# design 1

### src/rtl/stencil_sched_pkg.sv
// Shared types and helpers for the stencil coprocessor AXI burst scheduler.
// Burst length honours the beat limit, the words left and the 4 KB page boundary.
package stencil_sched_pkg;

    typedef enum logic [1:0] {
        ST_IDLE   = 2'd0,
        ST_RUN    = 2'd1,
        ST_FINISH = 2'd2
    } sched_state_t;

    localparam logic [1:0]  AXI_OKAY   = 2'b00;
    localparam int unsigned PAGE_BYTES = 4096;

    function automatic logic [8:0] burst_len(input logic [31:0] addr,
                                             input logic [31:0] remaining,
                                             input int unsigned max_burst);
        logic [31:0] page_words;
        logic [31:0] len;
        page_words = (PAGE_BYTES - {20'd0, addr[11:0]}) >> 2;
        len = max_burst;
        if (remaining < len) len = remaining;
        if (page_words < len) len = page_words;
        return len[8:0];
    endfunction

endpackage

### src/rtl/stencil_burst_split.sv
// One address channel of the scheduler: splits a job into bursts, gates issue on
// FIFO credit and in-flight limit, and holds ADDR/LEN/VALID until READY.
// With STENCIL_SCHED_PERF_EN defined it also reports a per-cycle stall flag.
module stencil_burst_split
    import stencil_sched_pkg::*;
#(
    parameter int unsigned MAX_BURST       = 16,
    parameter int unsigned FIFO_DEPTH      = 64,
    parameter int unsigned LEN_WIDTH       = 16,
    parameter int unsigned MAX_OUTSTANDING = 4,
    parameter bit          BEAT_RETIRE     = 1'b1,
    parameter int unsigned CW              = $clog2(FIFO_DEPTH) + 1
) (
    input  logic                 clk_i,
    input  logic                 rst_i,
    input  logic                 load_i,
    input  logic                 run_i,
    input  logic [31:0]          base_i,
    input  logic [LEN_WIDTH-1:0] words_i,
    input  logic [CW-1:0]        credit_i,
    input  logic                 beat_i,
    input  logic                 retire_i,
    input  logic                 ready_i,
    output logic                 valid_o,
    output logic [31:0]          addr_o,
    output logic [7:0]           len_o,
`ifdef STENCIL_SCHED_PERF_EN
    output logic                 stall_o,
`endif
    output logic                 idle_o
);
    localparam int unsigned RW = CW + 1;
    localparam int unsigned OW = $clog2(MAX_OUTSTANDING + 1);
    localparam int unsigned PW = (MAX_OUTSTANDING > 1) ? $clog2(MAX_OUTSTANDING) : 1;

    logic [31:0]          addr_q;
    logic [LEN_WIDTH-1:0] remaining_q;
    logic                 valid_q;
    logic [8:0]           len_q;
    logic [RW-1:0]        reserved_q, reserved_d;
    logic [OW-1:0]        outstanding_q, outstanding_d;
    logic [8:0]           lens_q [MAX_OUTSTANDING];
    logic [PW-1:0]        head_q, tail_q;
    logic [8:0]           beat_cnt_q;
    logic [8:0]           len_w;
    logic                 hs, credit_ok, slot_ok, has_work, issue, beat_retire, retire;

    function automatic logic [PW-1:0] ptr_inc(input logic [PW-1:0] p);
        return (p == PW'(MAX_OUTSTANDING - 1)) ? '0 : p + 1'b1;
    endfunction

    // In beat-retire mode a burst leaves the in-flight count when its last beat lands,
    // so the issued lengths are queued in order; otherwise retire_i (B handshake) does it.
    always_comb begin
        len_w         = burst_len(addr_q, 32'(remaining_q), MAX_BURST);
        hs            = valid_q && ready_i;
        credit_ok     = 32'(credit_i) >= 32'(reserved_q) + 32'(len_w);
        slot_ok       = 32'(outstanding_q) < MAX_OUTSTANDING;
        has_work      = remaining_q != '0;
        issue         = run_i && !valid_q && has_work && credit_ok && slot_ok;
        beat_retire   = beat_i && (outstanding_q != '0) && ((beat_cnt_q + 9'd1) == lens_q[head_q]);
        retire        = BEAT_RETIRE ? beat_retire : (retire_i && (outstanding_q != '0));
        reserved_d    = reserved_q + (hs ? RW'(len_q) : '0);
        if (beat_i && (reserved_d != '0)) reserved_d = reserved_d - 1'b1;
        outstanding_d = outstanding_q + OW'(hs) - OW'(retire);
    end

    always_ff @(posedge clk_i) begin
        if (rst_i) begin
            addr_q        <= '0;
            remaining_q   <= '0;
            valid_q       <= 1'b0;
            len_q         <= '0;
            reserved_q    <= '0;
            outstanding_q <= '0;
            head_q        <= '0;
            tail_q        <= '0;
            beat_cnt_q    <= '0;
            for (int i = 0; i < int'(MAX_OUTSTANDING); i++) lens_q[i] <= '0;
        end else begin
            if (load_i) begin
                addr_q      <= base_i;
                remaining_q <= words_i;
            end else if (hs) begin
                addr_q      <= addr_q + {21'd0, len_q, 2'b00};
                remaining_q <= remaining_q - LEN_WIDTH'(len_q);
            end
            if (hs) begin
                valid_q <= 1'b0;
            end else if (issue) begin
                valid_q <= 1'b1;
                len_q   <= len_w;
            end
            reserved_q    <= reserved_d;
            outstanding_q <= outstanding_d;
            if (hs) begin
                lens_q[tail_q] <= len_q;
                tail_q         <= ptr_inc(tail_q);
            end
            if (BEAT_RETIRE && beat_i && (outstanding_q != '0)) begin
                if (beat_retire) begin
                    beat_cnt_q <= '0;
                    head_q     <= ptr_inc(head_q);
                end else begin
                    beat_cnt_q <= beat_cnt_q + 1'b1;
                end
            end
        end
    end

    assign valid_o = valid_q;
    assign addr_o  = addr_q;
    assign len_o   = (len_q == '0) ? 8'd0 : 8'(len_q - 9'd1);
    assign idle_o  = (remaining_q == '0) && (outstanding_q == '0) && !valid_q;
`ifdef STENCIL_SCHED_PERF_EN
    assign stall_o = run_i && !valid_q && has_work && !(credit_ok && slot_ok);
`endif

endmodule

### src/rtl/stencil_dma_sched.sv
// Burst scheduler for the stencil coprocessor AXI4 FIFO master: job FSM, error flag,
// and one burst splitter per direction. STENCIL_SCHED_PERF_EN adds stall counters.
module stencil_dma_sched
    import stencil_sched_pkg::*;
#(
    parameter int unsigned MAX_BURST       = 16,
    parameter int unsigned FIFO_DEPTH      = 64,
    parameter int unsigned LEN_WIDTH       = 16,
    parameter int unsigned MAX_OUTSTANDING = 4,
    parameter int unsigned CNT_W           = $clog2(FIFO_DEPTH) + 1
) (
    input  logic                 ACLK,
    input  logic                 ARESET,
    input  logic                 start,
    input  logic [31:0]          src_addr,
    input  logic [31:0]          dst_addr,
    input  logic [LEN_WIDTH-1:0] words,
    output logic                 busy,
    output logic                 done,
    output logic                 err,
    input  logic [CNT_W-1:0]     rd_fifo_free,
    input  logic                 rd_beat,
    input  logic [CNT_W-1:0]     wr_fifo_count,
    input  logic                 wr_beat,
    output logic [31:0]          ARADDR,
    output logic [7:0]           ARLEN,
    output logic                 ARVALID,
    input  logic                 ARREADY,
    output logic [31:0]          AWADDR,
    output logic [7:0]           AWLEN,
    output logic                 AWVALID,
    input  logic                 AWREADY,
    input  logic [1:0]           BRESP,
    input  logic                 BVALID,
`ifdef STENCIL_SCHED_PERF_EN
    output logic [31:0]          rd_stall_cyc,
    output logic [31:0]          wr_stall_cyc,
`endif
    output logic                 BREADY
);
    sched_state_t state_q, state_d;
    logic         err_q;
    logic         load, run, rd_idle, wr_idle, b_hs;

    assign load = start && (state_q == ST_IDLE);
    assign run  = (state_q == ST_RUN);
    assign b_hs = BVALID && BREADY;

    always_comb begin
        state_d = state_q;
        case (state_q)
            ST_IDLE:   if (start) state_d = (words == '0) ? ST_FINISH : ST_RUN;
            ST_RUN:    if (wr_idle && rd_idle) state_d = ST_FINISH;
            ST_FINISH: state_d = ST_IDLE;
            default:   state_d = ST_IDLE;
        endcase
    end

    always_ff @(posedge ACLK) begin
        if (ARESET) begin
            state_q <= ST_IDLE;
            err_q   <= 1'b0;
        end else begin
            state_q <= state_d;
            if (load) err_q <= 1'b0;
            else if (b_hs && (BRESP != AXI_OKAY)) err_q <= 1'b1;
        end
    end

    assign busy   = run;
    assign done   = (state_q == ST_FINISH);
    assign err    = err_q;
    assign BREADY = 1'b1;

`ifdef STENCIL_SCHED_PERF_EN
    logic        rd_stall, wr_stall;
    logic [31:0] rd_stall_q, wr_stall_q;
    always_ff @(posedge ACLK) begin
        if (ARESET || load) begin
            rd_stall_q <= '0;
            wr_stall_q <= '0;
        end else begin
            if (rd_stall && (rd_stall_q != '1)) rd_stall_q <= rd_stall_q + 1'b1;
            if (wr_stall && (wr_stall_q != '1)) wr_stall_q <= wr_stall_q + 1'b1;
        end
    end
    assign rd_stall_cyc = rd_stall_q;
    assign wr_stall_cyc = wr_stall_q;
`endif

    stencil_burst_split #(
        .MAX_BURST(MAX_BURST), .FIFO_DEPTH(FIFO_DEPTH), .LEN_WIDTH(LEN_WIDTH),
        .MAX_OUTSTANDING(MAX_OUTSTANDING), .BEAT_RETIRE(1'b1), .CW(CNT_W)
    ) u_rd (
        .clk_i(ACLK), .rst_i(ARESET), .load_i(load), .run_i(run),
        .base_i(src_addr), .words_i(words), .credit_i(rd_fifo_free),
        .beat_i(rd_beat), .retire_i(1'b0), .ready_i(ARREADY),
        .valid_o(ARVALID), .addr_o(ARADDR), .len_o(ARLEN),
`ifdef STENCIL_SCHED_PERF_EN
        .stall_o(rd_stall),
`endif
        .idle_o(rd_idle)
    );

    // Write bursts retire on B; the credit here is data already sitting in the output FIFO.
    stencil_burst_split #(
        .MAX_BURST(MAX_BURST), .FIFO_DEPTH(FIFO_DEPTH), .LEN_WIDTH(LEN_WIDTH),
        .MAX_OUTSTANDING(MAX_OUTSTANDING), .BEAT_RETIRE(1'b0), .CW(CNT_W)
    ) u_wr (
        .clk_i(ACLK), .rst_i(ARESET), .load_i(load), .run_i(run),
        .base_i(dst_addr), .words_i(words), .credit_i(wr_fifo_count),
        .beat_i(wr_beat), .retire_i(b_hs), .ready_i(AWREADY),
        .valid_o(AWVALID), .addr_o(AWADDR), .len_o(AWLEN),
`ifdef STENCIL_SCHED_PERF_EN
        .stall_o(wr_stall),
`endif
        .idle_o(wr_idle)
    );

endmodule

### config.mk
export PLATFORM = sky130hd
export DESIGN_NAME = stencil_dma_sched
export DESIGN_NICKNAME = d
export VERILOG_FILES = /design/src/rtl/stencil_sched_pkg.sv /design/src/rtl/stencil_burst_split.sv /design/src/rtl/stencil_dma_sched.sv
export SDC_FILE = /design/constraint.sdc
export NUM_CORES = 1
export LEC_CHECK = 0
export ABC_AREA = 1
export CAP_MARGIN = 20
export CORE_MARGIN = 1
export CORE_UTILIZATION = 30
export CTS_BUF_LIST = sky130_fd_sc_hd__clkbuf_4 sky130_fd_sc_hd__clkbuf_8
export DETAILED_ROUTE_END_ITERATION = 12
export PLACE_DENSITY = 0.54
export SKIP_LAST_GASP = 1
export SLEW_MARGIN = 25
export SYNTH_ARGS = -nofsm -noshare
export SYNTH_HDL_FRONTEND = slang
export SYNTH_SLANG_ARGS = --single-unit
### constraint.sdc
create_clock -name ACLK -period 11.3 [get_ports ACLK]
set_input_delay 2.26 -clock ACLK [delete_from_list [all_inputs] [get_ports ACLK]]
set_output_delay 2.26 -clock ACLK [all_outputs]
set_load 0.03 [all_outputs]
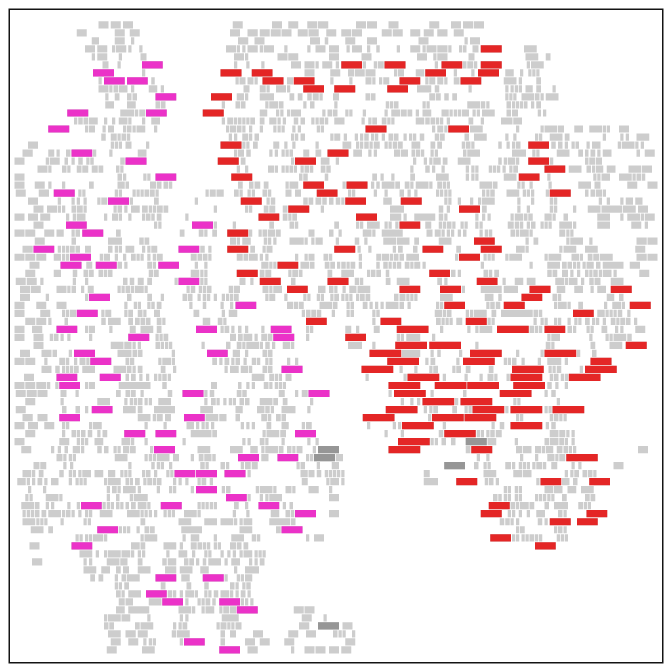
Figure 1: design 1, flops by top-level scope.
Other sequential cells in the stronger grey, the rest of the logic in the fainter grey.
scope	colour	flops
`u_wr`	magenta	69
`u_rd`	red	118
not coloured	5
total die area: 49000 um2
Core Util, Final: 36.9%
tally of non-filler cells in the final layout: 2977

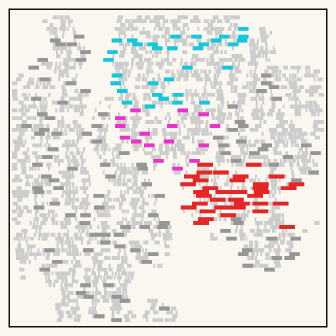
Figure 2: design 1, sequential cells grouped by signal name.
Other sequential cells in the stronger grey, the rest of the logic in the fainter grey.
name in the netlist	colour	flops
`u_rd.lens_q`	red	36
`u_rd.addr_o`	cyan	32
`u_rd.remaining_q`	magenta	16
not coloured	108
Seq group: 0.860 mW
sequential fraction of total cell area: 24.3%
Storage cell area: 4200 um2

==> impl_metrics.json <==
{
  "outcome": "finished, final reports clean",
  "tritoncts": "done",
  "final_common_cell": "sky130_fd_sc_hd__nand2_1",
  "tap-cell-count": 607,
  "timing.max_cap.violations": 0,
  "reg2regPathDepth": 32,
  "place_inst": 2945,
  "family_of_cells_with_the_greatest_summed_delay_on_the_critical_path": "buffers and inverters",
  "largest_reg_flops": 36,
  "m1WireLength_um": 22000,
  "postLayoutSetupSlackWorst_ns": 5.29,
  "r2r_slack_ns": 5.93,
  "post-dp-hpwl_um": 36800,
  "synthToLayoutAreaGrowth_pct": 20.1,
  "wl_met3_um": 2030,
  "clock_buffer_count_from_cts": 17,
  "numSynthFlops": 192,
  "power.internal_mw": 1.58,
  "portBuffers": 188,
  "globalRoute.totalOverflow": 0,
  "global_route_total_usage_across_every_layer_pct": 19.8,
  "fillCellCount": 5060,
  "holdWs_ns": 0.490,
  "post_synth_xor_area_fraction_pct": 4.80,
  "ys_sh_mux_pct": 0,
  "critical_path_class": "flip-flop to primary output"
}
-- cells by family after synthesis --
group / Yosys count
AND-OR/OR-AND: 384
AND/OR/NAND/NOR: 1069
XOR/XNOR: 79
other: 1
buffers and inverters: 341
flip-flops: 192
adder cells (fa/ha/maj): 123
-- metal layers --
| layer | global-route usage, % | vias up |
|---|---|---|
| li1 | - | 7503 |
| met3 | 3.59 | 51 |
| met1 | 24.8 | 6828 |
| met5 | 0 | - |
| met4 | 6.20 | 0 |
| met2 | 34.1 | 329 |

# design 2

**src/rtl/fetch_pkg.sv**
```systemverilog
// fetch_pkg: shared constants and types for the fetch-side instruction buffer.
//   FQ_WIDTH   - default instruction / PC+4 field width
//   FQ_DEPTH   - default number of buffered entries
//   NOP_INSTR  - bubble instruction presented to decode when the buffer is empty
//   fq_entry_t - one buffered {instruction, PC+4} pair at the default width
package fetch_pkg;

    localparam int FQ_WIDTH = 32;
    localparam int FQ_DEPTH = 4;

    localparam logic [31:0] NOP_INSTR = 32'h0000_0000;

    typedef struct packed {
        logic [FQ_WIDTH-1:0] instr;
        logic [FQ_WIDTH-1:0] pc4;
    } fq_entry_t;

endpackage

```
**src/rtl/fq_storage.sv**
```systemverilog
// fq_storage: DEPTH x DW register array backing the fetch queue.
//   clk   in  system clock
//   we    in  write enable, sampled on the rising edge
//   waddr in  write address
//   wdata in  write data
//   raddr in  read address
//   rdata out combinational read data
// Contents are intentionally not reset; occupancy tracking in the parent
// decides which entries are meaningful.
module fq_storage
    import fetch_pkg::*;
#(
    parameter int DEPTH = FQ_DEPTH,
    parameter int DW    = 2 * FQ_WIDTH,
    localparam int AW   = $clog2(DEPTH)
) (
    input  logic          clk,
    input  logic          we,
    input  logic [AW-1:0] waddr,
    input  logic [DW-1:0] wdata,
    input  logic [AW-1:0] raddr,
    output logic [DW-1:0] rdata
);

    logic [DW-1:0] mem [DEPTH];

    always_ff @(posedge clk) begin
        if (we) begin
            mem[waddr] <= wdata;
        end
    end

    assign rdata = mem[raddr];

endmodule

```
**src/rtl/fetch_queue.sv**
```systemverilog
// fetch_queue: circular instruction buffer between fetch and decode.
//   clk       in  system clock
//   reset     in  asynchronous active-low reset
//   in_valid  in  fetch presents an {instr, pc4} pair
//   in_instr  in  instruction word
//   in_pc4    in  PC+4 of that instruction
//   STALL     out hold the fetch PC (buffer full)
//   flush     in  discard all buffered entries
//   out_valid out head entry valid for decode
//   out_instr out head instruction, NOP when empty
//   out_pc4   out head PC+4, zero when empty
//   out_ready in  decode consumes the head
//   count     out current occupancy 0..DEPTH
module fetch_queue
    import fetch_pkg::*;
#(
    parameter int DEPTH = FQ_DEPTH,
    parameter int WIDTH = FQ_WIDTH,
    localparam int AW   = $clog2(DEPTH)
) (
    input  logic             clk,
    input  logic             reset,
    input  logic             in_valid,
    input  logic [WIDTH-1:0] in_instr,
    input  logic [WIDTH-1:0] in_pc4,
    output logic             STALL,
    input  logic             flush,
    output logic             out_valid,
    output logic [WIDTH-1:0] out_instr,
    output logic [WIDTH-1:0] out_pc4,
    input  logic             out_ready,
    output logic [AW:0]      count
);

    localparam logic [AW:0]   DEPTH_C = (AW + 1)'(DEPTH);
    localparam logic [AW-1:0] ONE_P   = AW'(1);

    logic [AW-1:0]      wr_ptr_q, wr_ptr_d;
    logic [AW-1:0]      rd_ptr_q, rd_ptr_d;
    logic [AW:0]        count_q, count_d;
    logic               full, empty, push, pop, wr_en;
    logic [2*WIDTH-1:0] head_data;

    // Flags come only from registered count, so STALL has no input path.
    assign full  = (count_q == DEPTH_C);
    assign empty = (count_q == '0);
    assign push  = in_valid & ~full;
    assign pop   = ~empty & out_ready;
    // A flushed cycle's push must not land in storage either.
    assign wr_en = push & ~flush;

    always_comb begin
        wr_ptr_d = wr_ptr_q;
        rd_ptr_d = rd_ptr_q;
        count_d  = count_q;
        if (flush) begin
            // Everything between rd_ptr and wr_ptr is wrong-path; drop it.
            rd_ptr_d = wr_ptr_q;
            count_d  = '0;
        end else begin
            if (push) wr_ptr_d = wr_ptr_q + ONE_P;
            if (pop)  rd_ptr_d = rd_ptr_q + ONE_P;
            if (push && !pop)      count_d = count_q + 1'b1;
            else if (pop && !push) count_d = count_q - 1'b1;
        end
    end

    always_ff @(posedge clk or negedge reset) begin
        if (!reset) begin
            wr_ptr_q <= '0;
            rd_ptr_q <= '0;
            count_q  <= '0;
        end else begin
            wr_ptr_q <= wr_ptr_d;
            rd_ptr_q <= rd_ptr_d;
            count_q  <= count_d;
        end
    end

    fq_storage #(
        .DEPTH (DEPTH),
        .DW    (2 * WIDTH)
    ) u_storage (
        .clk   (clk),
        .we    (wr_en),
        .waddr (wr_ptr_q),
        .wdata ({in_instr, in_pc4}),
        .raddr (rd_ptr_q),
        .rdata (head_data)
    );

    assign STALL     = full;
    assign out_valid = ~empty;
    assign out_instr = empty ? WIDTH'(NOP_INSTR) : head_data[2*WIDTH-1:WIDTH];
    assign out_pc4   = empty ? '0 : head_data[WIDTH-1:0];
    assign count     = count_q;

endmodule

```
**config.mk**
```make
export PLATFORM = sky130hd
export DESIGN_NAME = fetch_queue
export DESIGN_NICKNAME = d
export VERILOG_FILES = /design/src/rtl/fetch_pkg.sv /design/src/rtl/fq_storage.sv /design/src/rtl/fetch_queue.sv
export SDC_FILE = /design/constraint.sdc
export NUM_CORES = 1
export LEC_CHECK = 0
export ABC_CLOCK_PERIOD_IN_PS = 14800
export CAP_MARGIN = 20
export CORE_MARGIN = 1.5
export CORE_UTILIZATION = 55
export CTS_BUF_LIST = sky130_fd_sc_hd__clkbuf_4
export DETAILED_ROUTE_END_ITERATION = 10
export PLACE_DENSITY = 0.86
export SYNTH_ARGS = -nofsm -noshare
export SYNTH_HDL_FRONTEND = slang
export SYNTH_HIERARCHICAL = 1
export SYNTH_SLANG_ARGS = --single-unit
```
**constraint.sdc**
```tcl
create_clock -name clk -period 14.8 [get_ports clk]
set_input_delay 2.96 -clock clk [delete_from_list [all_inputs] [get_ports clk]]
set_output_delay 2.96 -clock clk [all_outputs]
set_load 0.1 [all_outputs]
```
==> impl_metrics.json <==
{
  "timing.max_cap.violations": 0,
  "min-delay-path-class": "flip-flop to flip-flop",
  "worst_setup_path_end_kind": "primary output",
  "synthesis.nets": 536,
  "tritoncts": "done",
  "largestClassByArea": "flip-flops and latches",
  "die_area_um2": 19600,
  "achievable-frequency_mhz": 145,
  "fin_setup_tns_ns": 0,
  "grt_max_degree": 66,
  "outcome": "finished, final reports clean",
  "share_of_async_settable_or_async_resettable_flops_after_synthesis_pct": 2.66,
  "final.setup_skew_ns": 0.0264,
  "r2r-end": "count[2]"
}
==> per-stage QoR <==
stage | setup WS [ns] | instances | area [um2]
global placement | 8.46 | 810 | 11800
detailed placement | 8.44 | 810 | 11800
CTS | 7.76 | 920 | 12600
finish | 7.91 | 924 | 12600
global route | 7.62 | 924 | 12600
floorplan | 6.10 | 466 | 10300
==> sequential cells by signal, summed over array words and instances, names as in the netlist <==
register and flops:
rd_ptr_q 2, count 3, wr_ptr_q 2, u_storage/mem 256
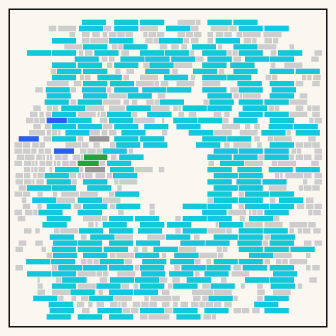
Figure 3: design 2, sequential cells grouped by signal name.
Other sequential cells in the stronger grey, the rest of the logic in the fainter grey.
name in the netlist	colour	flops
`u_storage/mem`	cyan	256
`rd_ptr_q`	green	2
`count`	blue	3

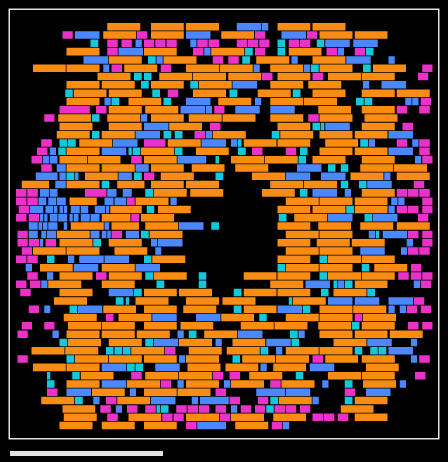
Figure 4: design 2, placement by cell class.
Bar = 50 um.
class	colour	cells
remaining buffers and delay cells	magenta	144
sequential cells	orange	263
combinational and other logic	blue	177
clock drivers and dummy loads	cyan	110


# design 3

$ cat src/rtl/reg_expr_pipe_ctrl_pkg.sv
// Shared constants for the two-stage register-expression pipeline controller.
package reg_expr_pipe_ctrl_pkg;

    localparam int unsigned DATA_WIDTH_DEF = 8;
    localparam int unsigned CNT_WIDTH_DEF  = 16;
    localparam int unsigned INC_VAL        = 1;

endpackage

$ cat src/rtl/reg_expr_pipe_ctrl_pipe_stage_vld.sv
// One pipeline valid bit with its ready/load handshake; the data register lives in the parent.
module pipe_stage_vld (
    input  logic clk,
    input  logic rst,
    input  logic up_vld,
    input  logic dn_rd,
    input  logic flush,
    output logic vld,
    output logic up_rd,
    output logic ld
);

    logic vld_q;
    logic vld_d;

    // Ready, load and next valid state; a stalled stage keeps its valid bit.
    always_comb begin
        up_rd = !vld_q || dn_rd;
        ld    = up_vld && up_rd && !flush;
        if (flush) begin
            vld_d = 1'b0;
        end else begin
            vld_d = ld || (vld_q && !dn_rd);
        end
    end

    // Valid bit register.
    always_ff @(posedge clk) begin
        if (rst) begin
            vld_q <= 1'b0;
        end else begin
            vld_q <= vld_d;
        end
    end

    assign vld = vld_q;

endmodule

$ cat src/rtl/reg_expr_pipe_ctrl.sv
// Valid/ready controller sequencing r0 = i + 1 and r1 = (r0 ^ 1) + 1 + r0,
// with flush, occupancy and a wrapping count of completed output transfers.
module reg_expr_pipe_ctrl
    import reg_expr_pipe_ctrl_pkg::*;
#(
    parameter int unsigned DATA_WIDTH = DATA_WIDTH_DEF,
    parameter int unsigned CNT_WIDTH  = CNT_WIDTH_DEF
) (
    input  logic                  clk,
    input  logic                  rst,
    input  logic [DATA_WIDTH-1:0] din,
    input  logic                  din_vld,
    output logic                  din_rd,
    output logic [DATA_WIDTH-1:0] dout,
    output logic                  dout_vld,
    input  logic                  dout_rd,
    input  logic                  flush,
    output logic                  busy,
    output logic [1:0]            occupancy,
    output logic [CNT_WIDTH-1:0]  processed_cnt
);

    localparam logic [DATA_WIDTH-1:0] INC = DATA_WIDTH'(INC_VAL);
    localparam logic [CNT_WIDTH-1:0]  CNT_ONE = CNT_WIDTH'(1);

    logic                  v0;
    logic                  v1;
    logic                  rdy0;
    logic                  rdy1;
    logic                  ld0;
    logic                  ld1;
    logic [DATA_WIDTH-1:0] r0_q;
    logic [DATA_WIDTH-1:0] r0_d;
    logic [DATA_WIDTH-1:0] r1_q;
    logic [DATA_WIDTH-1:0] r1_d;
    logic [CNT_WIDTH-1:0]  cnt_q;
    logic [CNT_WIDTH-1:0]  cnt_d;

    pipe_stage_vld u_stage0 (
        .clk    (clk),
        .rst    (rst),
        .up_vld (din_vld),
        .dn_rd  (rdy1),
        .flush  (flush),
        .vld    (v0),
        .up_rd  (rdy0),
        .ld     (ld0)
    );

    pipe_stage_vld u_stage1 (
        .clk    (clk),
        .rst    (rst),
        .up_vld (v0),
        .dn_rd  (dout_rd),
        .flush  (flush),
        .vld    (v1),
        .up_rd  (rdy1),
        .ld     (ld1)
    );

    assign din_rd = rdy0 && !flush;

    // Datapath next values; the output handshake still counts during a flush.
    always_comb begin
        r0_d  = din + INC;
        r1_d  = (r0_q ^ INC) + INC + r0_q;
        if (v1 && dout_rd) begin
            cnt_d = cnt_q + CNT_ONE;
        end else begin
            cnt_d = cnt_q;
        end
    end

    // Stage data registers and transfer counter; data is left stale on flush.
    always_ff @(posedge clk) begin
        if (rst) begin
            r0_q  <= '0;
            r1_q  <= '0;
            cnt_q <= '0;
        end else begin
            if (ld0) begin
                r0_q <= r0_d;
            end else begin
                r0_q <= r0_q;
            end
            if (ld1) begin
                r1_q <= r1_d;
            end else begin
                r1_q <= r1_q;
            end
            cnt_q <= cnt_d;
        end
    end

    assign dout          = r1_q;
    assign dout_vld      = v1;
    assign busy          = v0 || v1;
    assign occupancy     = {1'b0, v0} + {1'b0, v1};
    assign processed_cnt = cnt_q;

endmodule

$ cat config.mk
export PLATFORM = sky130hd
export DESIGN_NAME = reg_expr_pipe_ctrl
export DESIGN_NICKNAME = d
export VERILOG_FILES = /design/src/rtl/reg_expr_pipe_ctrl_pkg.sv /design/src/rtl/reg_expr_pipe_ctrl_pipe_stage_vld.sv /design/src/rtl/reg_expr_pipe_ctrl.sv
export SDC_FILE = /design/constraint.sdc
export NUM_CORES = 1
export LEC_CHECK = 0
export CAP_MARGIN = 40
export CORE_ASPECT_RATIO = 1.4
export CORE_UTILIZATION = 35
export DETAILED_ROUTE_END_ITERATION = 7
export PLACE_DENSITY = 0.68
export SYNTH_ARGS = -nofsm -noshare
export SYNTH_HDL_FRONTEND = slang
export SYNTH_HIERARCHICAL = 1
export SYNTH_SLANG_ARGS = --single-unit
$ cat constraint.sdc
create_clock -name clk -period 1.7 [get_ports clk]
set_input_delay 0.34 -clock clk [delete_from_list [all_inputs] [get_ports clk]]
set_output_delay 0.34 -clock clk [all_outputs]
set_load 0.02 [all_outputs]
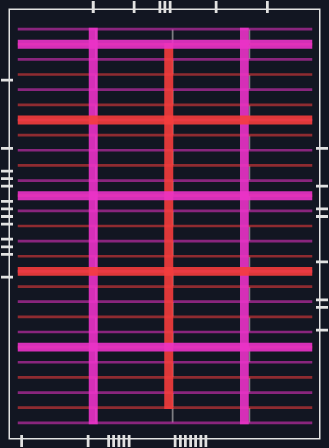
Figure 5: design 3, power grid.
Pins as bars on the die edge. Tap cells in grey.
net	colour
VSS	magenta
VDD	red
tap cells	42
met1 rails	27
met4 straps	3
met5 straps	5
signal pins	42
vertical die dimension: 76.9 um
chip width: 55.5 um
core region area: 3740 um2
maximum VDD drop: 562 uV

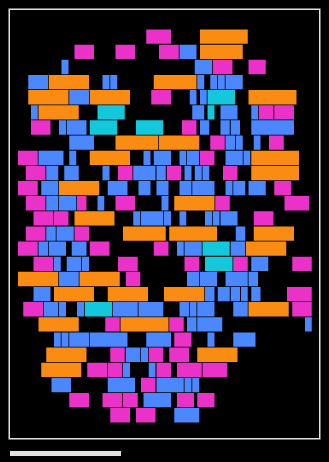
Figure 6: design 3, placement by cell class.
Bar = 20 um.
class	colour	cells
clock drivers and dummy loads	cyan	8
combinational and other logic	blue	117
remaining buffers and delay cells	magenta	62
sequential cells	orange	31

==> impl_metrics.json <==
{
  "outcome": "finished, final reports clean",
  "aoi_share_pct": 7.14,
  "rsz0062_at_grt": "true",
  "wl_met3_um": 146,
  "comb_power_share_pct": 9.2,
  "drt_pass1_iterations": 4,
  "ys_area_um2": 1400,
  "holdWs_ns": 0.470,
  "commonest_cells_after_routing_fill_and_taps_aside": "sky130_fd_sc_hd__nor2_1 (30), sky130_fd_sc_hd__clkdlybuf4s50_1 (28), sky130_fd_sc_hd__buf_4 (23)",
  "gpl.final_weighted_congestion": 0.832,
  "enable_flop_cells": 0,
  "placed_cell_area_um2": 2010,
  "top_power_group": "sequential cells",
  "ant_nets": 0,
  "postLayoutSetupSlackWorst_ns": 0.0260,
  "setup-violations-final": 0
}
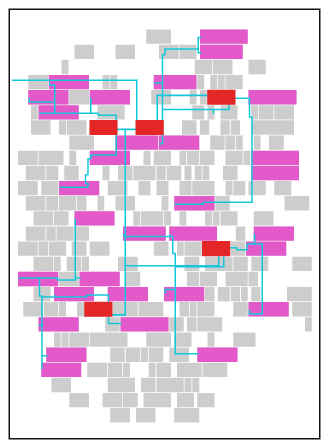
Figure 7: design 3, routed clock nets over the placement.
[flip-flops] magenta | count: 31
[clock wires] cyan | length: 392 um
[clock drivers] red | count: 5
routed clock nets	6
clk latency late pin: 0.28 ns
Setup Skew: 0.00521 ns
clock network power: 0.630 mW
clock group share of total power: 41.8%

worst min path at each step:
stage | startpoint | endpoint | slack [ns]
after floorplan | flush | u_stage0/vld | 0.40
after global placement | dout[1] | dout[1] | 0.45
after detailed placement | dout[1] | dout[1] | 0.46
after CTS | dout[1] | dout[1] | 0.47
after global routing | r0_q[5] | r0_q[5] | 0.52
final | dout[1] | dout[1] | 0.47
area by class of cell:
type,instances,area (um2)
fill,337,1580
multi-input combinational,110,772
sequential,31,648
timing repair buffer,62,564
clock buffer,8,100
tap,42,52.6
inverter,7,26.3

# design 4

Figure 8. Routed clock nets over the placement (design 4).
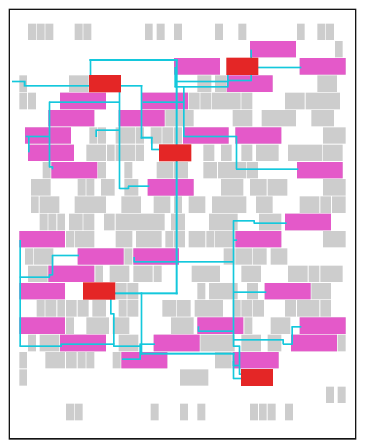
Figure 9. Sequential cells grouped by signal name (design 4).
Other sequential cells in the stronger grey, the rest of the logic in the fainter grey.
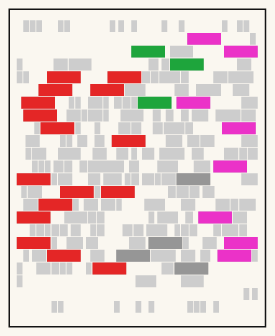
### src/rtl/uart_tx_driver.sv
// rtl/uart_tx_driver.sv - memory-mapped 8N1 UART transmitter with busy status
// A single IO write starts a frame when idle; tx is fully registered.
module uart_tx_driver #(
  parameter int CLKS_PER_BIT = 104
) (
  input  logic        clk,
  input  logic        rst,
  input  logic [7:0]  wdata,
  input  logic        sel,
  input  logic        wstrb,
  input  logic        rstrb,
  output logic [31:0] rdata,
  output logic        tx,
  output logic        tx_done
);

  typedef enum logic [1:0] {IDLE, START, DATA, STOP} state_t;

  localparam logic [15:0] LAST_CNT = 16'(CLKS_PER_BIT - 1);

  state_t      state, state_n;
  logic [15:0] cnt, cnt_n;
  logic [2:0]  idx, idx_n;
  logic [7:0]  shift, shift_n;
  logic        tx_n, done_n;
  logic        bit_end;
  logic        busy;
  logic        unused_rstrb;

  // Status reads are side-effect free, so the read strobe is not needed.
  assign unused_rstrb = rstrb;

  assign bit_end = (cnt == LAST_CNT);
  assign busy    = (state != IDLE);
  assign rdata   = sel ? {31'b0, busy} : 32'h0;

  always_comb begin
    state_n = state;
    cnt_n   = cnt;
    idx_n   = idx;
    shift_n = shift;
    tx_n    = tx;
    done_n  = 1'b0;
    case (state)
      IDLE: begin
        if (sel && wstrb) begin
          state_n = START;
          shift_n = wdata;
          cnt_n   = 16'd0;
          idx_n   = 3'd0;
          tx_n    = 1'b0;
        end
      end
      START: begin
        if (bit_end) begin
          state_n = DATA;
          cnt_n   = 16'd0;
          tx_n    = shift[0];
        end else begin
          cnt_n = cnt + 16'd1;
        end
      end
      DATA: begin
        if (bit_end) begin
          cnt_n   = 16'd0;
          idx_n   = idx + 3'd1;
          shift_n = {1'b0, shift[7:1]};
          // tx is registered, so the next data bit comes from shift[1].
          if (idx == 3'd7) begin
            state_n = STOP;
            tx_n    = 1'b1;
          end else begin
            tx_n = shift[1];
          end
        end else begin
          cnt_n = cnt + 16'd1;
        end
      end
      STOP: begin
        if (bit_end) begin
          state_n = IDLE;
          cnt_n   = 16'd0;
          tx_n    = 1'b1;
          done_n  = 1'b1;
        end else begin
          cnt_n = cnt + 16'd1;
        end
      end
      default: begin
        state_n = IDLE;
        tx_n    = 1'b1;
      end
    endcase
  end

  always_ff @(posedge clk) begin
    if (rst) begin
      state   <= IDLE;
      cnt     <= 16'd0;
      idx     <= 3'd0;
      shift   <= 8'd0;
      tx      <= 1'b1;
      tx_done <= 1'b0;
    end else begin
      state   <= state_n;
      cnt     <= cnt_n;
      idx     <= idx_n;
      shift   <= shift_n;
      tx      <= tx_n;
      tx_done <= done_n;
    end
  end

endmodule

### config.mk
export PLATFORM = sky130hd
export DESIGN_NAME = uart_tx_driver
export DESIGN_NICKNAME = d
export VERILOG_FILES = /design/src/rtl/uart_tx_driver.sv
export SDC_FILE = /design/constraint.sdc
export NUM_CORES = 1
export LEC_CHECK = 0
export CAP_MARGIN = 20
export CORE_ASPECT_RATIO = 1.25
export CORE_UTILIZATION = 55
export DETAILED_ROUTE_END_ITERATION = 8
export DONT_BUFFER_PORTS = 1
export GPL_ROUTABILITY_DRIVEN = 0
export PLACE_DENSITY = 0.78
export SLEW_MARGIN = 20
export SYNTH_ARGS = -nofsm -noshare
export SYNTH_HDL_FRONTEND = slang
export SYNTH_SLANG_ARGS = --single-unit
export TNS_END_PERCENT = 10
### constraint.sdc
create_clock -name clk -period 2.2 [get_ports clk]
set_input_delay 0.66 -clock clk [delete_from_list [all_inputs] [get_ports clk]]
set_output_delay 0.66 -clock clk [all_outputs]
set_load 0.01 [all_outputs]
==> impl_metrics.json <==
{
  "outcome": "finished, final reports clean",
  "p_sw_share_pct": 38.7,
  "globalRoute.totalOverflow": 0,
  "cp-startpoint": "cnt[12]",
  "first_iter_violations": 21,
  "via_count_of_the_first_global_routing_pass": 1174,
  "grt_max_degree": 22,
  "aoi_share_pct": 14.0,
  "switching_power_mw": 0.752,
  "min-delay-path-class": "input pin to flip-flop",
  "ys_seq_share_pct": 33.0,
  "num-clock-buffers": 6,
  "synthToLayoutAreaGrowth_pct": -1.46,
  "holdPathEnd": "state[0]",
  "fin_setup_tns_ns": 0,
  "clock_tree.root_cell": "sky130_fd_sc_hd__clkbuf_8",
  "finalCoreUtilization_pct": 57.5,
  "critical_path_required_ns": 2.41,
  "fp-utilization_pct": 58.3,
  "p_per_area_nw_per_um2": 1050,
  "global_route_total_usage_across_every_layer_pct": 18.7,
  "wire_length_of_the_first_global_routing_pass_um": 4850,
  "critical_path_end": "state[0]",
  "comb_power_share_pct": 43.0,
  "ys_sh_mux_pct": 5.59,
  "synth.top_cells.by_area": "sky130_fd_sc_hd__dfxtp_1 (33%), sky130_fd_sc_hd__buf_4 (13%), sky130_fd_sc_hd__ha_1 (5.3%)",
  "synth.cellmix.simpleShare_pct": 18.4
}
Notes on Figure 8 above:
[flip-flops] magenta | count: 31
[clock wires] cyan | length: 410 um
[clock drivers] red | count: 5
routed clock nets	6
flops lie	all over the die
clock group share of total power: 20.8%
clock network power: 0.404 mW
clk latency late pin: 0.28 ns

Notes on Figure 9 above:
name in the netlist	colour	flops
`shift`	magenta	8
`cnt`	red	16
`idx`	green	3
Storage cell area: 621 um2
sequential fraction of total cell area: 33.5%

==> layout by cell type (no fill, tap or decap), drive strengths merged, types with 2 or more instances in the layout <==
cell    instances
o21ai           6
inv             4
clkbuf          6
or3             2
a21oi          16
ha              8
buf             6
xnor2          11
nand4           4
nand2           7
nor2           22
nand4b          3
nand2b          2
or4             2
nor4            2
nor3b           2
mux2i           9
nand3           5
a311oi          7
and3            2
xor2            3
nor3            5
dfxtp          31
conb           31
nor2b           2
==> critical path, delay by kind of cell, from the launching register on <==
family / cells / cell delay (ns)
compound gates: 3 / 0.54
flops: 1 / 0.33
simple gates: 2 / 1.13

# design 5

Figure 10. Placement by cell class (design 5).
Bar = 50 um.
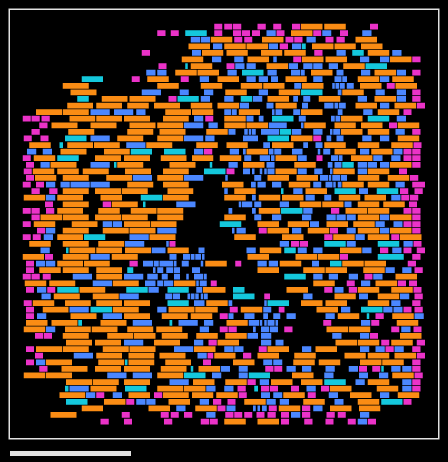
==> config.mk <==
export PLATFORM = sky130hd
export DESIGN_NAME = lsu_tracker_flat
export DESIGN_NICKNAME = d
export VERILOG_FILES = /design/src/rtl/gouram_trace_pkg.sv /design/src/rtl/lsu_tracker_if.sv /design/src/rtl/trace_fifo.sv /design/src/rtl/lsu_tracker.sv /design/src/flat_wrapper.sv
export SDC_FILE = /design/constraint.sdc
export NUM_CORES = 1
export LEC_CHECK = 0
export CAP_MARGIN = 20
export CORE_MARGIN = 5
export CORE_UTILIZATION = 50
export DETAILED_ROUTE_END_ITERATION = 6
export GPL_ROUTABILITY_DRIVEN = 1
export PLACE_DENSITY_LB_ADDON = 0.3
export SETUP_SLACK_MARGIN = 0.02
export SLEW_MARGIN = 15
export SYNTH_ARGS = -nofsm -noshare
export SYNTH_HDL_FRONTEND = slang
export SYNTH_HIERARCHICAL = 1
export SYNTH_SLANG_ARGS = --single-unit
==> constraint.sdc <==
create_clock -name clk -period 8.95 [get_ports clk]
set_input_delay 1.79 -clock clk [delete_from_list [all_inputs] [get_ports clk]]
set_output_delay 1.79 -clock clk [all_outputs]
set_load 0.02 [all_outputs]
==> src/rtl/gouram_trace_pkg.sv <==
// Shared types and constants for the load/store trace tracker.
// Latency: n/a (declarations only).
// Backpressure: n/a.
package gouram_trace_pkg;

  // Record field widths; the tracker's width parameters must match these.
  localparam int LSU_DATA_W = 32;
  localparam int LSU_ADDR_W = 32;
  localparam int LSU_TIME_W = 32;

  // RISC-V major opcodes of the words the fetch tracker forwards.
  localparam logic [6:0] OPC_LOAD  = 7'h03;
  localparam logic [6:0] OPC_STORE = 7'h23;

  typedef enum logic [1:0] {
    IDLE        = 2'd0,
    WAIT_GNT    = 2'd1,
    WAIT_RVALID = 2'd2,
    EMIT        = 2'd3
  } lsu_state_t;

  typedef struct packed {
    logic [LSU_DATA_W-1:0] instruction;
    logic [LSU_ADDR_W-1:0] addr;
    logic                  we;
    logic [LSU_TIME_W-1:0] req_time;
    logic [LSU_TIME_W-1:0] done_time;
  } lsu_trace_t;

  // True when an instruction word carries a load or store major opcode.
  function automatic logic is_lsu_opcode(input logic [LSU_DATA_W-1:0] word);
    return (word[6:0] == OPC_LOAD) || (word[6:0] == OPC_STORE);
  endfunction

endpackage

==> src/rtl/lsu_tracker_if.sv <==
// Bundles the fetch-report, data-port snoop and trace-record signals.
// Latency: n/a (wiring only).
// Backpressure: trace_ready stalls the trace record; data port is snooped only.
interface lsu_tracker_if #(
  parameter int DATA_WIDTH = 32,
  parameter int ADDR_WIDTH = 32,
  parameter int TIME_WIDTH = 32
) ();

  logic                  if_data_ready;
  logic [DATA_WIDTH-1:0] if_instruction;

  logic                  data_req;
  logic                  data_gnt;
  logic [ADDR_WIDTH-1:0] data_addr;
  logic                  data_we;
  logic                  data_rvalid;

  logic                  trace_valid;
  logic                  trace_ready;
  logic [DATA_WIDTH-1:0] trace_instruction;
  logic [ADDR_WIDTH-1:0] trace_addr;
  logic                  trace_we;
  logic [TIME_WIDTH-1:0] trace_req_time;
  logic [TIME_WIDTH-1:0] trace_done_time;
  logic                  trace_lost;

  // Tracker side: observes everything, drives only the trace record.
  modport master (
    input  if_data_ready, if_instruction,
    input  data_req, data_gnt, data_addr, data_we, data_rvalid,
    input  trace_ready,
    output trace_valid, trace_instruction, trace_addr, trace_we,
    output trace_req_time, trace_done_time, trace_lost
  );

  // Environment side: fetch tracker, core data port and trace sink.
  modport slave (
    output if_data_ready, if_instruction,
    output data_req, data_gnt, data_addr, data_we, data_rvalid,
    output trace_ready,
    input  trace_valid, trace_instruction, trace_addr, trace_we,
    input  trace_req_time, trace_done_time, trace_lost
  );

endinterface

==> src/rtl/trace_fifo.sv <==
// Synchronous FIFO for pending instruction words, head visible combinationally.
// Latency: a pushed word is visible at the head one cycle after the push.
// Backpressure: push is dropped when full unless a pop happens in the same cycle.
module trace_fifo #(
  parameter int WIDTH = 32,
  parameter int DEPTH = 4
) (
  input  logic             clk,
  input  logic             rst_n,
  input  logic             push_i,
  input  logic [WIDTH-1:0] push_dat_i,
  input  logic             pop_i,
  output logic [WIDTH-1:0] pop_dat_o,
  output logic             full_o,
  output logic             empty_o
);

  localparam int AW = $clog2(DEPTH);

  logic [WIDTH-1:0] mem_q [DEPTH];
  logic [AW:0]      wptr_q;
  logic [AW:0]      rptr_q;
  logic             do_push;
  logic             do_pop;

  // Pointers carry one extra wrap bit so full and empty are distinguishable.
  assign empty_o   = (wptr_q == rptr_q);
  assign full_o    = (wptr_q[AW] != rptr_q[AW]) && (wptr_q[AW-1:0] == rptr_q[AW-1:0]);
  assign do_pop    = pop_i & ~empty_o;
  assign do_push   = push_i & (~full_o | do_pop);
  assign pop_dat_o = mem_q[rptr_q[AW-1:0]];

  // Advance read/write pointers; reset empties the queue.
  always_ff @(posedge clk or negedge rst_n) begin
    if (!rst_n) begin
      wptr_q <= '0;
      rptr_q <= '0;
    end else begin
      if (do_push) wptr_q <= wptr_q + 1'b1;
      if (do_pop)  rptr_q <= rptr_q + 1'b1;
    end
  end

  // Storage write; stale contents are unreachable after reset.
  always_ff @(posedge clk) begin
    if (do_push) mem_q[wptr_q[AW-1:0]] <= push_dat_i;
  end

endmodule

==> src/rtl/lsu_tracker.sv <==
// Pairs queued load/store words with snooped data-port transactions, emits timestamped records.
// Latency: trace_valid rises one cycle after data_rvalid.
// Backpressure: record held stable until trace_ready; requests seen meanwhile are lost. Option: LSU_TRACKER_LOST_CNT_EN.
module lsu_tracker
  import gouram_trace_pkg::*;
#(
  parameter int DATA_WIDTH = 32,
  parameter int ADDR_WIDTH = 32,
  parameter int TIME_WIDTH = 32,
  parameter int FIFO_DEPTH = 4
) (
  input  logic           clk,
  input  logic           rst_n,
  lsu_tracker_if.master  bus
`ifdef LSU_TRACKER_LOST_CNT_EN
  ,
  output logic [7:0]     lost_count
`endif
);

  lsu_state_t            state_q, state_d;
  logic [TIME_WIDTH-1:0] ts_q;
  logic                  we_q;
  logic [TIME_WIDTH-1:0] req_time_q;
  logic [ADDR_WIDTH-1:0] addr_q;
  lsu_trace_t            trace_q;
  logic                  lost_q;

  logic                  fifo_full;
  logic                  fifo_empty;
  logic [DATA_WIDTH-1:0] fifo_head;

  logic                  cap_req;
  logic                  cap_addr;
  logic                  load_rec;
  logic                  pop;
  logic                  emit_drop;
  logic                  overflow_drop;

  // A push while full only survives if the head leaves in the same cycle.
  assign overflow_drop = bus.if_data_ready & fifo_full & ~pop;

  trace_fifo #(
    .WIDTH (DATA_WIDTH),
    .DEPTH (FIFO_DEPTH)
  ) u_pending (
    .clk        (clk),
    .rst_n      (rst_n),
    .push_i     (bus.if_data_ready),
    .push_dat_i (bus.if_instruction),
    .pop_i      (pop),
    .pop_dat_o  (fifo_head),
    .full_o     (fifo_full),
    .empty_o    (fifo_empty)
  );

  // FSM state register.
  always_ff @(posedge clk or negedge rst_n) begin
    if (!rst_n) state_q <= IDLE;
    else        state_q <= state_d;
  end

  // FSM next state; a request with nothing queued is an orphan and is ignored.
  always_comb begin
    state_d = state_q;
    unique case (state_q)
      IDLE: begin
        if (bus.data_req && !fifo_empty) state_d = bus.data_gnt ? WAIT_RVALID : WAIT_GNT;
      end
      WAIT_GNT: begin
        if (bus.data_gnt) state_d = WAIT_RVALID;
      end
      WAIT_RVALID: begin
        if (bus.data_rvalid) state_d = EMIT;
      end
      EMIT: begin
        if (bus.trace_ready) state_d = IDLE;
      end
      default: state_d = IDLE;
    endcase
  end

  // FSM outputs: capture strobes, queue pop and the in-EMIT drop event.
  always_comb begin
    cap_req   = 1'b0;
    cap_addr  = 1'b0;
    load_rec  = 1'b0;
    pop       = 1'b0;
    emit_drop = 1'b0;
    unique case (state_q)
      IDLE: begin
        cap_req  = bus.data_req & ~fifo_empty;
        cap_addr = bus.data_req & ~fifo_empty & bus.data_gnt;
      end
      WAIT_GNT: begin
        cap_addr = bus.data_gnt;
      end
      WAIT_RVALID: begin
        load_rec = bus.data_rvalid;
        pop      = bus.data_rvalid & ~fifo_empty;
      end
      EMIT: begin
        emit_drop = bus.data_req & ~fifo_empty;
      end
      default: ;
    endcase
  end

  // Free-running cycle timestamp, wraps naturally.
  always_ff @(posedge clk or negedge rst_n) begin
    if (!rst_n) ts_q <= '0;
    else        ts_q <= ts_q + 1'b1;
  end

  // Working capture of the tracked request: direction and time at req, address at gnt.
  always_ff @(posedge clk or negedge rst_n) begin
    if (!rst_n) begin
      we_q       <= 1'b0;
      req_time_q <= '0;
      addr_q     <= '0;
    end else begin
      if (cap_req) begin
        we_q       <= bus.data_we;
        req_time_q <= ts_q;
      end
      if (cap_addr) addr_q <= bus.data_addr;
    end
  end

  // Outgoing record, loaded on completion and held until the next completion.
  always_ff @(posedge clk or negedge rst_n) begin
    if (!rst_n) begin
      trace_q <= '0;
    end else if (load_rec) begin
      trace_q.instruction <= fifo_head;
      trace_q.addr        <= addr_q;
      trace_q.we          <= we_q;
      trace_q.req_time    <= req_time_q;
      trace_q.done_time   <= ts_q;
    end
  end

  // Sticky loss flag, cleared only by reset.
  always_ff @(posedge clk or negedge rst_n) begin
    if (!rst_n) lost_q <= 1'b0;
    else if (overflow_drop || emit_drop) lost_q <= 1'b1;
  end

`ifdef LSU_TRACKER_LOST_CNT_EN
  logic [7:0] lost_cnt_q;
  logic [8:0] lost_sum;

  // Both drop kinds can occur in one cycle, so add them before saturating.
  assign lost_sum = {1'b0, lost_cnt_q} + {8'd0, overflow_drop} + {8'd0, emit_drop};

  // Saturating count of drop events.
  always_ff @(posedge clk or negedge rst_n) begin
    if (!rst_n) lost_cnt_q <= '0;
    else        lost_cnt_q <= lost_sum[8] ? 8'hff : lost_sum[7:0];
  end

  assign lost_count = lost_cnt_q;
`endif

  assign bus.trace_valid       = (state_q == EMIT);
  assign bus.trace_instruction = trace_q.instruction;
  assign bus.trace_addr        = trace_q.addr;
  assign bus.trace_we          = trace_q.we;
  assign bus.trace_req_time    = trace_q.req_time;
  assign bus.trace_done_time   = trace_q.done_time;
  assign bus.trace_lost        = lost_q;

endmodule

==> src/flat_wrapper.sv <==
// flat-port wrapper written by rule: the top's interface ports become plain ports
module lsu_tracker_flat import gouram_trace_pkg::*;
#(
  parameter int DATA_WIDTH = 32,
  parameter int ADDR_WIDTH = 32,
  parameter int TIME_WIDTH = 32,
  parameter int FIFO_DEPTH = 4
)
  (clk, rst_n, bus_if_data_ready, bus_if_instruction, bus_data_req, bus_data_gnt, bus_data_addr, bus_data_we, bus_data_rvalid, bus_trace_ready, bus_trace_valid, bus_trace_instruction, bus_trace_addr, bus_trace_we, bus_trace_req_time, bus_trace_done_time, bus_trace_lost);
  lsu_tracker_if #(.DATA_WIDTH(DATA_WIDTH), .ADDR_WIDTH(ADDR_WIDTH), .TIME_WIDTH(TIME_WIDTH)) bus_i ();
  input  logic clk;
  input  logic rst_n;
  input wire logic [$bits(bus_i.if_data_ready)-1:0] bus_if_data_ready;
  input wire logic [$bits(bus_i.if_instruction)-1:0] bus_if_instruction;
  input wire logic [$bits(bus_i.data_req)-1:0] bus_data_req;
  input wire logic [$bits(bus_i.data_gnt)-1:0] bus_data_gnt;
  input wire logic [$bits(bus_i.data_addr)-1:0] bus_data_addr;
  input wire logic [$bits(bus_i.data_we)-1:0] bus_data_we;
  input wire logic [$bits(bus_i.data_rvalid)-1:0] bus_data_rvalid;
  input wire logic [$bits(bus_i.trace_ready)-1:0] bus_trace_ready;
  output wire logic [$bits(bus_i.trace_valid)-1:0] bus_trace_valid;
  output wire logic [$bits(bus_i.trace_instruction)-1:0] bus_trace_instruction;
  output wire logic [$bits(bus_i.trace_addr)-1:0] bus_trace_addr;
  output wire logic [$bits(bus_i.trace_we)-1:0] bus_trace_we;
  output wire logic [$bits(bus_i.trace_req_time)-1:0] bus_trace_req_time;
  output wire logic [$bits(bus_i.trace_done_time)-1:0] bus_trace_done_time;
  output wire logic [$bits(bus_i.trace_lost)-1:0] bus_trace_lost;
  assign bus_i.if_data_ready = bus_if_data_ready;
  assign bus_i.if_instruction = bus_if_instruction;
  assign bus_i.data_req = bus_data_req;
  assign bus_i.data_gnt = bus_data_gnt;
  assign bus_i.data_addr = bus_data_addr;
  assign bus_i.data_we = bus_data_we;
  assign bus_i.data_rvalid = bus_data_rvalid;
  assign bus_i.trace_ready = bus_trace_ready;
  assign bus_trace_valid = bus_i.trace_valid;
  assign bus_trace_instruction = bus_i.trace_instruction;
  assign bus_trace_addr = bus_i.trace_addr;
  assign bus_trace_we = bus_i.trace_we;
  assign bus_trace_req_time = bus_i.trace_req_time;
  assign bus_trace_done_time = bus_i.trace_done_time;
  assign bus_trace_lost = bus_i.trace_lost;
  lsu_tracker #(.DATA_WIDTH(DATA_WIDTH), .ADDR_WIDTH(ADDR_WIDTH), .TIME_WIDTH(TIME_WIDTH), .FIFO_DEPTH(FIFO_DEPTH)) u_core (.clk(clk), .rst_n(rst_n), .bus(bus_i));
endmodule
==> impl_metrics.json <==
{
  "m1WireLength_um": 11700,
  "synthDistinctLibCells": 48,
  "design.portCount": 203,
  "worstPathCellList": "clkdlybuf4s50_1 > nand2_4 > nor2_1 > or4_4 > and3_2",
  "cp-startpoint": "bus_data_rvalid",
  "grt_max_degree": 94,
  "global_route_total_usage_across_every_layer_pct": 17.0,
  "min-delay-path-class": "flip-flop to flip-flop",
  "r2r_slack_ns": 5.16,
  "reg2regPathDepth": 5,
  "via_count_of_the_first_global_routing_pass": 7707,
  "top_routing_layer_in_use": "met4",
  "portBuffers": 202,
  "tool_warning_count": 33,
  "share_of_async_settable_or_async_resettable_flops_after_synthesis_pct": 64.7,
  "commonest_cells_after_routing_fill_and_taps_aside": "sky130_fd_sc_hd__dfrtp_1 (233), sky130_fd_sc_hd__clkdlybuf4s50_1 (201), sky130_fd_sc_hd__mux2_2 (190)",
  "drt-wirelength-per-cell_um": 18.8,
  "enable_flop_cells": 128,
  "top_power_group": "sequential cells",
  "outcome": "finished, final reports clean",
  "fp-row-count": 61,
  "holdWs_ns": 0.476,
  "min_period_ns": 4.40,
  "ys_seq_share_pct": 69.9,
  "pwr.group.sequential_mw": 2.37,
  "antenna-diode-count": 0,
  "postSynth.topFlopCell": "sky130_fd_sc_hd__dfrtp_1",
  "holdPathEnd": "u_core/bus.trace_lost",
  "regToRegStartpoint": "u_core/u_pending/rptr_q[1]"
}
## Picture notes: Figure 10
class	colour	cells
combinational and other logic	blue	378
sequential cells	orange	363
remaining buffers and delay cells	magenta	209
clock drivers and dummy loads	cyan	63

[kinds of logic after synthesis]
kind of cell               after synthesis  synth area share (%)
xor gates and xnor gates                35                  2.26
muxes                                  230                  21.2
DFF                                    363                  69.9
AOI/OAI and AO/OA                       16                 0.881
buffers and inverters                   42                  1.31
and+or+nand+nor                         76                  3.52
adders and majority gates               11                 0.989
[cell type report]
cell class	instances	area, um2	share of cell area, %
clock buffers	53	1070	6.10
clock inverters	10	73.8	0.422
inverters	10	37.5	0.215
multi-input cells	368	4030	23.0
flip-flops and latches	363	9730	55.6
well taps	378	473	2.71
repair buffers	209	2080	11.9

# design 6

Figure 11. Placement by cell class (design 6).
Bar = 20 um.
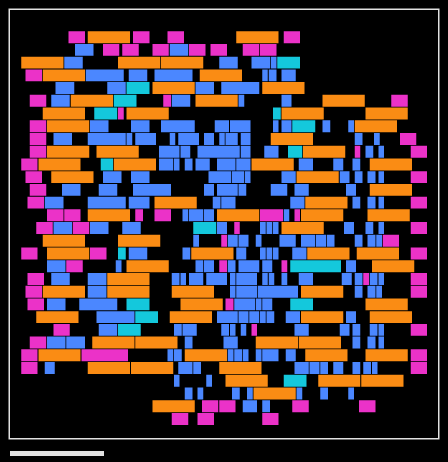
Figure 12. Power grid (design 6).
Pins as bars on the die edge. Tap cells in grey.
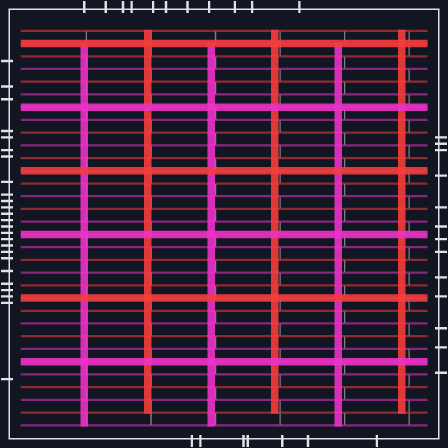
Figure 13. Routed clock nets over the placement (design 6).
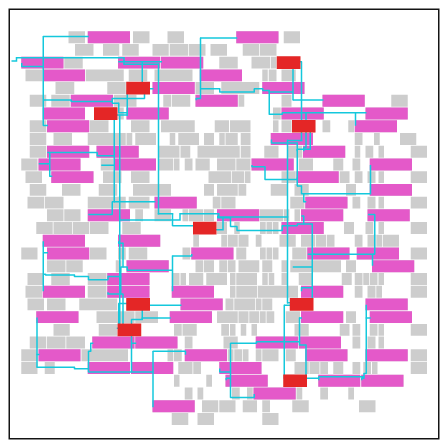
===== src/rtl/csa_sub_seq.sv =====
// rtl/csa_sub_seq.sv - Multi-cycle borrow-select subtractor, CHUNK bits per clock (optional CSA_SUB_ADD_MODE_EN add mode)
module csa_sub_seq #(
    parameter int WIDTH = 16,
    parameter int CHUNK = 4
) (
    input  logic             clk,
    input  logic             rst,
    input  logic             start,
    input  logic [WIDTH-1:0] a,
    input  logic [WIDTH-1:0] b,
    input  logic             bw_in,
`ifdef CSA_SUB_ADD_MODE_EN
    input  logic             sub,
`endif
    output logic             busy,
    output logic             done,
    output logic [WIDTH-1:0] d,
    output logic             bw_out,
    output logic             ovf
);

    localparam int N  = WIDTH / CHUNK;
    localparam int CW = (N > 1) ? $clog2(N) : 1;
    localparam logic [CW-1:0] LAST = CW'(N - 1);

    typedef enum logic [1:0] {
        ST_IDLE = 2'd0,
        ST_RUN  = 2'd1,
        ST_DONE = 2'd2
    } state_t;

    state_t           state_q, state_d;
    logic [CW-1:0]    cnt_q, cnt_d;
    logic [WIDTH-1:0] a_q, a_d;
    logic [WIDTH-1:0] b_q, b_d;
    logic             brw_q, brw_d;
    logic [WIDTH-1:0] acc_q, acc_d;
    logic [WIDTH-1:0] d_q, d_d;
    logic             bwo_q, bwo_d;
    logic             ovf_q, ovf_d;
    logic             is_sub;

`ifdef CSA_SUB_ADD_MODE_EN
    logic             sub_q, sub_d;
    assign is_sub = sub_q;
`else
    assign is_sub = 1'b1;
`endif

    // Slice datapath: both borrow/carry candidates are formed, the registered borrow picks one
    logic [CHUNK-1:0] a_s, b_s;
    logic [CHUNK:0]   r0, r1, sel;
    logic [WIDTH-1:0] acc_next;
    logic             ovf_calc;

    // Form the current slice result and the accumulator with that slice merged in
    always_comb begin
        a_s = a_q[cnt_q*CHUNK +: CHUNK];
        b_s = b_q[cnt_q*CHUNK +: CHUNK];
        if (is_sub) begin
            r0 = {1'b0, a_s} - {1'b0, b_s};
            r1 = r0 - {{CHUNK{1'b0}}, 1'b1};
        end else begin
            r0 = {1'b0, a_s} + {1'b0, b_s};
            r1 = r0 + {{CHUNK{1'b0}}, 1'b1};
        end
        sel      = brw_q ? r1 : r0;
        acc_next = acc_q;
        acc_next[cnt_q*CHUNK +: CHUNK] = sel[CHUNK-1:0];
        if (is_sub)
            ovf_calc = (a_q[WIDTH-1] != b_q[WIDTH-1]) && (acc_next[WIDTH-1] != a_q[WIDTH-1]);
        else
            ovf_calc = (a_q[WIDTH-1] == b_q[WIDTH-1]) && (acc_next[WIDTH-1] != a_q[WIDTH-1]);
    end

    // Next-state and datapath-register updates; results only move on the last RUN edge
    always_comb begin
        state_d = state_q;
        cnt_d   = cnt_q;
        a_d     = a_q;
        b_d     = b_q;
        brw_d   = brw_q;
        acc_d   = acc_q;
        d_d     = d_q;
        bwo_d   = bwo_q;
        ovf_d   = ovf_q;
`ifdef CSA_SUB_ADD_MODE_EN
        sub_d   = sub_q;
`endif
        case (state_q)
            ST_IDLE: begin
                if (start) begin
                    a_d     = a;
                    b_d     = b;
                    brw_d   = bw_in;
                    cnt_d   = '0;
                    acc_d   = '0;
`ifdef CSA_SUB_ADD_MODE_EN
                    sub_d   = sub;
`endif
                    state_d = ST_RUN;
                end
            end
            ST_RUN: begin
                acc_d = acc_next;
                brw_d = sel[CHUNK];
                cnt_d = cnt_q + CW'(1);
                if (cnt_q == LAST) begin
                    cnt_d   = '0;
                    d_d     = acc_next;
                    bwo_d   = sel[CHUNK];
                    ovf_d   = ovf_calc;
                    state_d = ST_DONE;
                end
            end
            ST_DONE: state_d = ST_IDLE;
            default: state_d = ST_IDLE;
        endcase
    end

    // State and datapath registers; reset discards any partial operation
    always_ff @(posedge clk or posedge rst) begin
        if (rst) begin
            state_q <= ST_IDLE;
            cnt_q   <= '0;
            a_q     <= '0;
            b_q     <= '0;
            brw_q   <= 1'b0;
            acc_q   <= '0;
            d_q     <= '0;
            bwo_q   <= 1'b0;
            ovf_q   <= 1'b0;
`ifdef CSA_SUB_ADD_MODE_EN
            sub_q   <= 1'b1;
`endif
        end else begin
            state_q <= state_d;
            cnt_q   <= cnt_d;
            a_q     <= a_d;
            b_q     <= b_d;
            brw_q   <= brw_d;
            acc_q   <= acc_d;
            d_q     <= d_d;
            bwo_q   <= bwo_d;
            ovf_q   <= ovf_d;
`ifdef CSA_SUB_ADD_MODE_EN
            sub_q   <= sub_d;
`endif
        end
    end

    assign busy   = (state_q == ST_RUN);
    assign done   = (state_q == ST_DONE);
    assign d      = d_q;
    assign bw_out = bwo_q;
    assign ovf    = ovf_q;

endmodule


===== config.mk =====
export PLATFORM = sky130hd
export DESIGN_NAME = csa_sub_seq
export DESIGN_NICKNAME = d
export VERILOG_FILES = /design/src/rtl/csa_sub_seq.sv
export SDC_FILE = /design/constraint.sdc
export NUM_CORES = 1
export LEC_CHECK = 0
export CORE_MARGIN = 2
export CORE_UTILIZATION = 45
export CTS_CLUSTER_DIAMETER = 150
export DETAILED_ROUTE_END_ITERATION = 6
export GPL_TIMING_DRIVEN = 0
export MAX_ROUTING_LAYER = met4
export PLACE_DENSITY = 0.69
export SLEW_MARGIN = 20
export SYNTH_ARGS = -nofsm -noshare
export SYNTH_HDL_FRONTEND = slang
export SYNTH_SLANG_ARGS = --single-unit

===== constraint.sdc =====
create_clock -name clk -period 3.72 [get_ports clk]
set_clock_uncertainty 0.05 [all_clocks]
set_input_delay 0.372 -clock clk [delete_from_list [all_inputs] [get_ports clk]]
set_output_delay 0.372 -clock clk [all_outputs]
set_load 0.03 [all_outputs]

==> impl_metrics.json <==
{
  "ant_nets": 0,
  "synth.most_common_cell": "sky130_fd_sc_hd__dfrtp_1",
  "sh_comb_area_pct": 35.6,
  "max_stage_delay_ns": 0.57,
  "core_um2": 7330,
  "hold_violations": 0,
  "cp_max_fo": 10,
  "tap-cell-count": 99,
  "timing.max_slew.rel_slack_pct": 45.4,
  "cts.sinks": 71,
  "final_nets": 407,
  "final.period_utilization_pct": 94.4,
  "synth.logic.top_family": "multiplexers",
  "signal_inverters": 15,
  "ys_sh_mux_pct": 16.0,
  "min_period_ns": 3.51,
  "outcome": "finished, final reports clean",
  "worst_setup_path_end_kind": "flip-flop",
  "final_max_slew_viol_count": 0,
  "drt_pass1_iterations": 4,
  "path_buffers": 1,
  "critical_path_end": "ovf",
  "commonest_cells_after_routing_fill_and_taps_aside": "sky130_fd_sc_hd__dfrtp_1 (71), sky130_fd_sc_hd__clkdlybuf4s50_1 (55), sky130_fd_sc_hd__nand2_1 (36)"
}
Notes on Figure 11 above:
class	colour	cells
combinational and other logic	blue	208
remaining buffers and delay cells	magenta	69
clock drivers and dummy loads	cyan	16
sequential cells	orange	71

Notes on Figure 12 above:
net	colour
VDD	red
VSS	magenta
rows	31
met5 straps	6

Notes on Figure 13 above:
[clock wires] cyan | length: 901 um
[flip-flops] magenta | count: 71
[clock drivers] red | count: 9
routed clock nets	10
flops lie	all over the die

==> through the flow <==
stage | std cells | area, um2 | utilization (%) | worst slack [ns]
3_3_place_gp | 446 | 4120 | 56.2 | -0.0368
5_1_grt | 463 | 4360 | 59.5 | 0.0429
2_1_floorplan | 292 | 3440 | - | 0.528
6_report | 463 | 4360 | 59.5 | 0.208
4_1_cts | 463 | 4360 | 59.5 | 0.149
3_5_place_dp | 447 | 4150 | 56.6 | -0.124

# design 7

Figure 14. Placement by cell class (design 7).
Bar = 20 um.
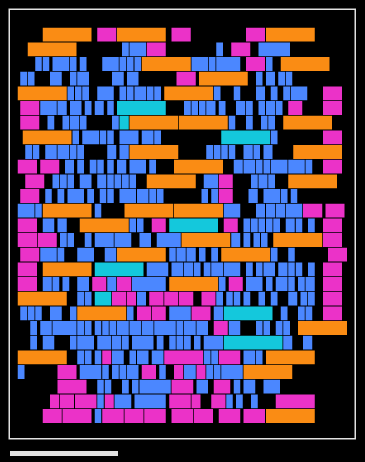
Figure 15. Sequential cells grouped by signal name (design 7).
Other sequential cells in the stronger grey, the rest of the logic in the fainter grey.
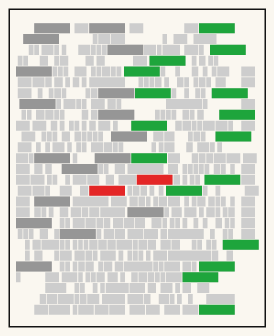
--- src/rtl/pipe_hazard_ctrl_pkg.sv ---
// Shared definitions for the 3-stage pipeline hazard sequencer.
// Holds the opcode group codes (opcode[7:3]), the FSM state codes and the
// opcode classification functions used by the decoders.
package pipe_pkg;

  // FSM state codes as they appear on the state output
  localparam logic [1:0] ST_RUN   = 2'd0;
  localparam logic [1:0] ST_FLUSH = 2'd1;
  localparam logic [1:0] ST_STALL = 2'd2;

  typedef enum logic [1:0] {
    S_RUN   = ST_RUN,
    S_FLUSH = ST_FLUSH,
    S_STALL = ST_STALL
  } state_e;

  // Opcode groups, keyed on opcode[7:3]; opcode[2:0] is the register field rrr
  localparam logic [4:0] OP_UNC = 5'b0000_0; // rrr 3..7: unconditional JUA/CUA/...
  localparam logic [4:0] OP_JCD = 5'b0000_1; // conditional transfer
  localparam logic [4:0] OP_NOT = 5'b0001_0;
  localparam logic [4:0] OP_DCR = 5'b0001_1;
  localparam logic [4:0] OP_JZ  = 5'b0010_1; // conditional transfer
  localparam logic [4:0] OP_JNZ = 5'b0011_0; // conditional transfer
  localparam logic [4:0] OP_JN  = 5'b0011_1; // conditional transfer
  localparam logic [4:0] OP_INC = 5'b0100_0;
  localparam logic [4:0] OP_CCD = 5'b0100_1; // conditional transfer
  localparam logic [4:0] OP_STA = 5'b0101_0;
  localparam logic [4:0] OP_PSH = 5'b0101_1;
  localparam logic [4:0] OP_MVS = 5'b0110_0;
  localparam logic [4:0] OP_LDA = 5'b0111_0;
  localparam logic [4:0] OP_POP = 5'b0111_1;
  localparam logic [4:0] OP_RLA = 5'b1111_0;
  localparam logic [4:0] OP_RRA = 5'b1111_1;

  // ALU block occupies opcode[7:4] = 1000..1110
  function automatic logic is_alu(input logic [7:0] op);
    return op[7] && (op[6:4] != 3'b111);
  endfunction

  // Control transfer that is taken given the evaluated condition flag
  function automatic logic is_xfer(input logic [7:0] op, input logic flag);
    logic r;
    r = 1'b0;
    case (op[7:3])
      OP_UNC:                             r = (op[2:0] >= 3'd3);
      OP_JCD, OP_JZ, OP_JNZ, OP_JN, OP_CCD: r = flag;
      default:                            r = 1'b0;
    endcase
    return r;
  endfunction

  // Instructions whose result lands late in register rn = opcode[2:0]
  function automatic logic is_load(input logic [7:0] op);
    logic r;
    r = 1'b0;
    case (op[7:3])
      OP_LDA:  r = (op[2:0] != 3'd0);
      OP_POP:  r = 1'b1;
      default: r = 1'b0;
    endcase
    return r;
  endfunction

  // Instructions that read register rn = opcode[2:0] in decode
  function automatic logic reads_rn(input logic [7:0] op);
    logic r;
    r = 1'b0;
    case (op[7:3])
      OP_NOT, OP_DCR, OP_INC, OP_PSH: r = 1'b1;
      OP_STA, OP_MVS:                 r = (op[2:0] != 3'd0);
      default:                        r = is_alu(op) && !op[3];
    endcase
    return r;
  endfunction

  // Instructions that read the accumulator R0
  function automatic logic reads_acc(input logic [7:0] op);
    return is_alu(op) || (op[7:3] == OP_RLA) || (op[7:3] == OP_RRA);
  endfunction

endpackage

--- src/rtl/pipe_hazard_ctrl_op_decode.sv ---
// Combinational opcode classifier; one instance per watched pipeline slot.
// Every class bit is qualified by the slot's valid so a bubble never raises a hazard.
module pipe_op_decode
  import pipe_pkg::*;
(
  input  logic       valid_i,
  input  logic [7:0] opcode_i,
  input  logic       flag_i,
  output logic       xfer_o,
  output logic       load_o,
  output logic       reads_rn_o,
  output logic       reads_acc_o,
  output logic [2:0] rn_o
);

  // Class bits straight from the package functions, masked by valid
  always_comb begin
    xfer_o      = valid_i && is_xfer(opcode_i, flag_i);
    load_o      = valid_i && is_load(opcode_i);
    reads_rn_o  = valid_i && reads_rn(opcode_i);
    reads_acc_o = valid_i && reads_acc(opcode_i);
    rn_o        = opcode_i[2:0];
  end

endmodule

--- src/rtl/pipe_hazard_ctrl.sv ---
// Hazard sequencer for the fetch / decode / execute pipeline.
// A taken transfer in execute flushes decode and execute for FLUSH_CYCLES cycles;
// a load-use RAW hazard holds PC/decode and bubbles execute for LOAD_LAT cycles.
// The first bubble cycle is the detection cycle itself (Mealy outputs in RUN);
// FLUSH/STALL cover the remaining N-1 cycles, so N=1 never leaves RUN.
module pipe_hazard_ctrl
  import pipe_pkg::*;
#(
  parameter int FLUSH_CYCLES = 2,
  parameter int LOAD_LAT     = 1,
  parameter int CNT_W        = 16
) (
  input  logic             clk,
  input  logic             rst,
  input  logic             id_valid,
  input  logic [7:0]       id_opcode,
  input  logic             ex_valid,
  input  logic [7:0]       ex_opcode,
  input  logic             ex_flag,
  output logic             hold_pc,
  output logic             hold_id,
  output logic             flush_id,
  output logic             flush_ex,
  output logic [1:0]       state,
  output logic [CNT_W-1:0] stall_cnt,
  output logic [CNT_W-1:0] flush_cnt
);

  // Down-counter preload: cycles left in FLUSH/STALL after the first one, minus one
  localparam logic [1:0] FL_PRELOAD = (FLUSH_CYCLES > 1) ? 2'(FLUSH_CYCLES - 2) : 2'd0;
  localparam logic [1:0] LD_PRELOAD = (LOAD_LAT > 1) ? 2'(LOAD_LAT - 2) : 2'd0;

  function automatic logic [CNT_W-1:0] sat_inc(input logic [CNT_W-1:0] v);
    return (&v) ? v : v + CNT_W'(1);
  endfunction

  state_e           state_q, state_d;
  logic [1:0]       cnt_q, cnt_d;
  logic [CNT_W-1:0] stall_cnt_q, stall_cnt_d;
  logic [CNT_W-1:0] flush_cnt_q, flush_cnt_d;
  logic             hold_pc_c, hold_id_c, flush_id_c, flush_ex_c;

  logic       id_xfer, id_load, id_rd_rn, id_rd_acc;
  logic       ex_xfer, ex_load, ex_rd_rn, ex_rd_acc;
  logic [2:0] id_rn, ex_rn;
  logic       lu_hit;
  logic       unused_dec;

  pipe_op_decode u_id_dec (
    .valid_i     (id_valid),
    .opcode_i    (id_opcode),
    .flag_i      (1'b0),
    .xfer_o      (id_xfer),
    .load_o      (id_load),
    .reads_rn_o  (id_rd_rn),
    .reads_acc_o (id_rd_acc),
    .rn_o        (id_rn)
  );

  pipe_op_decode u_ex_dec (
    .valid_i     (ex_valid),
    .opcode_i    (ex_opcode),
    .flag_i      (ex_flag),
    .xfer_o      (ex_xfer),
    .load_o      (ex_load),
    .reads_rn_o  (ex_rd_rn),
    .reads_acc_o (ex_rd_acc),
    .rn_o        (ex_rn)
  );

  // Only the consumer side of id and the producer side of ex matter here
  assign unused_dec = ^{id_xfer, id_load, ex_rd_rn, ex_rd_acc};

  // Load in execute whose destination is read by the decode instruction
  always_comb begin
    lu_hit = ex_load && ((id_rd_rn && (id_rn == ex_rn)) ||
                         (id_rd_acc && (ex_rn == 3'd0)));
  end

  // Next state, down-counter, perf counters and Mealy control outputs
  always_comb begin
    state_d     = state_q;
    cnt_d       = cnt_q;
    stall_cnt_d = stall_cnt_q;
    flush_cnt_d = flush_cnt_q;
    hold_pc_c   = 1'b0;
    hold_id_c   = 1'b0;
    flush_id_c  = 1'b0;
    flush_ex_c  = 1'b0;
    case (state_q)
      S_RUN: begin
        if (ex_xfer) begin
          flush_id_c  = 1'b1;
          flush_ex_c  = 1'b1;
          flush_cnt_d = sat_inc(flush_cnt_q);
          if (FLUSH_CYCLES > 1) begin
            state_d = S_FLUSH;
            cnt_d   = FL_PRELOAD;
          end
        end else if (lu_hit) begin
          hold_pc_c   = 1'b1;
          hold_id_c   = 1'b1;
          flush_ex_c  = 1'b1;
          stall_cnt_d = sat_inc(stall_cnt_q);
          if (LOAD_LAT > 1) begin
            state_d = S_STALL;
            cnt_d   = LD_PRELOAD;
          end
        end
      end
      S_FLUSH: begin
        flush_id_c = 1'b1;
        flush_ex_c = 1'b1;
        if (cnt_q == 2'd0) state_d = S_RUN;
        else               cnt_d   = cnt_q - 2'd1;
      end
      S_STALL: begin
        hold_pc_c   = 1'b1;
        hold_id_c   = 1'b1;
        flush_ex_c  = 1'b1;
        stall_cnt_d = sat_inc(stall_cnt_q);
        if (cnt_q == 2'd0) state_d = S_RUN;
        else               cnt_d   = cnt_q - 2'd1;
      end
      default: state_d = S_RUN;
    endcase
  end

  // State and counter registers; reset aborts any sequence in flight
  always_ff @(posedge clk or posedge rst) begin
    if (rst) begin
      state_q     <= S_RUN;
      cnt_q       <= 2'd0;
      stall_cnt_q <= '0;
      flush_cnt_q <= '0;
    end else begin
      state_q     <= state_d;
      cnt_q       <= cnt_d;
      stall_cnt_q <= stall_cnt_d;
      flush_cnt_q <= flush_cnt_d;
    end
  end

  // RUN outputs follow the inputs, so reset must also mask them directly
  always_comb begin
    hold_pc  = hold_pc_c  && !rst;
    hold_id  = hold_id_c  && !rst;
    flush_id = flush_id_c && !rst;
    flush_ex = flush_ex_c && !rst;
  end

  assign state     = state_q;
  assign stall_cnt = stall_cnt_q;
  assign flush_cnt = flush_cnt_q;

endmodule

--- config.mk ---
export PLATFORM = sky130hd
export DESIGN_NAME = pipe_hazard_ctrl
export DESIGN_NICKNAME = d
export VERILOG_FILES = /design/src/rtl/pipe_hazard_ctrl_pkg.sv /design/src/rtl/pipe_hazard_ctrl_op_decode.sv /design/src/rtl/pipe_hazard_ctrl.sv
export SDC_FILE = /design/constraint.sdc
export NUM_CORES = 1
export LEC_CHECK = 0
export ABC_AREA = 1
export ABC_CLOCK_PERIOD_IN_PS = 2200
export CORE_ASPECT_RATIO = 1.25
export CORE_UTILIZATION = 50
export CTS_BUF_LIST = sky130_fd_sc_hd__clkbuf_16
export CTS_CLUSTER_DIAMETER = 200
export DETAILED_ROUTE_END_ITERATION = 6
export PLACE_DENSITY = 0.81
export SLEW_MARGIN = 40
export SYNTH_ARGS = -nofsm -noshare
export SYNTH_HDL_FRONTEND = slang
export SYNTH_SLANG_ARGS = --single-unit
--- constraint.sdc ---
create_clock -name clk -period 2.2 [get_ports clk]
set_input_delay 0.66 -clock clk [delete_from_list [all_inputs] [get_ports clk]]
set_output_delay 0.66 -clock clk [all_outputs]
set_load 0.03 [all_outputs]
==> impl_metrics.json <==
{
  "outcome": "complete, but fails checks",
  "failing_checks": "negative setup slack",
  "power.internal_mw": 1.36,
  "final_cell_count_no_fill": 479,
  "ys_sh_mux_pct": 0,
  "fp-utilization_pct": 53.3,
  "postLayoutSetupSlackWorst_ns": -0.167,
  "p_leak_nw": 1.63,
  "enable_flop_cells": 0,
  "design.portCount": 59,
  "achievable-frequency_mhz": 423,
  "grt_util_met2_pct": 51.0,
  "drt-wirelength-per-cell_um": 13.3,
  "min-delay-start": "cnt_q[1]",
  "regToRegStartpoint": "flush_cnt[0]",
  "setup-violations-final": 4,
  "fp-row-count": 27,
  "critical_path_cell_count": 11,
  "synthToLayoutAreaGrowth_pct": 41.5,
  "post_synth_xor_area_fraction_pct": 8.05,
  "die_y_um": 79.4,
  "synthesis.nets": 369,
  "grt.met3_usage_pct": 4.43
}
Notes on Figure 14 above:
class	colour	cells
clock drivers and dummy loads	cyan	8
combinational and other logic	blue	301
sequential cells	orange	35
remaining buffers and delay cells	magenta	77
final design instance area without fill: 3390 um2
core region area: 4490 um2
Core Util, Final: 75.4%

Notes on Figure 15 above:
name in the netlist	colour	flops
`cnt_q`	red	2
`flush_cnt`	green	16
sequential fraction of total cell area: 25.8%
Seq group: 0.724 mW
Storage cell area: 876 um2

[tightest hold or removal path, delay by kind of cell, from the launching register on]
family          cells  cell delay, ns
buf+inv             1            0.07
flops               1            0.35
compound gates      1            0.08
[area by class of cell]
class,count,area (um2),area share (%)
clock inverters,3,43.8,1.29
inverters,41,166,4.91
clock buffers,5,125,3.69
multi-input cells,260,1380,40.6
flip-flops and latches,35,876,25.8
repair buffers,77,728,21.5
well taps,58,72.6,2.14

# design 8

<file path="src/rtl/cpu_decode_stage_pkg.sv">
// Shared RV32I decode constants: major opcodes, ALU funct3 operations and funct7 modifiers.
// Also holds the helper that checks a funct7 modifier against its funct3.
package cpu_decode_stage_pkg;

    localparam logic [6:0] OPC_OP     = 7'b0110011;
    localparam logic [6:0] OPC_OP_IMM = 7'b0010011;
    localparam logic [6:0] OPC_LUI    = 7'b0110111;
    localparam logic [6:0] OPC_AUIPC  = 7'b0010111;

    localparam logic [2:0] INST_ARLOG_ADD = 3'b000;
    localparam logic [2:0] INST_ARLOG_SLL = 3'b001;
    localparam logic [2:0] INST_ARLOG_SR  = 3'b101;

    // MOD_ALT selects SUB for ADD and arithmetic shift for SR.
    localparam logic [6:0] ALU_MOD_ADD = 7'h00;
    localparam logic [6:0] ALU_MOD_ALT = 7'h20;

    // ADD/SUB and SRL/SRA accept either modifier; every other operation needs the plain one.
    function automatic logic mod_legal(input logic [2:0] funct3, input logic [6:0] funct7);
        if (funct3 == INST_ARLOG_ADD || funct3 == INST_ARLOG_SR)
            return (funct7 == ALU_MOD_ADD) || (funct7 == ALU_MOD_ALT);
        else
            return funct7 == ALU_MOD_ADD;
    endfunction

endpackage

</file>
<file path="src/rtl/cpu_imm_gen.sv">
// Combinational extraction of the I-type (sign-extended) and U-type immediates.
// Only instruction bits [31:12] carry immediate data for these two formats.
module cpu_imm_gen (
    input  logic [19:0] inst_upper,
    output logic [31:0] imm_i,
    output logic [31:0] imm_u
);

    assign imm_i = {{20{inst_upper[19]}}, inst_upper[19:8]};
    assign imm_u = {inst_upper, 12'b0};

endmodule

</file>
<file path="src/rtl/cpu_decode_stage.sv">
// Registered RV32I decode stage for OP, OP-IMM, LUI and AUIPC; anything else is flagged illegal.
// Single output register with a valid/ready handshake on both sides and no skid buffer.
module cpu_decode_stage
    import cpu_decode_stage_pkg::*;
#(
    parameter int                XLEN     = 32,
    parameter logic [XLEN-1:0]   RESET_PC = '0
) (
    input  logic            clk,
    input  logic            rst_n,
    input  logic            flush,
    input  logic            in_valid,
    output logic            in_ready,
    input  logic [31:0]     in_inst,
    input  logic [XLEN-1:0] in_pc,
    output logic [4:0]      rs1_addr,
    output logic [4:0]      rs2_addr,
    input  logic [XLEN-1:0] rs1_data,
    input  logic [XLEN-1:0] rs2_data,
    output logic            out_valid,
    input  logic            out_ready,
    output logic [2:0]      out_operation,
    output logic [6:0]      out_mod,
    output logic [XLEN-1:0] out_operand_a,
    output logic [XLEN-1:0] out_operand_b,
    output logic [4:0]      out_rd,
    output logic            out_rd_write,
    output logic [XLEN-1:0] out_pc,
    output logic            out_illegal
);

    logic [6:0]      opcode;
    logic [2:0]      funct3;
    logic [6:0]      funct7;
    logic [4:0]      rd;
    logic [31:0]     imm_i;
    logic [31:0]     imm_u;
    logic [XLEN-1:0] rs1_val;
    logic [XLEN-1:0] rs2_val;

    logic            dec_legal;
    logic [2:0]      dec_op;
    logic [6:0]      dec_mod;
    logic [XLEN-1:0] dec_a;
    logic [XLEN-1:0] dec_b;
    logic            accept;

    assign opcode   = in_inst[6:0];
    assign rd       = in_inst[11:7];
    assign funct3   = in_inst[14:12];
    assign rs1_addr = in_inst[19:15];
    assign rs2_addr = in_inst[24:20];
    assign funct7   = in_inst[31:25];

    // x0 always reads as zero regardless of what the register file returns.
    assign rs1_val = (rs1_addr == 5'd0) ? '0 : rs1_data;
    assign rs2_val = (rs2_addr == 5'd0) ? '0 : rs2_data;

    cpu_imm_gen u_imm_gen (
        .inst_upper (in_inst[31:12]),
        .imm_i      (imm_i),
        .imm_u      (imm_u)
    );

    // NOTE: every combinational output gets a default first so no path through the case infers a latch.
    always_comb begin
        dec_legal = 1'b0;
        dec_op    = INST_ARLOG_ADD;
        dec_mod   = ALU_MOD_ADD;
        dec_a     = '0;
        dec_b     = '0;
        unique case (opcode)
            OPC_OP: begin
                dec_legal = mod_legal(funct3, funct7);
                dec_op    = funct3;
                dec_mod   = funct7;
                dec_a     = rs1_val;
                dec_b     = rs2_val;
            end
            OPC_OP_IMM: begin
                dec_op = funct3;
                dec_a  = rs1_val;
                dec_b  = imm_i;
                // Only the shifts use imm[11:5] as a modifier; the shift amount stays unmasked in B.
                if (funct3 == INST_ARLOG_SLL || funct3 == INST_ARLOG_SR) begin
                    dec_legal = mod_legal(funct3, funct7);
                    dec_mod   = funct7;
                end else begin
                    dec_legal = 1'b1;
                end
            end
            OPC_LUI: begin
                dec_legal = 1'b1;
                dec_b     = imm_u;
            end
            OPC_AUIPC: begin
                dec_legal = 1'b1;
                dec_a     = in_pc;
                dec_b     = imm_u;
            end
            default: ;
        endcase
        if (!dec_legal) begin
            dec_op  = '0;
            dec_mod = '0;
            dec_a   = '0;
            dec_b   = '0;
        end
    end

    assign in_ready = !out_valid || out_ready;
    assign accept   = in_valid && in_ready;

    // NOTE: sequential state uses non-blocking assignments so every register samples pre-edge values.
    always_ff @(posedge clk or negedge rst_n) begin
        if (!rst_n) begin
            out_valid     <= 1'b0;
            out_illegal   <= 1'b0;
            out_rd_write  <= 1'b0;
            out_operation <= '0;
            out_mod       <= '0;
            out_operand_a <= '0;
            out_operand_b <= '0;
            out_rd        <= '0;
            out_pc        <= RESET_PC;
        end else if (flush) begin
            out_valid <= 1'b0;
        end else if (accept) begin
            out_valid     <= 1'b1;
            out_illegal   <= !dec_legal;
            out_rd_write  <= dec_legal && (rd != 5'd0);
            out_operation <= dec_op;
            out_mod       <= dec_mod;
            out_operand_a <= dec_a;
            out_operand_b <= dec_b;
            out_rd        <= rd;
            out_pc        <= in_pc;
        end else if (out_ready) begin
            out_valid <= 1'b0;
        end
    end

endmodule

</file>
<file path="config.mk">
export PLATFORM = sky130hd
export DESIGN_NAME = cpu_decode_stage
export DESIGN_NICKNAME = d
export VERILOG_FILES = /design/src/rtl/cpu_decode_stage_pkg.sv /design/src/rtl/cpu_imm_gen.sv /design/src/rtl/cpu_decode_stage.sv
export SDC_FILE = /design/constraint.sdc
export NUM_CORES = 1
export LEC_CHECK = 0
export ABC_AREA = 1
export CORE_ASPECT_RATIO = 0.5
export CORE_MARGIN = 2
export CORE_UTILIZATION = 35
export DETAILED_ROUTE_END_ITERATION = 12
export GPL_ROUTABILITY_DRIVEN = 0
export HOLD_SLACK_MARGIN = 0.05
export PLACE_DENSITY_LB_ADDON = 0.25
export SYNTH_ARGS = -nofsm -noshare
export SYNTH_HDL_FRONTEND = slang
export SYNTH_SLANG_ARGS = --single-unit
</file>
<file path="constraint.sdc">
create_clock -name clk -period 1.48 [get_ports clk]
set_input_delay 0.296 -clock clk [delete_from_list [all_inputs] [get_ports clk]]
set_output_delay 0.296 -clock clk [all_outputs]
set_load 0.005 [all_outputs]
</file>
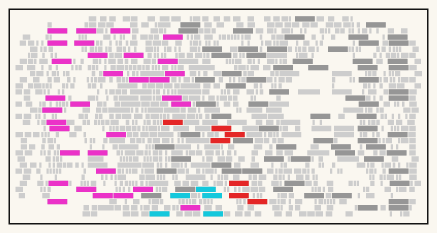
Figure 16: design 8, sequential cells grouped by signal name.
Other sequential cells in the stronger grey, the rest of the logic in the fainter grey.
name in the netlist	colour	flops
`out_operand_b`	magenta	32
`out_rd`	cyan	5
`out_mod`	red	7
sequential fraction of total cell area: 27.4%
Core Util, Final: 64.0%

==> impl_metrics.json <==
{
  "max_stage_delay_ns": 0.48,
  "setup-violations-final": 68,
  "power.internal_mw": 6.97,
  "finalPower_mw": 9.20,
  "numSequentialCells": 114,
  "p_comb_mw": 1.49,
  "worst_setup_path_end_kind": "flip-flop",
  "comb_power_share_pct": 16.2,
  "post_synth_most_frequent_cells": "sky130_fd_sc_hd__nand2_1 (352), sky130_fd_sc_hd__dfrtp_1 (114), sky130_fd_sc_hd__inv_1 (68)",
  "critical_path_class": "input pin to flip-flop",
  "ys_seq_share_pct": 49.2,
  "comb_cells": 548,
  "post-dp-hpwl_um": 13900,
  "dp_worst_setup_slack_ns": -0.535,
  "failing_checks": "negative setup slack",
  "ys_area_um2": 5800,
  "syn-cell-area_um2": 5800,
  "reg2regPathDepth": 11,
  "outcome": "complete, but fails checks",
  "postLayoutSetupSlackWorst_ns": -0.104,
  "fp-utilization_pct": 35.6
}
-- worst register-to-register path: cells and delay by family, from the launching register on --
kind / cells / cell delay (ns)
buf+inv: 3 / 0.40
simple gates: 8 / 0.70
flops: 1 / 0.39
-- routing by layer --
layer | track usage (%) | vias up
met2 | 42.2 | 234
met1 | 30.6 | 3102
met5 | 0 | -
met3 | 4.16 | 40
li1 | - | 3134
met4 | 9.12 | 0
-- state kept, by name (all words and copies together) (netlist names) --
register	cells
out_operation	3
out_rd_write	1
out_valid	1
out_operand_b	32
out_operand_a	32
out_pc	32
out_rd	5
out_illegal	1
out_mod	7

# design 9

Figure 17. Placement by cell class (design 9).
Bar = 20 um.
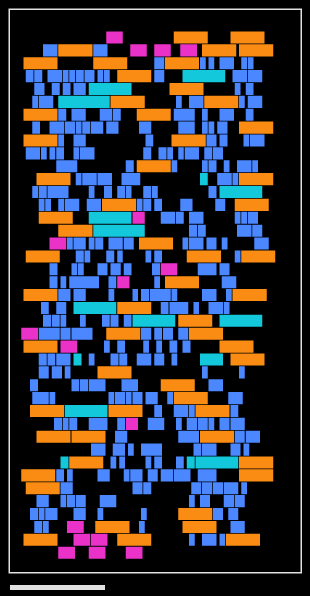
Figure 18. Sequential cells grouped by signal name (design 9).
Other sequential cells in the stronger grey, the rest of the logic in the fainter grey.
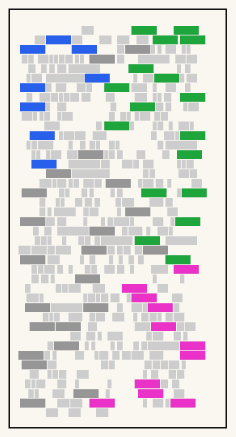
===== src/rtl/pll_seq_pkg.sv =====
// Shared types and widths for the PLL lock sequencer.
// The relock counter helper is used only when PLL_SEQ_RELOCK_CNT_EN is defined.
package pll_seq_pkg;

    localparam int unsigned SEQ_STATE_W  = 3;
    localparam int unsigned RELOCK_CNT_W = 8;

    typedef enum logic [SEQ_STATE_W-1:0] {
        ST_PLL_RST   = 3'd0,
        ST_WAIT_LOCK = 3'd1,
        ST_STABLE    = 3'd2,
        ST_RELEASE   = 3'd3,
        ST_RUN       = 3'd4,
        ST_FAULT     = 3'd5
    } seq_state_t;

    function automatic logic [RELOCK_CNT_W-1:0] sat_inc(input logic [RELOCK_CNT_W-1:0] v);
        return (v == '1) ? v : v + 1'b1;
    endfunction

endpackage


===== src/rtl/pll_seq_sync2.sv =====
// Two-flop synchronizer for a single-bit level from another clock domain.
// Both stages reset to 0 so the lock indication reads "unlocked" after reset.
module pll_seq_sync2 (
    input  logic clk_i,
    input  logic rst_i,
    input  logic d_i,
    output logic q_o
);

    logic meta_q;
    logic sync_q;

    always_ff @(posedge clk_i) begin
        if (rst_i) begin
            meta_q <= 1'b0;
            sync_q <= 1'b0;
        end else begin
            meta_q <= d_i;
            sync_q <= meta_q;
        end
    end

    assign q_o = sync_q;

endmodule


===== src/rtl/pll_lock_sequencer.sv =====
// PLL bring-up sequencer: reset pulse, lock wait with retries, lock debounce, staggered domain release.
// Optional PLL_SEQ_RELOCK_CNT_EN adds the saturating relock_count output.
module pll_lock_sequencer
    import pll_seq_pkg::*;
#(
    parameter int unsigned NUM_DOMAINS         = 5,
    parameter int unsigned RST_CYCLES          = 16,
    parameter int unsigned LOCK_STABLE_CYCLES  = 1024,
    parameter int unsigned LOCK_TIMEOUT_CYCLES = 65536,
    parameter int unsigned STAGGER_CYCLES      = 8,
    parameter int unsigned MAX_RETRIES         = 7
) (
    input  logic                   refclk,
    input  logic                   rst,
    input  logic                   pll_locked_async,
    input  logic                   req_relock,
    output logic                   pll_rst,
    output logic [NUM_DOMAINS-1:0] domain_rst,
    output logic                   all_ready,
    output logic                   fault,
    output logic [SEQ_STATE_W-1:0] seq_state
`ifdef PLL_SEQ_RELOCK_CNT_EN
    ,
    output logic [RELOCK_CNT_W-1:0] relock_count
`endif
);

    localparam int unsigned RST_W   = $clog2(RST_CYCLES + 1);
    localparam int unsigned WAIT_W  = $clog2(LOCK_TIMEOUT_CYCLES + 1);
    localparam int unsigned STAB_W  = $clog2(LOCK_STABLE_CYCLES + 1);
    localparam int unsigned STAG_W  = $clog2(STAGGER_CYCLES + 1);
    localparam int unsigned RETRY_W = 8;

    localparam logic [NUM_DOMAINS-1:0] DOM_ALL   = '1;
    localparam logic [NUM_DOMAINS-1:0] DOM_FIRST = DOM_ALL << 1;

    seq_state_t             state_q;
    logic                   pll_rst_q;
    logic [NUM_DOMAINS-1:0] domain_rst_q;
    logic                   all_ready_q;
    logic                   fault_q;

    logic [RST_W-1:0]       rst_tmr_q;
    logic [WAIT_W-1:0]      wait_tmr_q;
    logic [STAB_W-1:0]      stab_cnt_q;
    logic [STAG_W-1:0]      stag_tmr_q;
    logic [RETRY_W-1:0]     retry_q;

    logic                   lock_s;
    logic [RETRY_W-1:0]     retry_d;
    logic [NUM_DOMAINS-1:0] domain_shift_d;
    logic                   relock_evt_d;

    pll_seq_sync2 u_lock_sync (
        .clk_i (refclk),
        .rst_i (rst),
        .d_i   (pll_locked_async),
        .q_o   (lock_s)
    );

    always_comb begin
        retry_d        = retry_q + 1'b1;
        domain_shift_d = domain_rst_q << 1;
        relock_evt_d   = 1'b0;
        if (state_q == ST_RUN) begin
            relock_evt_d = !lock_s || req_relock;
        end else if (state_q == ST_RELEASE) begin
            relock_evt_d = !lock_s;
        end
    end

    always_ff @(posedge refclk) begin
        if (rst) begin
            state_q      <= ST_PLL_RST;
            pll_rst_q    <= 1'b1;
            domain_rst_q <= DOM_ALL;
            all_ready_q  <= 1'b0;
            fault_q      <= 1'b0;
            rst_tmr_q    <= '0;
            wait_tmr_q   <= '0;
            stab_cnt_q   <= '0;
            stag_tmr_q   <= '0;
            retry_q      <= '0;
        end else if (relock_evt_d) begin
            // Lock loss or relock request once domains are being released: start over cleanly
            state_q      <= ST_PLL_RST;
            pll_rst_q    <= 1'b1;
            domain_rst_q <= DOM_ALL;
            all_ready_q  <= 1'b0;
            rst_tmr_q    <= '0;
            retry_q      <= '0;
        end else begin
            unique case (state_q)
                ST_PLL_RST: begin
                    if (rst_tmr_q == RST_W'(RST_CYCLES - 1)) begin
                        state_q    <= ST_WAIT_LOCK;
                        pll_rst_q  <= 1'b0;
                        wait_tmr_q <= '0;
                    end else begin
                        rst_tmr_q <= rst_tmr_q + 1'b1;
                    end
                end
                ST_WAIT_LOCK: begin
                    if (lock_s) begin
                        // The sample that ends the wait is the first of the stable run
                        state_q    <= ST_STABLE;
                        stab_cnt_q <= STAB_W'(1);
                    end else if (wait_tmr_q == WAIT_W'(LOCK_TIMEOUT_CYCLES - 1)) begin
                        retry_q    <= retry_d;
                        wait_tmr_q <= '0;
                        pll_rst_q  <= 1'b1;
                        if (retry_d == RETRY_W'(MAX_RETRIES)) begin
                            state_q <= ST_FAULT;
                            fault_q <= 1'b1;
                        end else begin
                            state_q   <= ST_PLL_RST;
                            rst_tmr_q <= '0;
                        end
                    end else begin
                        wait_tmr_q <= wait_tmr_q + 1'b1;
                    end
                end
                ST_STABLE: begin
                    if (!lock_s) begin
                        state_q    <= ST_WAIT_LOCK;
                        wait_tmr_q <= '0;
                    end else if (stab_cnt_q >= STAB_W'(LOCK_STABLE_CYCLES - 1)) begin
                        domain_rst_q <= DOM_FIRST;
                        stag_tmr_q   <= '0;
                        if (DOM_FIRST == '0) begin
                            state_q     <= ST_RUN;
                            all_ready_q <= 1'b1;
                        end else begin
                            state_q <= ST_RELEASE;
                        end
                    end else begin
                        stab_cnt_q <= stab_cnt_q + 1'b1;
                    end
                end
                ST_RELEASE: begin
                    // Domains release low bit first by shifting zeros in from the bottom
                    if (stag_tmr_q == STAG_W'(STAGGER_CYCLES - 1)) begin
                        stag_tmr_q   <= '0;
                        domain_rst_q <= domain_shift_d;
                        if (domain_shift_d == '0) begin
                            state_q     <= ST_RUN;
                            all_ready_q <= 1'b1;
                        end
                    end else begin
                        stag_tmr_q <= stag_tmr_q + 1'b1;
                    end
                end
                ST_RUN: begin
                end
                ST_FAULT: begin
                    pll_rst_q    <= 1'b1;
                    domain_rst_q <= DOM_ALL;
                    all_ready_q  <= 1'b0;
                    fault_q      <= 1'b1;
                end
                default: begin
                    state_q      <= ST_PLL_RST;
                    pll_rst_q    <= 1'b1;
                    domain_rst_q <= DOM_ALL;
                    all_ready_q  <= 1'b0;
                    rst_tmr_q    <= '0;
                end
            endcase
        end
    end

`ifdef PLL_SEQ_RELOCK_CNT_EN
    logic [RELOCK_CNT_W-1:0] relock_cnt_q;

    always_ff @(posedge refclk) begin
        if (rst) begin
            relock_cnt_q <= '0;
        end else if (relock_evt_d) begin
            relock_cnt_q <= sat_inc(relock_cnt_q);
        end
    end

    assign relock_count = relock_cnt_q;
`endif

    assign pll_rst    = pll_rst_q;
    assign domain_rst = domain_rst_q;
    assign all_ready  = all_ready_q;
    assign fault      = fault_q;
    assign seq_state  = state_q;

endmodule

===== config.mk =====
export PLATFORM = sky130hd
export DESIGN_NAME = pll_lock_sequencer
export DESIGN_NICKNAME = d
export VERILOG_FILES = /design/src/rtl/pll_seq_pkg.sv /design/src/rtl/pll_seq_sync2.sv /design/src/rtl/pll_lock_sequencer.sv
export SDC_FILE = /design/constraint.sdc
export NUM_CORES = 1
export LEC_CHECK = 0
export ABC_AREA = 0
export CELL_PAD_IN_SITES_DETAIL_PLACEMENT = 0
export CELL_PAD_IN_SITES_GLOBAL_PLACEMENT = 1
export CORE_ASPECT_RATIO = 2
export CORE_MARGIN = 2
export CORE_UTILIZATION = 45
export CTS_BUF_LIST = sky130_fd_sc_hd__clkbuf_8 sky130_fd_sc_hd__clkbuf_16
export DETAILED_ROUTE_END_ITERATION = 8
export PLACE_DENSITY = 0.83
export SYNTH_ARGS = -nofsm -noshare
export SYNTH_HDL_FRONTEND = slang
export SYNTH_SLANG_ARGS = --single-unit
export TNS_END_PERCENT = 100

===== constraint.sdc =====
create_clock -name refclk -period 5.27 [get_ports refclk]
set_clock_uncertainty 0.1 [all_clocks]
set_input_delay 0.7905 -clock refclk [delete_from_list [all_inputs] [get_ports refclk]]
set_output_delay 0.7905 -clock refclk [all_outputs]
set_load 0.02 [all_outputs]

==> impl_metrics.json <==
{
  "clock_path_buffers": 2,
  "grt_max_degree": 24,
  "biggestRegsByFlops": "wait_tmr_q x17, stab_cnt_q x11, retry_q x8",
  "global_route_total_usage_across_every_layer_pct": 20.6,
  "holdWs_ns": 0.334,
  "timing.max_slew.rel_slack_pct": 34.0,
  "fillCellCount": 633,
  "average_footprint_of_a_synthesized_cell_um2": 8.17,
  "final_nets": 385,
  "p_comb_mw": 0.176,
  "aoi_share_pct": 16.2,
  "synthesis.nets": 373,
  "min-delay-path-class": "flip-flop to flip-flop",
  "ant_nets": 0,
  "outcome": "finished, final reports clean",
  "postSynthCellCount": 362
}
## Picture notes: Figure 17
class	colour	cells
combinational and other logic	blue	288
remaining buffers and delay cells	magenta	17
sequential cells	orange	58
clock drivers and dummy loads	cyan	16

## Picture notes: Figure 18
name in the netlist	colour	flops
`stab_cnt_q`	magenta	11
`wait_tmr_q`	green	17
`retry_q`	blue	8
not coloured	22
Seq group: 0.482 mW
Core Util, Final: 54.7%
Storage cell area: 1160 um2
sequential fraction of total cell area: 33.4%

==> per-layer routing <==
layer / vias up / track usage [%] / part of all wire (%)
met4: 0 / 11.7 / 4.1
met3: 18 / 7.00 / 2.9
met2: 35 / 34.6 / 52
met1: 1218 / 21.0 / 41
li1: 1313 / - / -
met5: - / 0 / 0
==> area by class of cell <==
cell class	count	area (um2)	share of cell area (%)
multi-input combinational	273	1670	48.1
sequential	58	1160	33.4
clock inverter	6	80.1	2.30
tap	86	108	3.09
clock buffer	10	239	6.87
timing repair buffer	17	163	4.67
inverter	15	56.3	1.62

# design 10

**src/rtl/spi_slave_ram.sv**
```systemverilog
`timescale 1ns/1ps
// SPI slave deserialising 10-bit command frames into a single-port RAM, with read data shifted back on miso.
// Latency: rx_valid on the last frame bit, RAM acts one edge later, miso starts two edges after the frame.
// No backpressure: mosi is ignored while read data is fetched and sent; define SPI_RAM_CLR_EN to zero the RAM on reset.
module spi_slave_ram #(
    parameter int MEM_DEPTH = 256,
    parameter int MEM_WIDTH = 8,
    parameter int ADDR_SIZE = 8,
    parameter int N         = 10,
    parameter int W         = 8
) (
    input  logic         clk,
    input  logic         rst_n,
    input  logic         ss_n,
    input  logic         mosi,
    output logic         miso,
    output logic [N-1:0] rx_data,
    output logic         rx_valid,
    output logic [W-1:0] tx_data,
    output logic         tx_valid
);

    typedef enum logic [1:0] {
        IDLE,
        RECV,
        WAIT,
        SEND
    } state_t;

    localparam int CW = $clog2((N > W ? N : W) + 1);
    localparam logic [CW-1:0] RX_LAST = CW'(N - 1);
    localparam logic [CW-1:0] TX_LAST = CW'(W - 1);
    localparam logic [ADDR_SIZE:0] DEPTH_LIM = (ADDR_SIZE + 1)'(MEM_DEPTH);

    state_t               state_q, state_d;
    logic [CW-1:0]        cnt_q, cnt_d;
    logic [N-2:0]         rx_shift_q, rx_shift_d;
    logic [W-1:0]         tx_shift_q, tx_shift_d;
    logic                 miso_q, miso_d;
    logic [N-1:0]         rx_data_q, rx_data_d;
    logic                 rx_valid_q, rx_valid_d;
    logic [W-1:0]         tx_data_q, tx_data_d;
    logic                 tx_valid_q, tx_valid_d;
    logic [ADDR_SIZE-1:0] wr_addr_q, wr_addr_d;
    logic [ADDR_SIZE-1:0] rd_addr_q, rd_addr_d;

    logic [MEM_WIDTH-1:0] mem [MEM_DEPTH];
    logic                 mem_we;
    logic [N-1:0]         frame;
    logic [1:0]           cmd;
    logic                 wr_in_range;
    logic                 rd_in_range;

    // frame is what rx_data would become if the current edge completes it
    assign frame       = {rx_shift_q, mosi};
    assign cmd         = rx_data_q[N-1:N-2];
    assign wr_in_range = ({1'b0, wr_addr_q} < DEPTH_LIM);
    assign rd_in_range = ({1'b0, rd_addr_q} < DEPTH_LIM);

    always_comb begin
        state_d    = state_q;
        cnt_d      = cnt_q;
        rx_shift_d = rx_shift_q;
        tx_shift_d = tx_shift_q;
        miso_d     = 1'b0;
        rx_data_d  = rx_data_q;
        rx_valid_d = 1'b0;
        tx_data_d  = tx_data_q;
        tx_valid_d = 1'b0;
        wr_addr_d  = wr_addr_q;
        rd_addr_d  = rd_addr_q;
        mem_we     = 1'b0;

        case (state_q)
            IDLE: begin
                if (!ss_n) begin
                    state_d    = RECV;
                    rx_shift_d = frame[N-2:0];
                    cnt_d      = CW'(1);
                end
            end
            RECV: begin
                if (cnt_q == RX_LAST) begin
                    rx_data_d  = frame;
                    rx_valid_d = 1'b1;
                    cnt_d      = '0;
                    state_d    = (frame[N-1:N-2] == 2'b11) ? WAIT : RECV;
                end else begin
                    rx_shift_d = frame[N-2:0];
                    cnt_d      = cnt_q + CW'(1);
                end
            end
            WAIT: begin
                if (tx_valid_q) begin
                    state_d    = SEND;
                    miso_d     = tx_data_q[W-1];
                    tx_shift_d = {tx_data_q[W-2:0], 1'b0};
                    cnt_d      = '0;
                end
            end
            SEND: begin
                // MSB already presented at load; W-1 further bits, then one edge to return
                if (cnt_q == TX_LAST) begin
                    state_d = RECV;
                    cnt_d   = '0;
                end else begin
                    miso_d     = tx_shift_q[W-1];
                    tx_shift_d = {tx_shift_q[W-2:0], 1'b0};
                    cnt_d      = cnt_q + CW'(1);
                end
            end
            default: begin
                state_d = IDLE;
                cnt_d   = '0;
            end
        endcase

        // deselect aborts whatever the slave was doing, discarding partial frames
        if (ss_n) begin
            state_d    = IDLE;
            cnt_d      = '0;
            miso_d     = 1'b0;
            rx_valid_d = 1'b0;
        end

        if (rx_valid_q) begin
            case (cmd)
                2'b00: wr_addr_d = rx_data_q[ADDR_SIZE-1:0];
                2'b01: mem_we    = wr_in_range;
                2'b10: rd_addr_d = rx_data_q[ADDR_SIZE-1:0];
                default: begin
                    tx_data_d  = rd_in_range ? W'(mem[rd_addr_q]) : '0;
                    tx_valid_d = 1'b1;
                end
            endcase
        end
    end

    always_ff @(posedge clk or posedge rst_n) begin
        if (rst_n) begin
            state_q    <= IDLE;
            cnt_q      <= '0;
            rx_shift_q <= '0;
            tx_shift_q <= '0;
            miso_q     <= 1'b0;
            rx_data_q  <= '0;
            rx_valid_q <= 1'b0;
            tx_data_q  <= '0;
            tx_valid_q <= 1'b0;
            wr_addr_q  <= '0;
            rd_addr_q  <= '0;
        end else begin
            state_q    <= state_d;
            cnt_q      <= cnt_d;
            rx_shift_q <= rx_shift_d;
            tx_shift_q <= tx_shift_d;
            miso_q     <= miso_d;
            rx_data_q  <= rx_data_d;
            rx_valid_q <= rx_valid_d;
            tx_data_q  <= tx_data_d;
            tx_valid_q <= tx_valid_d;
            wr_addr_q  <= wr_addr_d;
            rd_addr_q  <= rd_addr_d;
        end
    end

`ifdef SPI_RAM_CLR_EN
    always_ff @(posedge clk or posedge rst_n) begin
        if (rst_n) begin
            for (int i = 0; i < MEM_DEPTH; i++) begin
                mem[i] <= '0;
            end
        end else if (mem_we) begin
            mem[wr_addr_q] <= rx_data_q[MEM_WIDTH-1:0];
        end
    end
`else
    always_ff @(posedge clk) begin
        if (mem_we) begin
            mem[wr_addr_q] <= rx_data_q[MEM_WIDTH-1:0];
        end
    end
`endif

    assign miso     = miso_q;
    assign rx_data  = rx_data_q;
    assign rx_valid = rx_valid_q;
    assign tx_data  = tx_data_q;
    assign tx_valid = tx_valid_q;

endmodule

```
**config.mk**
```make
export PLATFORM = sky130hd
export DESIGN_NAME = spi_slave_ram
export DESIGN_NICKNAME = d
export VERILOG_FILES = /design/src/rtl/spi_slave_ram.sv
export SDC_FILE = /design/constraint.sdc
export NUM_CORES = 2
export LEC_CHECK = 0
export ABC_AREA = 1
export ABC_CLOCK_PERIOD_IN_PS = 11800
export CORE_MARGIN = 2
export CORE_UTILIZATION = 40
export CTS_CLUSTER_SIZE = 16
export DETAILED_ROUTE_END_ITERATION = 8
export PLACE_DENSITY_LB_ADDON = 0.05
export SYNTH_ARGS = -nofsm -noshare
export SYNTH_HDL_FRONTEND = slang
export SYNTH_SLANG_ARGS = --single-unit
```
**constraint.sdc**
```tcl
create_clock -name clk -period 11.8 [get_ports clk]
set_clock_uncertainty 0.15 [all_clocks]
set_input_delay 3.54 -clock clk [delete_from_list [all_inputs] [get_ports clk]]
set_output_delay 3.54 -clock clk [all_outputs]
set_load 0.01 [all_outputs]
```
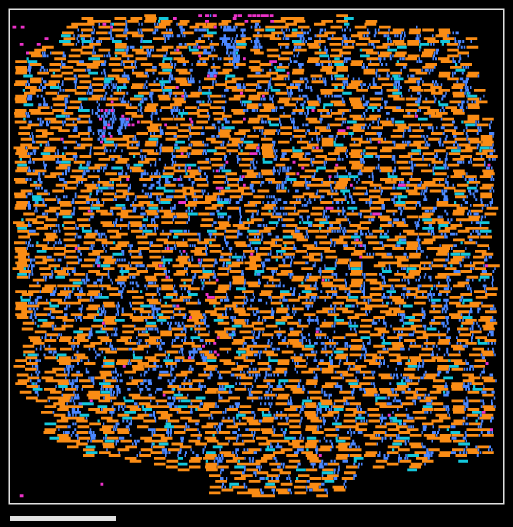
Figure 19: design 10, placement by cell class.
Bar = 100 um.
class	colour	cells
clock drivers and dummy loads	cyan	426
sequential cells	orange	2107
combinational and other logic	blue	4646
remaining buffers and delay cells	magenta	122

==> impl_metrics.json <==
{
  "clk_pin_slew_ns": 0.06,
  "clock_buffer_count_from_cts": 226,
  "regToRegStartpoint": "rd_addr_q[0]",
  "route.vias.total": 55200,
  "global_route_total_usage_across_every_layer_pct": 23.9,
  "min-delay-path-class": "flip-flop to flip-flop",
  "drc": 0,
  "p_per_area_nw_per_um2": 159,
  "tool_warning_count": 61,
  "finish.instance_area_um2": 95100,
  "reg2regPathDepth": 14,
  "numSynthFlops": 2107,
  "cts_htree_levels": 4,
  "final_cell_count_no_fill": 10100,
  "cts_setup_buffers": 0,
  "holdPathEnd": "rx_shift_q[6]",
  "irDropWorstVdd_uv": 155,
  "outcome": "finished, final reports clean",
  "wl_met2_um": 124000,
  "cp-startpoint": "rx_data[5]",
  "core_um2": 212000,
  "critical_path_required_ns": 8.11,
  "grt.met3_usage_pct": 3.52
}
[cells by family (layout without fill, tap and decap cells)]
| logic type | Yosys count | count (layout) | share of synthesized area (%) |
|---|---|---|---|
| AND/OR/NAND/NOR | 4507 | 4507 | 22.8 |
| other | 0 | 3 | 0 |
| adder cells (fa/ha/maj) | 6 | 6 | 0.0878 |
| buffers and inverters | 561 | 621 | 3.09 |
| AND-OR/OR-AND | 60 | 60 | 0.370 |
| flip-flops | 2107 | 2107 | 73.6 |

# design 11

Figure 20. Routed clock nets over the placement (design 11).
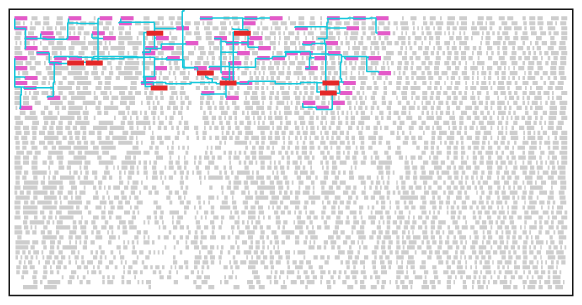
==> src/rtl/exe_stage_unit.sv <==
// Execute stage: Val2 generation, ALU, NZCV status register, branch resolution,
// and the EX/MEM pipeline register feeding the memory stage.
module exe_stage_unit #(
  parameter logic [3:0] SR_INIT    = 4'h0,
  parameter int         WORD_SHIFT = 2
) (
  input  logic        clk,
  input  logic        rst,
  input  logic        freeze,
  input  logic        wb_en_in,
  input  logic        mem_r_en_in,
  input  logic        mem_w_en_in,
  input  logic        B_in,
  input  logic        S_in,
  input  logic [31:0] PC_in,
  input  logic [3:0]  exe_cmd_in,
  input  logic [31:0] val_rn_in,
  input  logic [31:0] val_rm_in,
  input  logic        imm_in,
  input  logic [11:0] shift_operand_in,
  input  logic [23:0] signed_imm_24_in,
  input  logic [3:0]  dest_in,
  output logic [3:0]  status,
  output logic        branch_taken,
  output logic [31:0] branch_addr,
  output logic [31:0] alu_result,
  output logic [31:0] st_val,
  output logic [3:0]  dest,
  output logic        wb_en,
  output logic        mem_r_en,
  output logic        mem_w_en
);

  localparam logic [3:0] CMD_MOV = 4'b0001;
  localparam logic [3:0] CMD_MVN = 4'b1001;
  localparam logic [3:0] CMD_ADD = 4'b0010;
  localparam logic [3:0] CMD_ADC = 4'b0011;
  localparam logic [3:0] CMD_SUB = 4'b0100;
  localparam logic [3:0] CMD_SBC = 4'b0101;
  localparam logic [3:0] CMD_AND = 4'b0110;
  localparam logic [3:0] CMD_ORR = 4'b0111;
  localparam logic [3:0] CMD_EOR = 4'b1000;

  localparam logic [1:0] SH_LSL = 2'b00;
  localparam logic [1:0] SH_LSR = 2'b01;
  localparam logic [1:0] SH_ASR = 2'b10;
  localparam logic [1:0] SH_ROR = 2'b11;

  // ------------------------------------------------------------------
  // Val2 generation
  // ------------------------------------------------------------------
  logic [31:0] imm_ext;
  logic [4:0]  rot_amt;
  logic [63:0] rot_dbl;
  logic [31:0] rot_val;
  logic [4:0]  sh_amt;
  logic [63:0] ror_dbl;
  logic [31:0] shift_val;
  logic [31:0] val2;

  always_comb begin
    imm_ext = {24'b0, shift_operand_in[7:0]};
    rot_amt = {shift_operand_in[11:8], 1'b0};
    rot_dbl = {imm_ext, imm_ext} >> rot_amt;
    rot_val = rot_dbl[31:0];

    sh_amt  = shift_operand_in[11:7];
    ror_dbl = {val_rm_in, val_rm_in} >> sh_amt;
    case (shift_operand_in[6:5])
      SH_LSL:  shift_val = val_rm_in << sh_amt;
      SH_LSR:  shift_val = val_rm_in >> sh_amt;
      SH_ASR:  shift_val = $signed(val_rm_in) >>> sh_amt;
      SH_ROR:  shift_val = ror_dbl[31:0];
      default: shift_val = val_rm_in;
    endcase

    // Memory instructions use the raw 12-bit field as an unsigned offset.
    if (imm_in)
      val2 = rot_val;
    else if (mem_r_en_in || mem_w_en_in)
      val2 = {20'b0, shift_operand_in};
    else
      val2 = shift_val;
  end

  // ------------------------------------------------------------------
  // ALU and next flags
  // ------------------------------------------------------------------
  logic [32:0] sum;
  logic [31:0] alu_out;
  logic        c_next;
  logic        v_next;
  logic        cmd_valid;
  logic [3:0]  flags_next;

  always_comb begin
    sum       = '0;
    alu_out   = '0;
    c_next    = status[1];
    v_next    = status[0];
    cmd_valid = 1'b1;
    case (exe_cmd_in)
      CMD_MOV: alu_out = val2;
      CMD_MVN: alu_out = ~val2;
      CMD_ADD: begin
        sum     = {1'b0, val_rn_in} + {1'b0, val2};
        alu_out = sum[31:0];
        c_next  = sum[32];
        v_next  = (val_rn_in[31] == val2[31]) && (sum[31] != val_rn_in[31]);
      end
      CMD_ADC: begin
        sum     = {1'b0, val_rn_in} + {1'b0, val2} + {32'b0, status[1]};
        alu_out = sum[31:0];
        c_next  = sum[32];
        v_next  = (val_rn_in[31] == val2[31]) && (sum[31] != val_rn_in[31]);
      end
      // Subtraction as Rn + ~Val2 + carry-in, so carry out means no borrow.
      CMD_SUB: begin
        sum     = {1'b0, val_rn_in} + {1'b0, ~val2} + 33'd1;
        alu_out = sum[31:0];
        c_next  = sum[32];
        v_next  = (val_rn_in[31] != val2[31]) && (sum[31] != val_rn_in[31]);
      end
      CMD_SBC: begin
        sum     = {1'b0, val_rn_in} + {1'b0, ~val2} + {32'b0, status[1]};
        alu_out = sum[31:0];
        c_next  = sum[32];
        v_next  = (val_rn_in[31] != val2[31]) && (sum[31] != val_rn_in[31]);
      end
      CMD_AND: alu_out = val_rn_in & val2;
      CMD_ORR: alu_out = val_rn_in | val2;
      CMD_EOR: alu_out = val_rn_in ^ val2;
      default: cmd_valid = 1'b0;
    endcase

    if (cmd_valid)
      flags_next = {alu_out[31], (alu_out == 32'b0), c_next, v_next};
    else
      flags_next = status;
  end

  // ------------------------------------------------------------------
  // Branch resolution
  // ------------------------------------------------------------------
  logic [31:0] imm_sext;

  always_comb begin
    imm_sext     = {{8{signed_imm_24_in[23]}}, signed_imm_24_in};
    branch_addr  = PC_in + (imm_sext << WORD_SHIFT);
    branch_taken = B_in & ~freeze;
  end

  // ------------------------------------------------------------------
  // Status register and EX/MEM register; reset overrides freeze
  // ------------------------------------------------------------------
  always_ff @(posedge clk) begin
    if (rst) begin
      status     <= SR_INIT;
      alu_result <= '0;
      st_val     <= '0;
      dest       <= '0;
      wb_en      <= 1'b0;
      mem_r_en   <= 1'b0;
      mem_w_en   <= 1'b0;
    end else if (!freeze) begin
      if (S_in)
        status <= flags_next;
      alu_result <= alu_out;
      st_val     <= val_rm_in;
      dest       <= dest_in;
      wb_en      <= wb_en_in;
      mem_r_en   <= mem_r_en_in;
      mem_w_en   <= mem_w_en_in;
    end
  end

endmodule

==> config.mk <==
export PLATFORM = sky130hd
export DESIGN_NAME = exe_stage_unit
export DESIGN_NICKNAME = d
export VERILOG_FILES = /design/src/rtl/exe_stage_unit.sv
export SDC_FILE = /design/constraint.sdc
export NUM_CORES = 1
export LEC_CHECK = 0
export CELL_PAD_IN_SITES_DETAIL_PLACEMENT = 1
export CELL_PAD_IN_SITES_GLOBAL_PLACEMENT = 1
export CORE_ASPECT_RATIO = 0.5
export CORE_MARGIN = 2
export CORE_UTILIZATION = 42
export DETAILED_ROUTE_END_ITERATION = 16
export PLACE_DENSITY = 0.83
export SLEW_MARGIN = 20
export SYNTH_ARGS = -nofsm -noshare
export SYNTH_HDL_FRONTEND = slang
export SYNTH_SLANG_ARGS = --single-unit
==> constraint.sdc <==
create_clock -name clk -period 7.99 [get_ports clk]
set_input_delay 1.1985 -clock clk [delete_from_list [all_inputs] [get_ports clk]]
set_output_delay 1.1985 -clock clk [all_outputs]
set_load 0.01 [all_outputs]
==> impl_metrics.json <==
{
  "cp_common_cell": "sky130_fd_sc_hd__buf_4",
  "global_route_total_usage_across_every_layer_pct": 45.7,
  "comb_cells": 2258,
  "syn-cell-area_um2": 19300,
  "holdWs_ns": 0.493,
  "drt_pass1_iterations": 6,
  "comb_power_share_pct": 74.0,
  "final_nets": 3606,
  "portBuffers": 252,
  "family_of_cells_with_the_greatest_summed_delay_on_the_critical_path": "AND-OR/OR-AND gates",
  "outcome": "finished, final reports clean",
  "area_fraction_in_full_adders_half_adders_and_majority_gates_pct": 8.75,
  "via_count_of_the_first_global_routing_pass": 27100,
  "synth.cellmix.simpleShare_pct": 25.2,
  "cp.arrival_ns": 8.22,
  "seq_area_um2": 1500,
  "top_power_group": "combinational cells",
  "antenna_violations_before_repair": 1,
  "hold-path-cell-count": 2,
  "final_cell_count_no_fill": 3930,
  "clock_buffer_count_from_cts": 9,
  "p_leak_nw": 11.4,
  "sum_of_routed_wire_length_over_all_layers_um": 114000,
  "tool_warning_count": 79,
  "final_max_slew_viol_count": 0,
  "fin_setup_tns_ns": 0
}
About Figure 20:
[clock drivers] red | count: 9
[clock wires] cyan | length: 1180 um
[flip-flops] magenta | count: 75
routed clock nets	10
Setup Skew: 0.00770 ns
clock network power: 0.450 mW
clock group share of total power: 13.5%

## registers in the layout (all words and copies together) (netlist names)
name        count
wb_en           1
dest            4
mem_r_en        1
mem_w_en        1
st_val         32
status          4
alu_result     32
## cells in the final DEF (no fill, tap or decap), drive strengths merged, types with 40 or more instances in the layout
master	instances
nor2b	40
nor2	287
a21oi	175
inv	121
mux4	67
clkdlybuf4s50	239
o21ai	143
mux2i	132
buf	611
nand2	196
ha	130
nand3	95
nor3	68
xnor2	92
a211oi	50
dfxtp	75
## timing repair
action	CTS	global route
resized	0	38
hold buffers	0	0
setup buffers	0	0
setup endpoints to repair	0	12
hold endpoints to repair	0	0

# design 12

File: src/rtl/toggle_hs_pkg.sv
// Shared types and constants for the toggle-handshake receiver.
package toggle_hs_pkg;

    localparam int unsigned DATA_W_DEF = 8;
    localparam int unsigned CNT_W      = 16;

    typedef enum logic {
        IDLE  = 1'b0,
        VALID = 1'b1
    } state_t;

endpackage

File: src/rtl/sync_2ff.sv
// Two-flop single-bit synchronizer, synchronous active-high reset to 0.
// Only built with TOGGLE_HS_RX_SYNC_EN, the only configuration that uses it.
`ifdef TOGGLE_HS_RX_SYNC_EN
module sync_2ff (
    input  logic clk,
    input  logic rst,
    input  logic d,
    output logic q
);

    logic meta;

    always_ff @(posedge clk) begin
        if (rst) begin
            meta <= 1'b0;
            q    <= 1'b0;
        end else begin
            meta <= d;
            q    <= meta;
        end
    end

endmodule
`endif

File: src/rtl/toggle_hs_rx.sv
// Toggle-handshake receiver: captures one word per req_tgl transition, returns ack_tgl.
// TOGGLE_HS_RX_SYNC_EN adds a 2-flop synchronizer on req_tgl for an asynchronous sender.
module toggle_hs_rx
    import toggle_hs_pkg::*;
#(
    parameter int unsigned DATA_W = DATA_W_DEF
) (
    input  logic              clk,
    input  logic              rst,
    input  logic              req_tgl,
    input  logic [DATA_W-1:0] req_data,
    input  logic              out_ready,
    output logic              out_valid,
    output logic [DATA_W-1:0] out_data,
    output logic              ack_tgl,
    output logic [CNT_W-1:0]  rx_count,
    output logic              err
);

    state_t             state, state_nxt;
    logic               req_s, req_d;
    logic               valid_nxt;
    logic [DATA_W-1:0]  data_nxt;
    logic               ack_nxt;
    logic [CNT_W-1:0]   cnt_nxt;
    logic               err_nxt;

`ifdef TOGGLE_HS_RX_SYNC_EN
    sync_2ff u_sync (
        .clk (clk),
        .rst (rst),
        .d   (req_tgl),
        .q   (req_s)
    );
`else
    assign req_s = req_tgl;
`endif

    // State and output registers.
    always_ff @(posedge clk) begin
        if (rst) begin
            state     <= IDLE;
            req_d     <= 1'b0;
            out_valid <= 1'b0;
            out_data  <= '0;
            ack_tgl   <= 1'b0;
            rx_count  <= '0;
            err       <= 1'b0;
        end else begin
            state     <= state_nxt;
            req_d     <= req_s;
            out_valid <= valid_nxt;
            out_data  <= data_nxt;
            ack_tgl   <= ack_nxt;
            rx_count  <= cnt_nxt;
            err       <= err_nxt;
        end
    end

    // Next state: detect a pending request in IDLE, wait for acceptance in VALID.
    always_comb begin
        state_nxt = state;
        valid_nxt = out_valid;
        data_nxt  = out_data;
        ack_nxt   = ack_tgl;
        cnt_nxt   = rx_count;
        err_nxt   = err;
        case (state)
            IDLE: begin
                if (req_s != ack_tgl) begin
                    data_nxt  = req_data;
                    valid_nxt = 1'b1;
                    state_nxt = VALID;
                end
            end
            VALID: begin
                // The sender must not toggle again before seeing the ack.
                if (req_s != req_d) begin
                    err_nxt = 1'b1;
                end
                if (out_ready) begin
                    valid_nxt = 1'b0;
                    ack_nxt   = ~ack_tgl;
                    cnt_nxt   = rx_count + CNT_W'(1);
                    state_nxt = IDLE;
                end
            end
            default: state_nxt = IDLE;
        endcase
    end

endmodule

File: config.mk
export PLATFORM = sky130hd
export DESIGN_NAME = toggle_hs_rx
export DESIGN_NICKNAME = d
export VERILOG_FILES = /design/src/rtl/toggle_hs_pkg.sv /design/src/rtl/sync_2ff.sv /design/src/rtl/toggle_hs_rx.sv
export SDC_FILE = /design/constraint.sdc
export NUM_CORES = 1
export LEC_CHECK = 0
export CORE_MARGIN = 4
export CORE_UTILIZATION = 47
export DETAILED_ROUTE_END_ITERATION = 8
export PLACE_DENSITY = 0.86
export SLEW_MARGIN = 20
export SYNTH_ARGS = -nofsm -noshare
export SYNTH_HDL_FRONTEND = slang
export SYNTH_HIERARCHICAL = 1
export SYNTH_SLANG_ARGS = --single-unit
File: constraint.sdc
create_clock -name clk -period 2.8 [get_ports clk]
set_clock_uncertainty 0.2 [all_clocks]
set_input_delay 0.56 -clock clk [delete_from_list [all_inputs] [get_ports clk]]
set_output_delay 0.56 -clock clk [all_outputs]
set_load 0.1 [all_outputs]
==> impl_metrics.json <==
{
  "outcome": "finished, final reports clean",
  "drt-wirelength-per-cell_um": 13.0,
  "global_route_total_usage_across_every_layer_pct": 16.8,
  "min-delay-start": "err",
  "comb_power_share_pct": 25.7,
  "drc": 0,
  "post_cts_resize_count": 0,
  "worstPathCellList": "clkdlybuf4s50_1 > and4_4 > nand2_2 > or4_1 > a21oi_1",
  "min-delay-path-class": "flip-flop to flip-flop",
  "hold-path-cell-count": 2,
  "clock_buffer_count_from_cts": 5,
  "route.vias.total": 1001,
  "ys_area_um2": 1160,
  "design.portCount": 39,
  "p_sw_share_pct": 35.5
}
## cell type report
type                            count  area (um2)  area share [%]
Sequential cell                    29         581            37.6
Multi-Input combinational cell     85         549            35.6
Timing Repair Buffer               39         320            20.7
Clock buffer                        6        41.3            2.67
Tap cell                           28        35.0            2.27
Clock inverter                      2        10.0           0.648
Inverter                            2        7.51           0.486
## per-layer routing
layer / up-vias / routed length [um]
li1: 502 / -
met1: 451 / 1000
met2: 41 / 1160
met3: 7 / 273
met4: 0 / 46
met5: - / 0
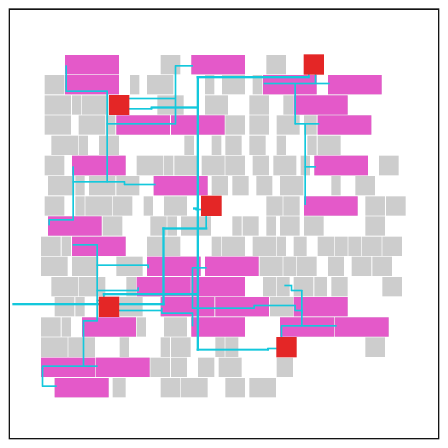
Figure 21: design 12, routed clock nets over the placement.
[clock drivers] red | count: 5
[flip-flops] magenta | count: 29
[clock wires] cyan | length: 336 um
routed clock nets	6

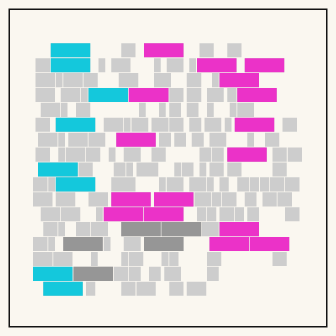
Figure 22: design 12, sequential cells grouped by signal name.
Other sequential cells in the stronger grey, the rest of the logic in the fainter grey.
name in the netlist	colour	flops
`out_data`	cyan	8
`rx_count`	magenta	16
not coloured	5
Seq group: 0.448 mW
Core Util, Final: 67.8%



==> notes/layouts.md <==
Pictures saved along the way, in no particular order.

Sequential cells grouped by signal name.
Other sequential cells in the stronger grey, the rest of the logic in the fainter grey.
panel A
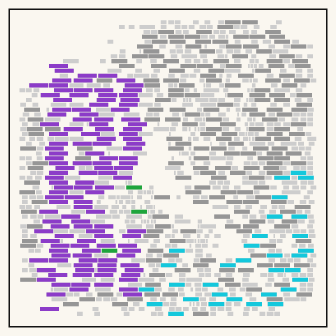
panel B
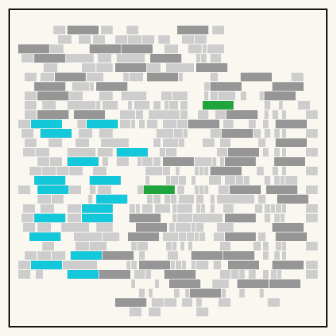
panel C
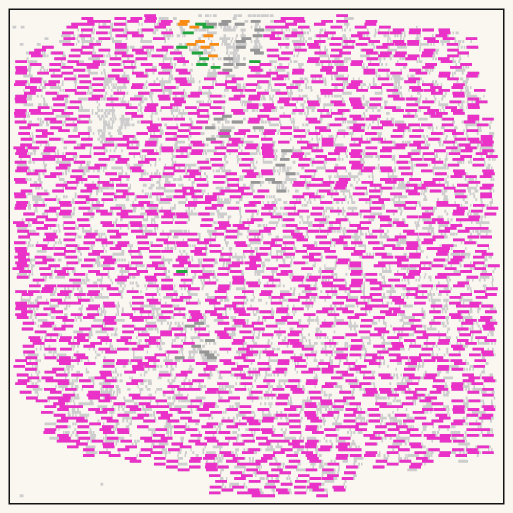
panel D
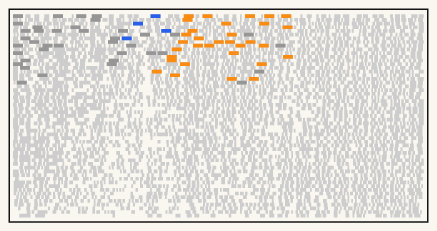
panel E
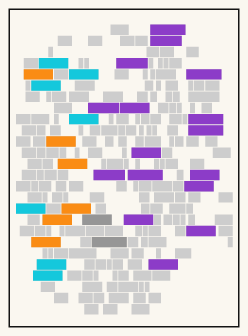
panel A: design 5
panel C: design 10
panel E: design 3
panel B: design 6
panel D: design 11


==> layout pictures side by side <==
Power grid.
Pins as bars on the die edge. Tap cells in grey.
(a)
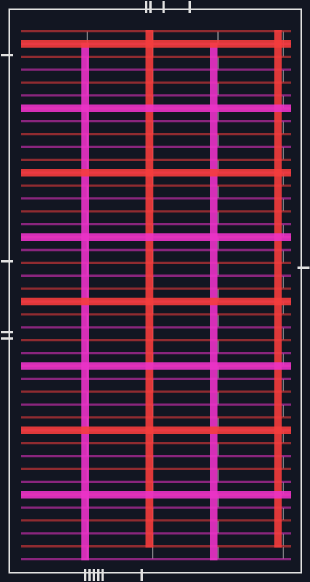
(b)
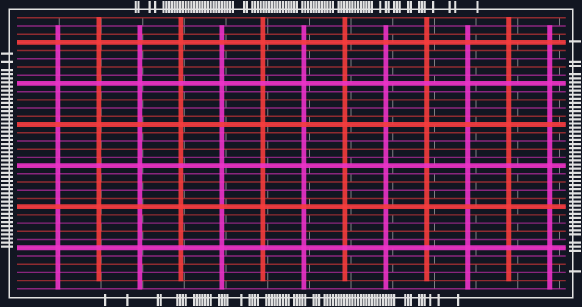
(c)
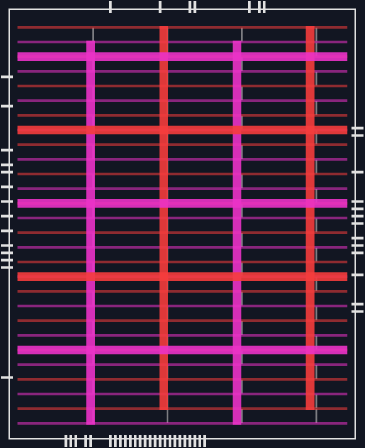
(d)
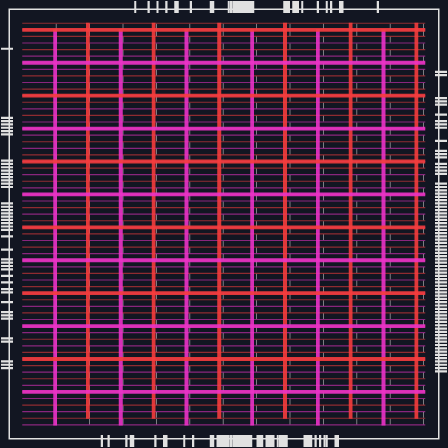
(e)
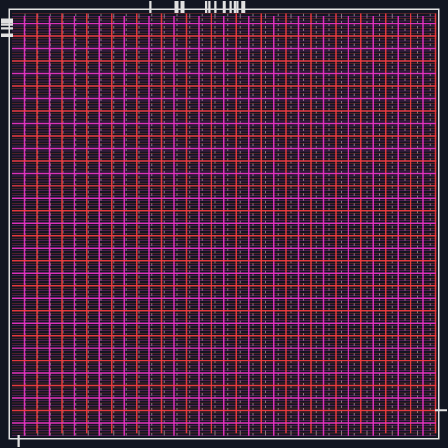
(f)
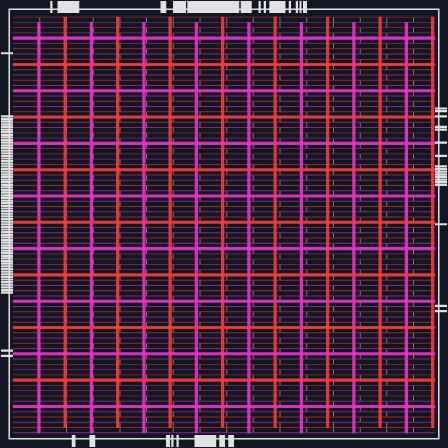
Design 1 is (f).
Design 5 is (d).
Design 10 is (e).
Design 7 is (c).
Design 9 is (a).
Design 8 is (b).
- fewest pins: (a)
- largest die: (e)

No activity file was given, so power comes from the tool's default toggle rates.
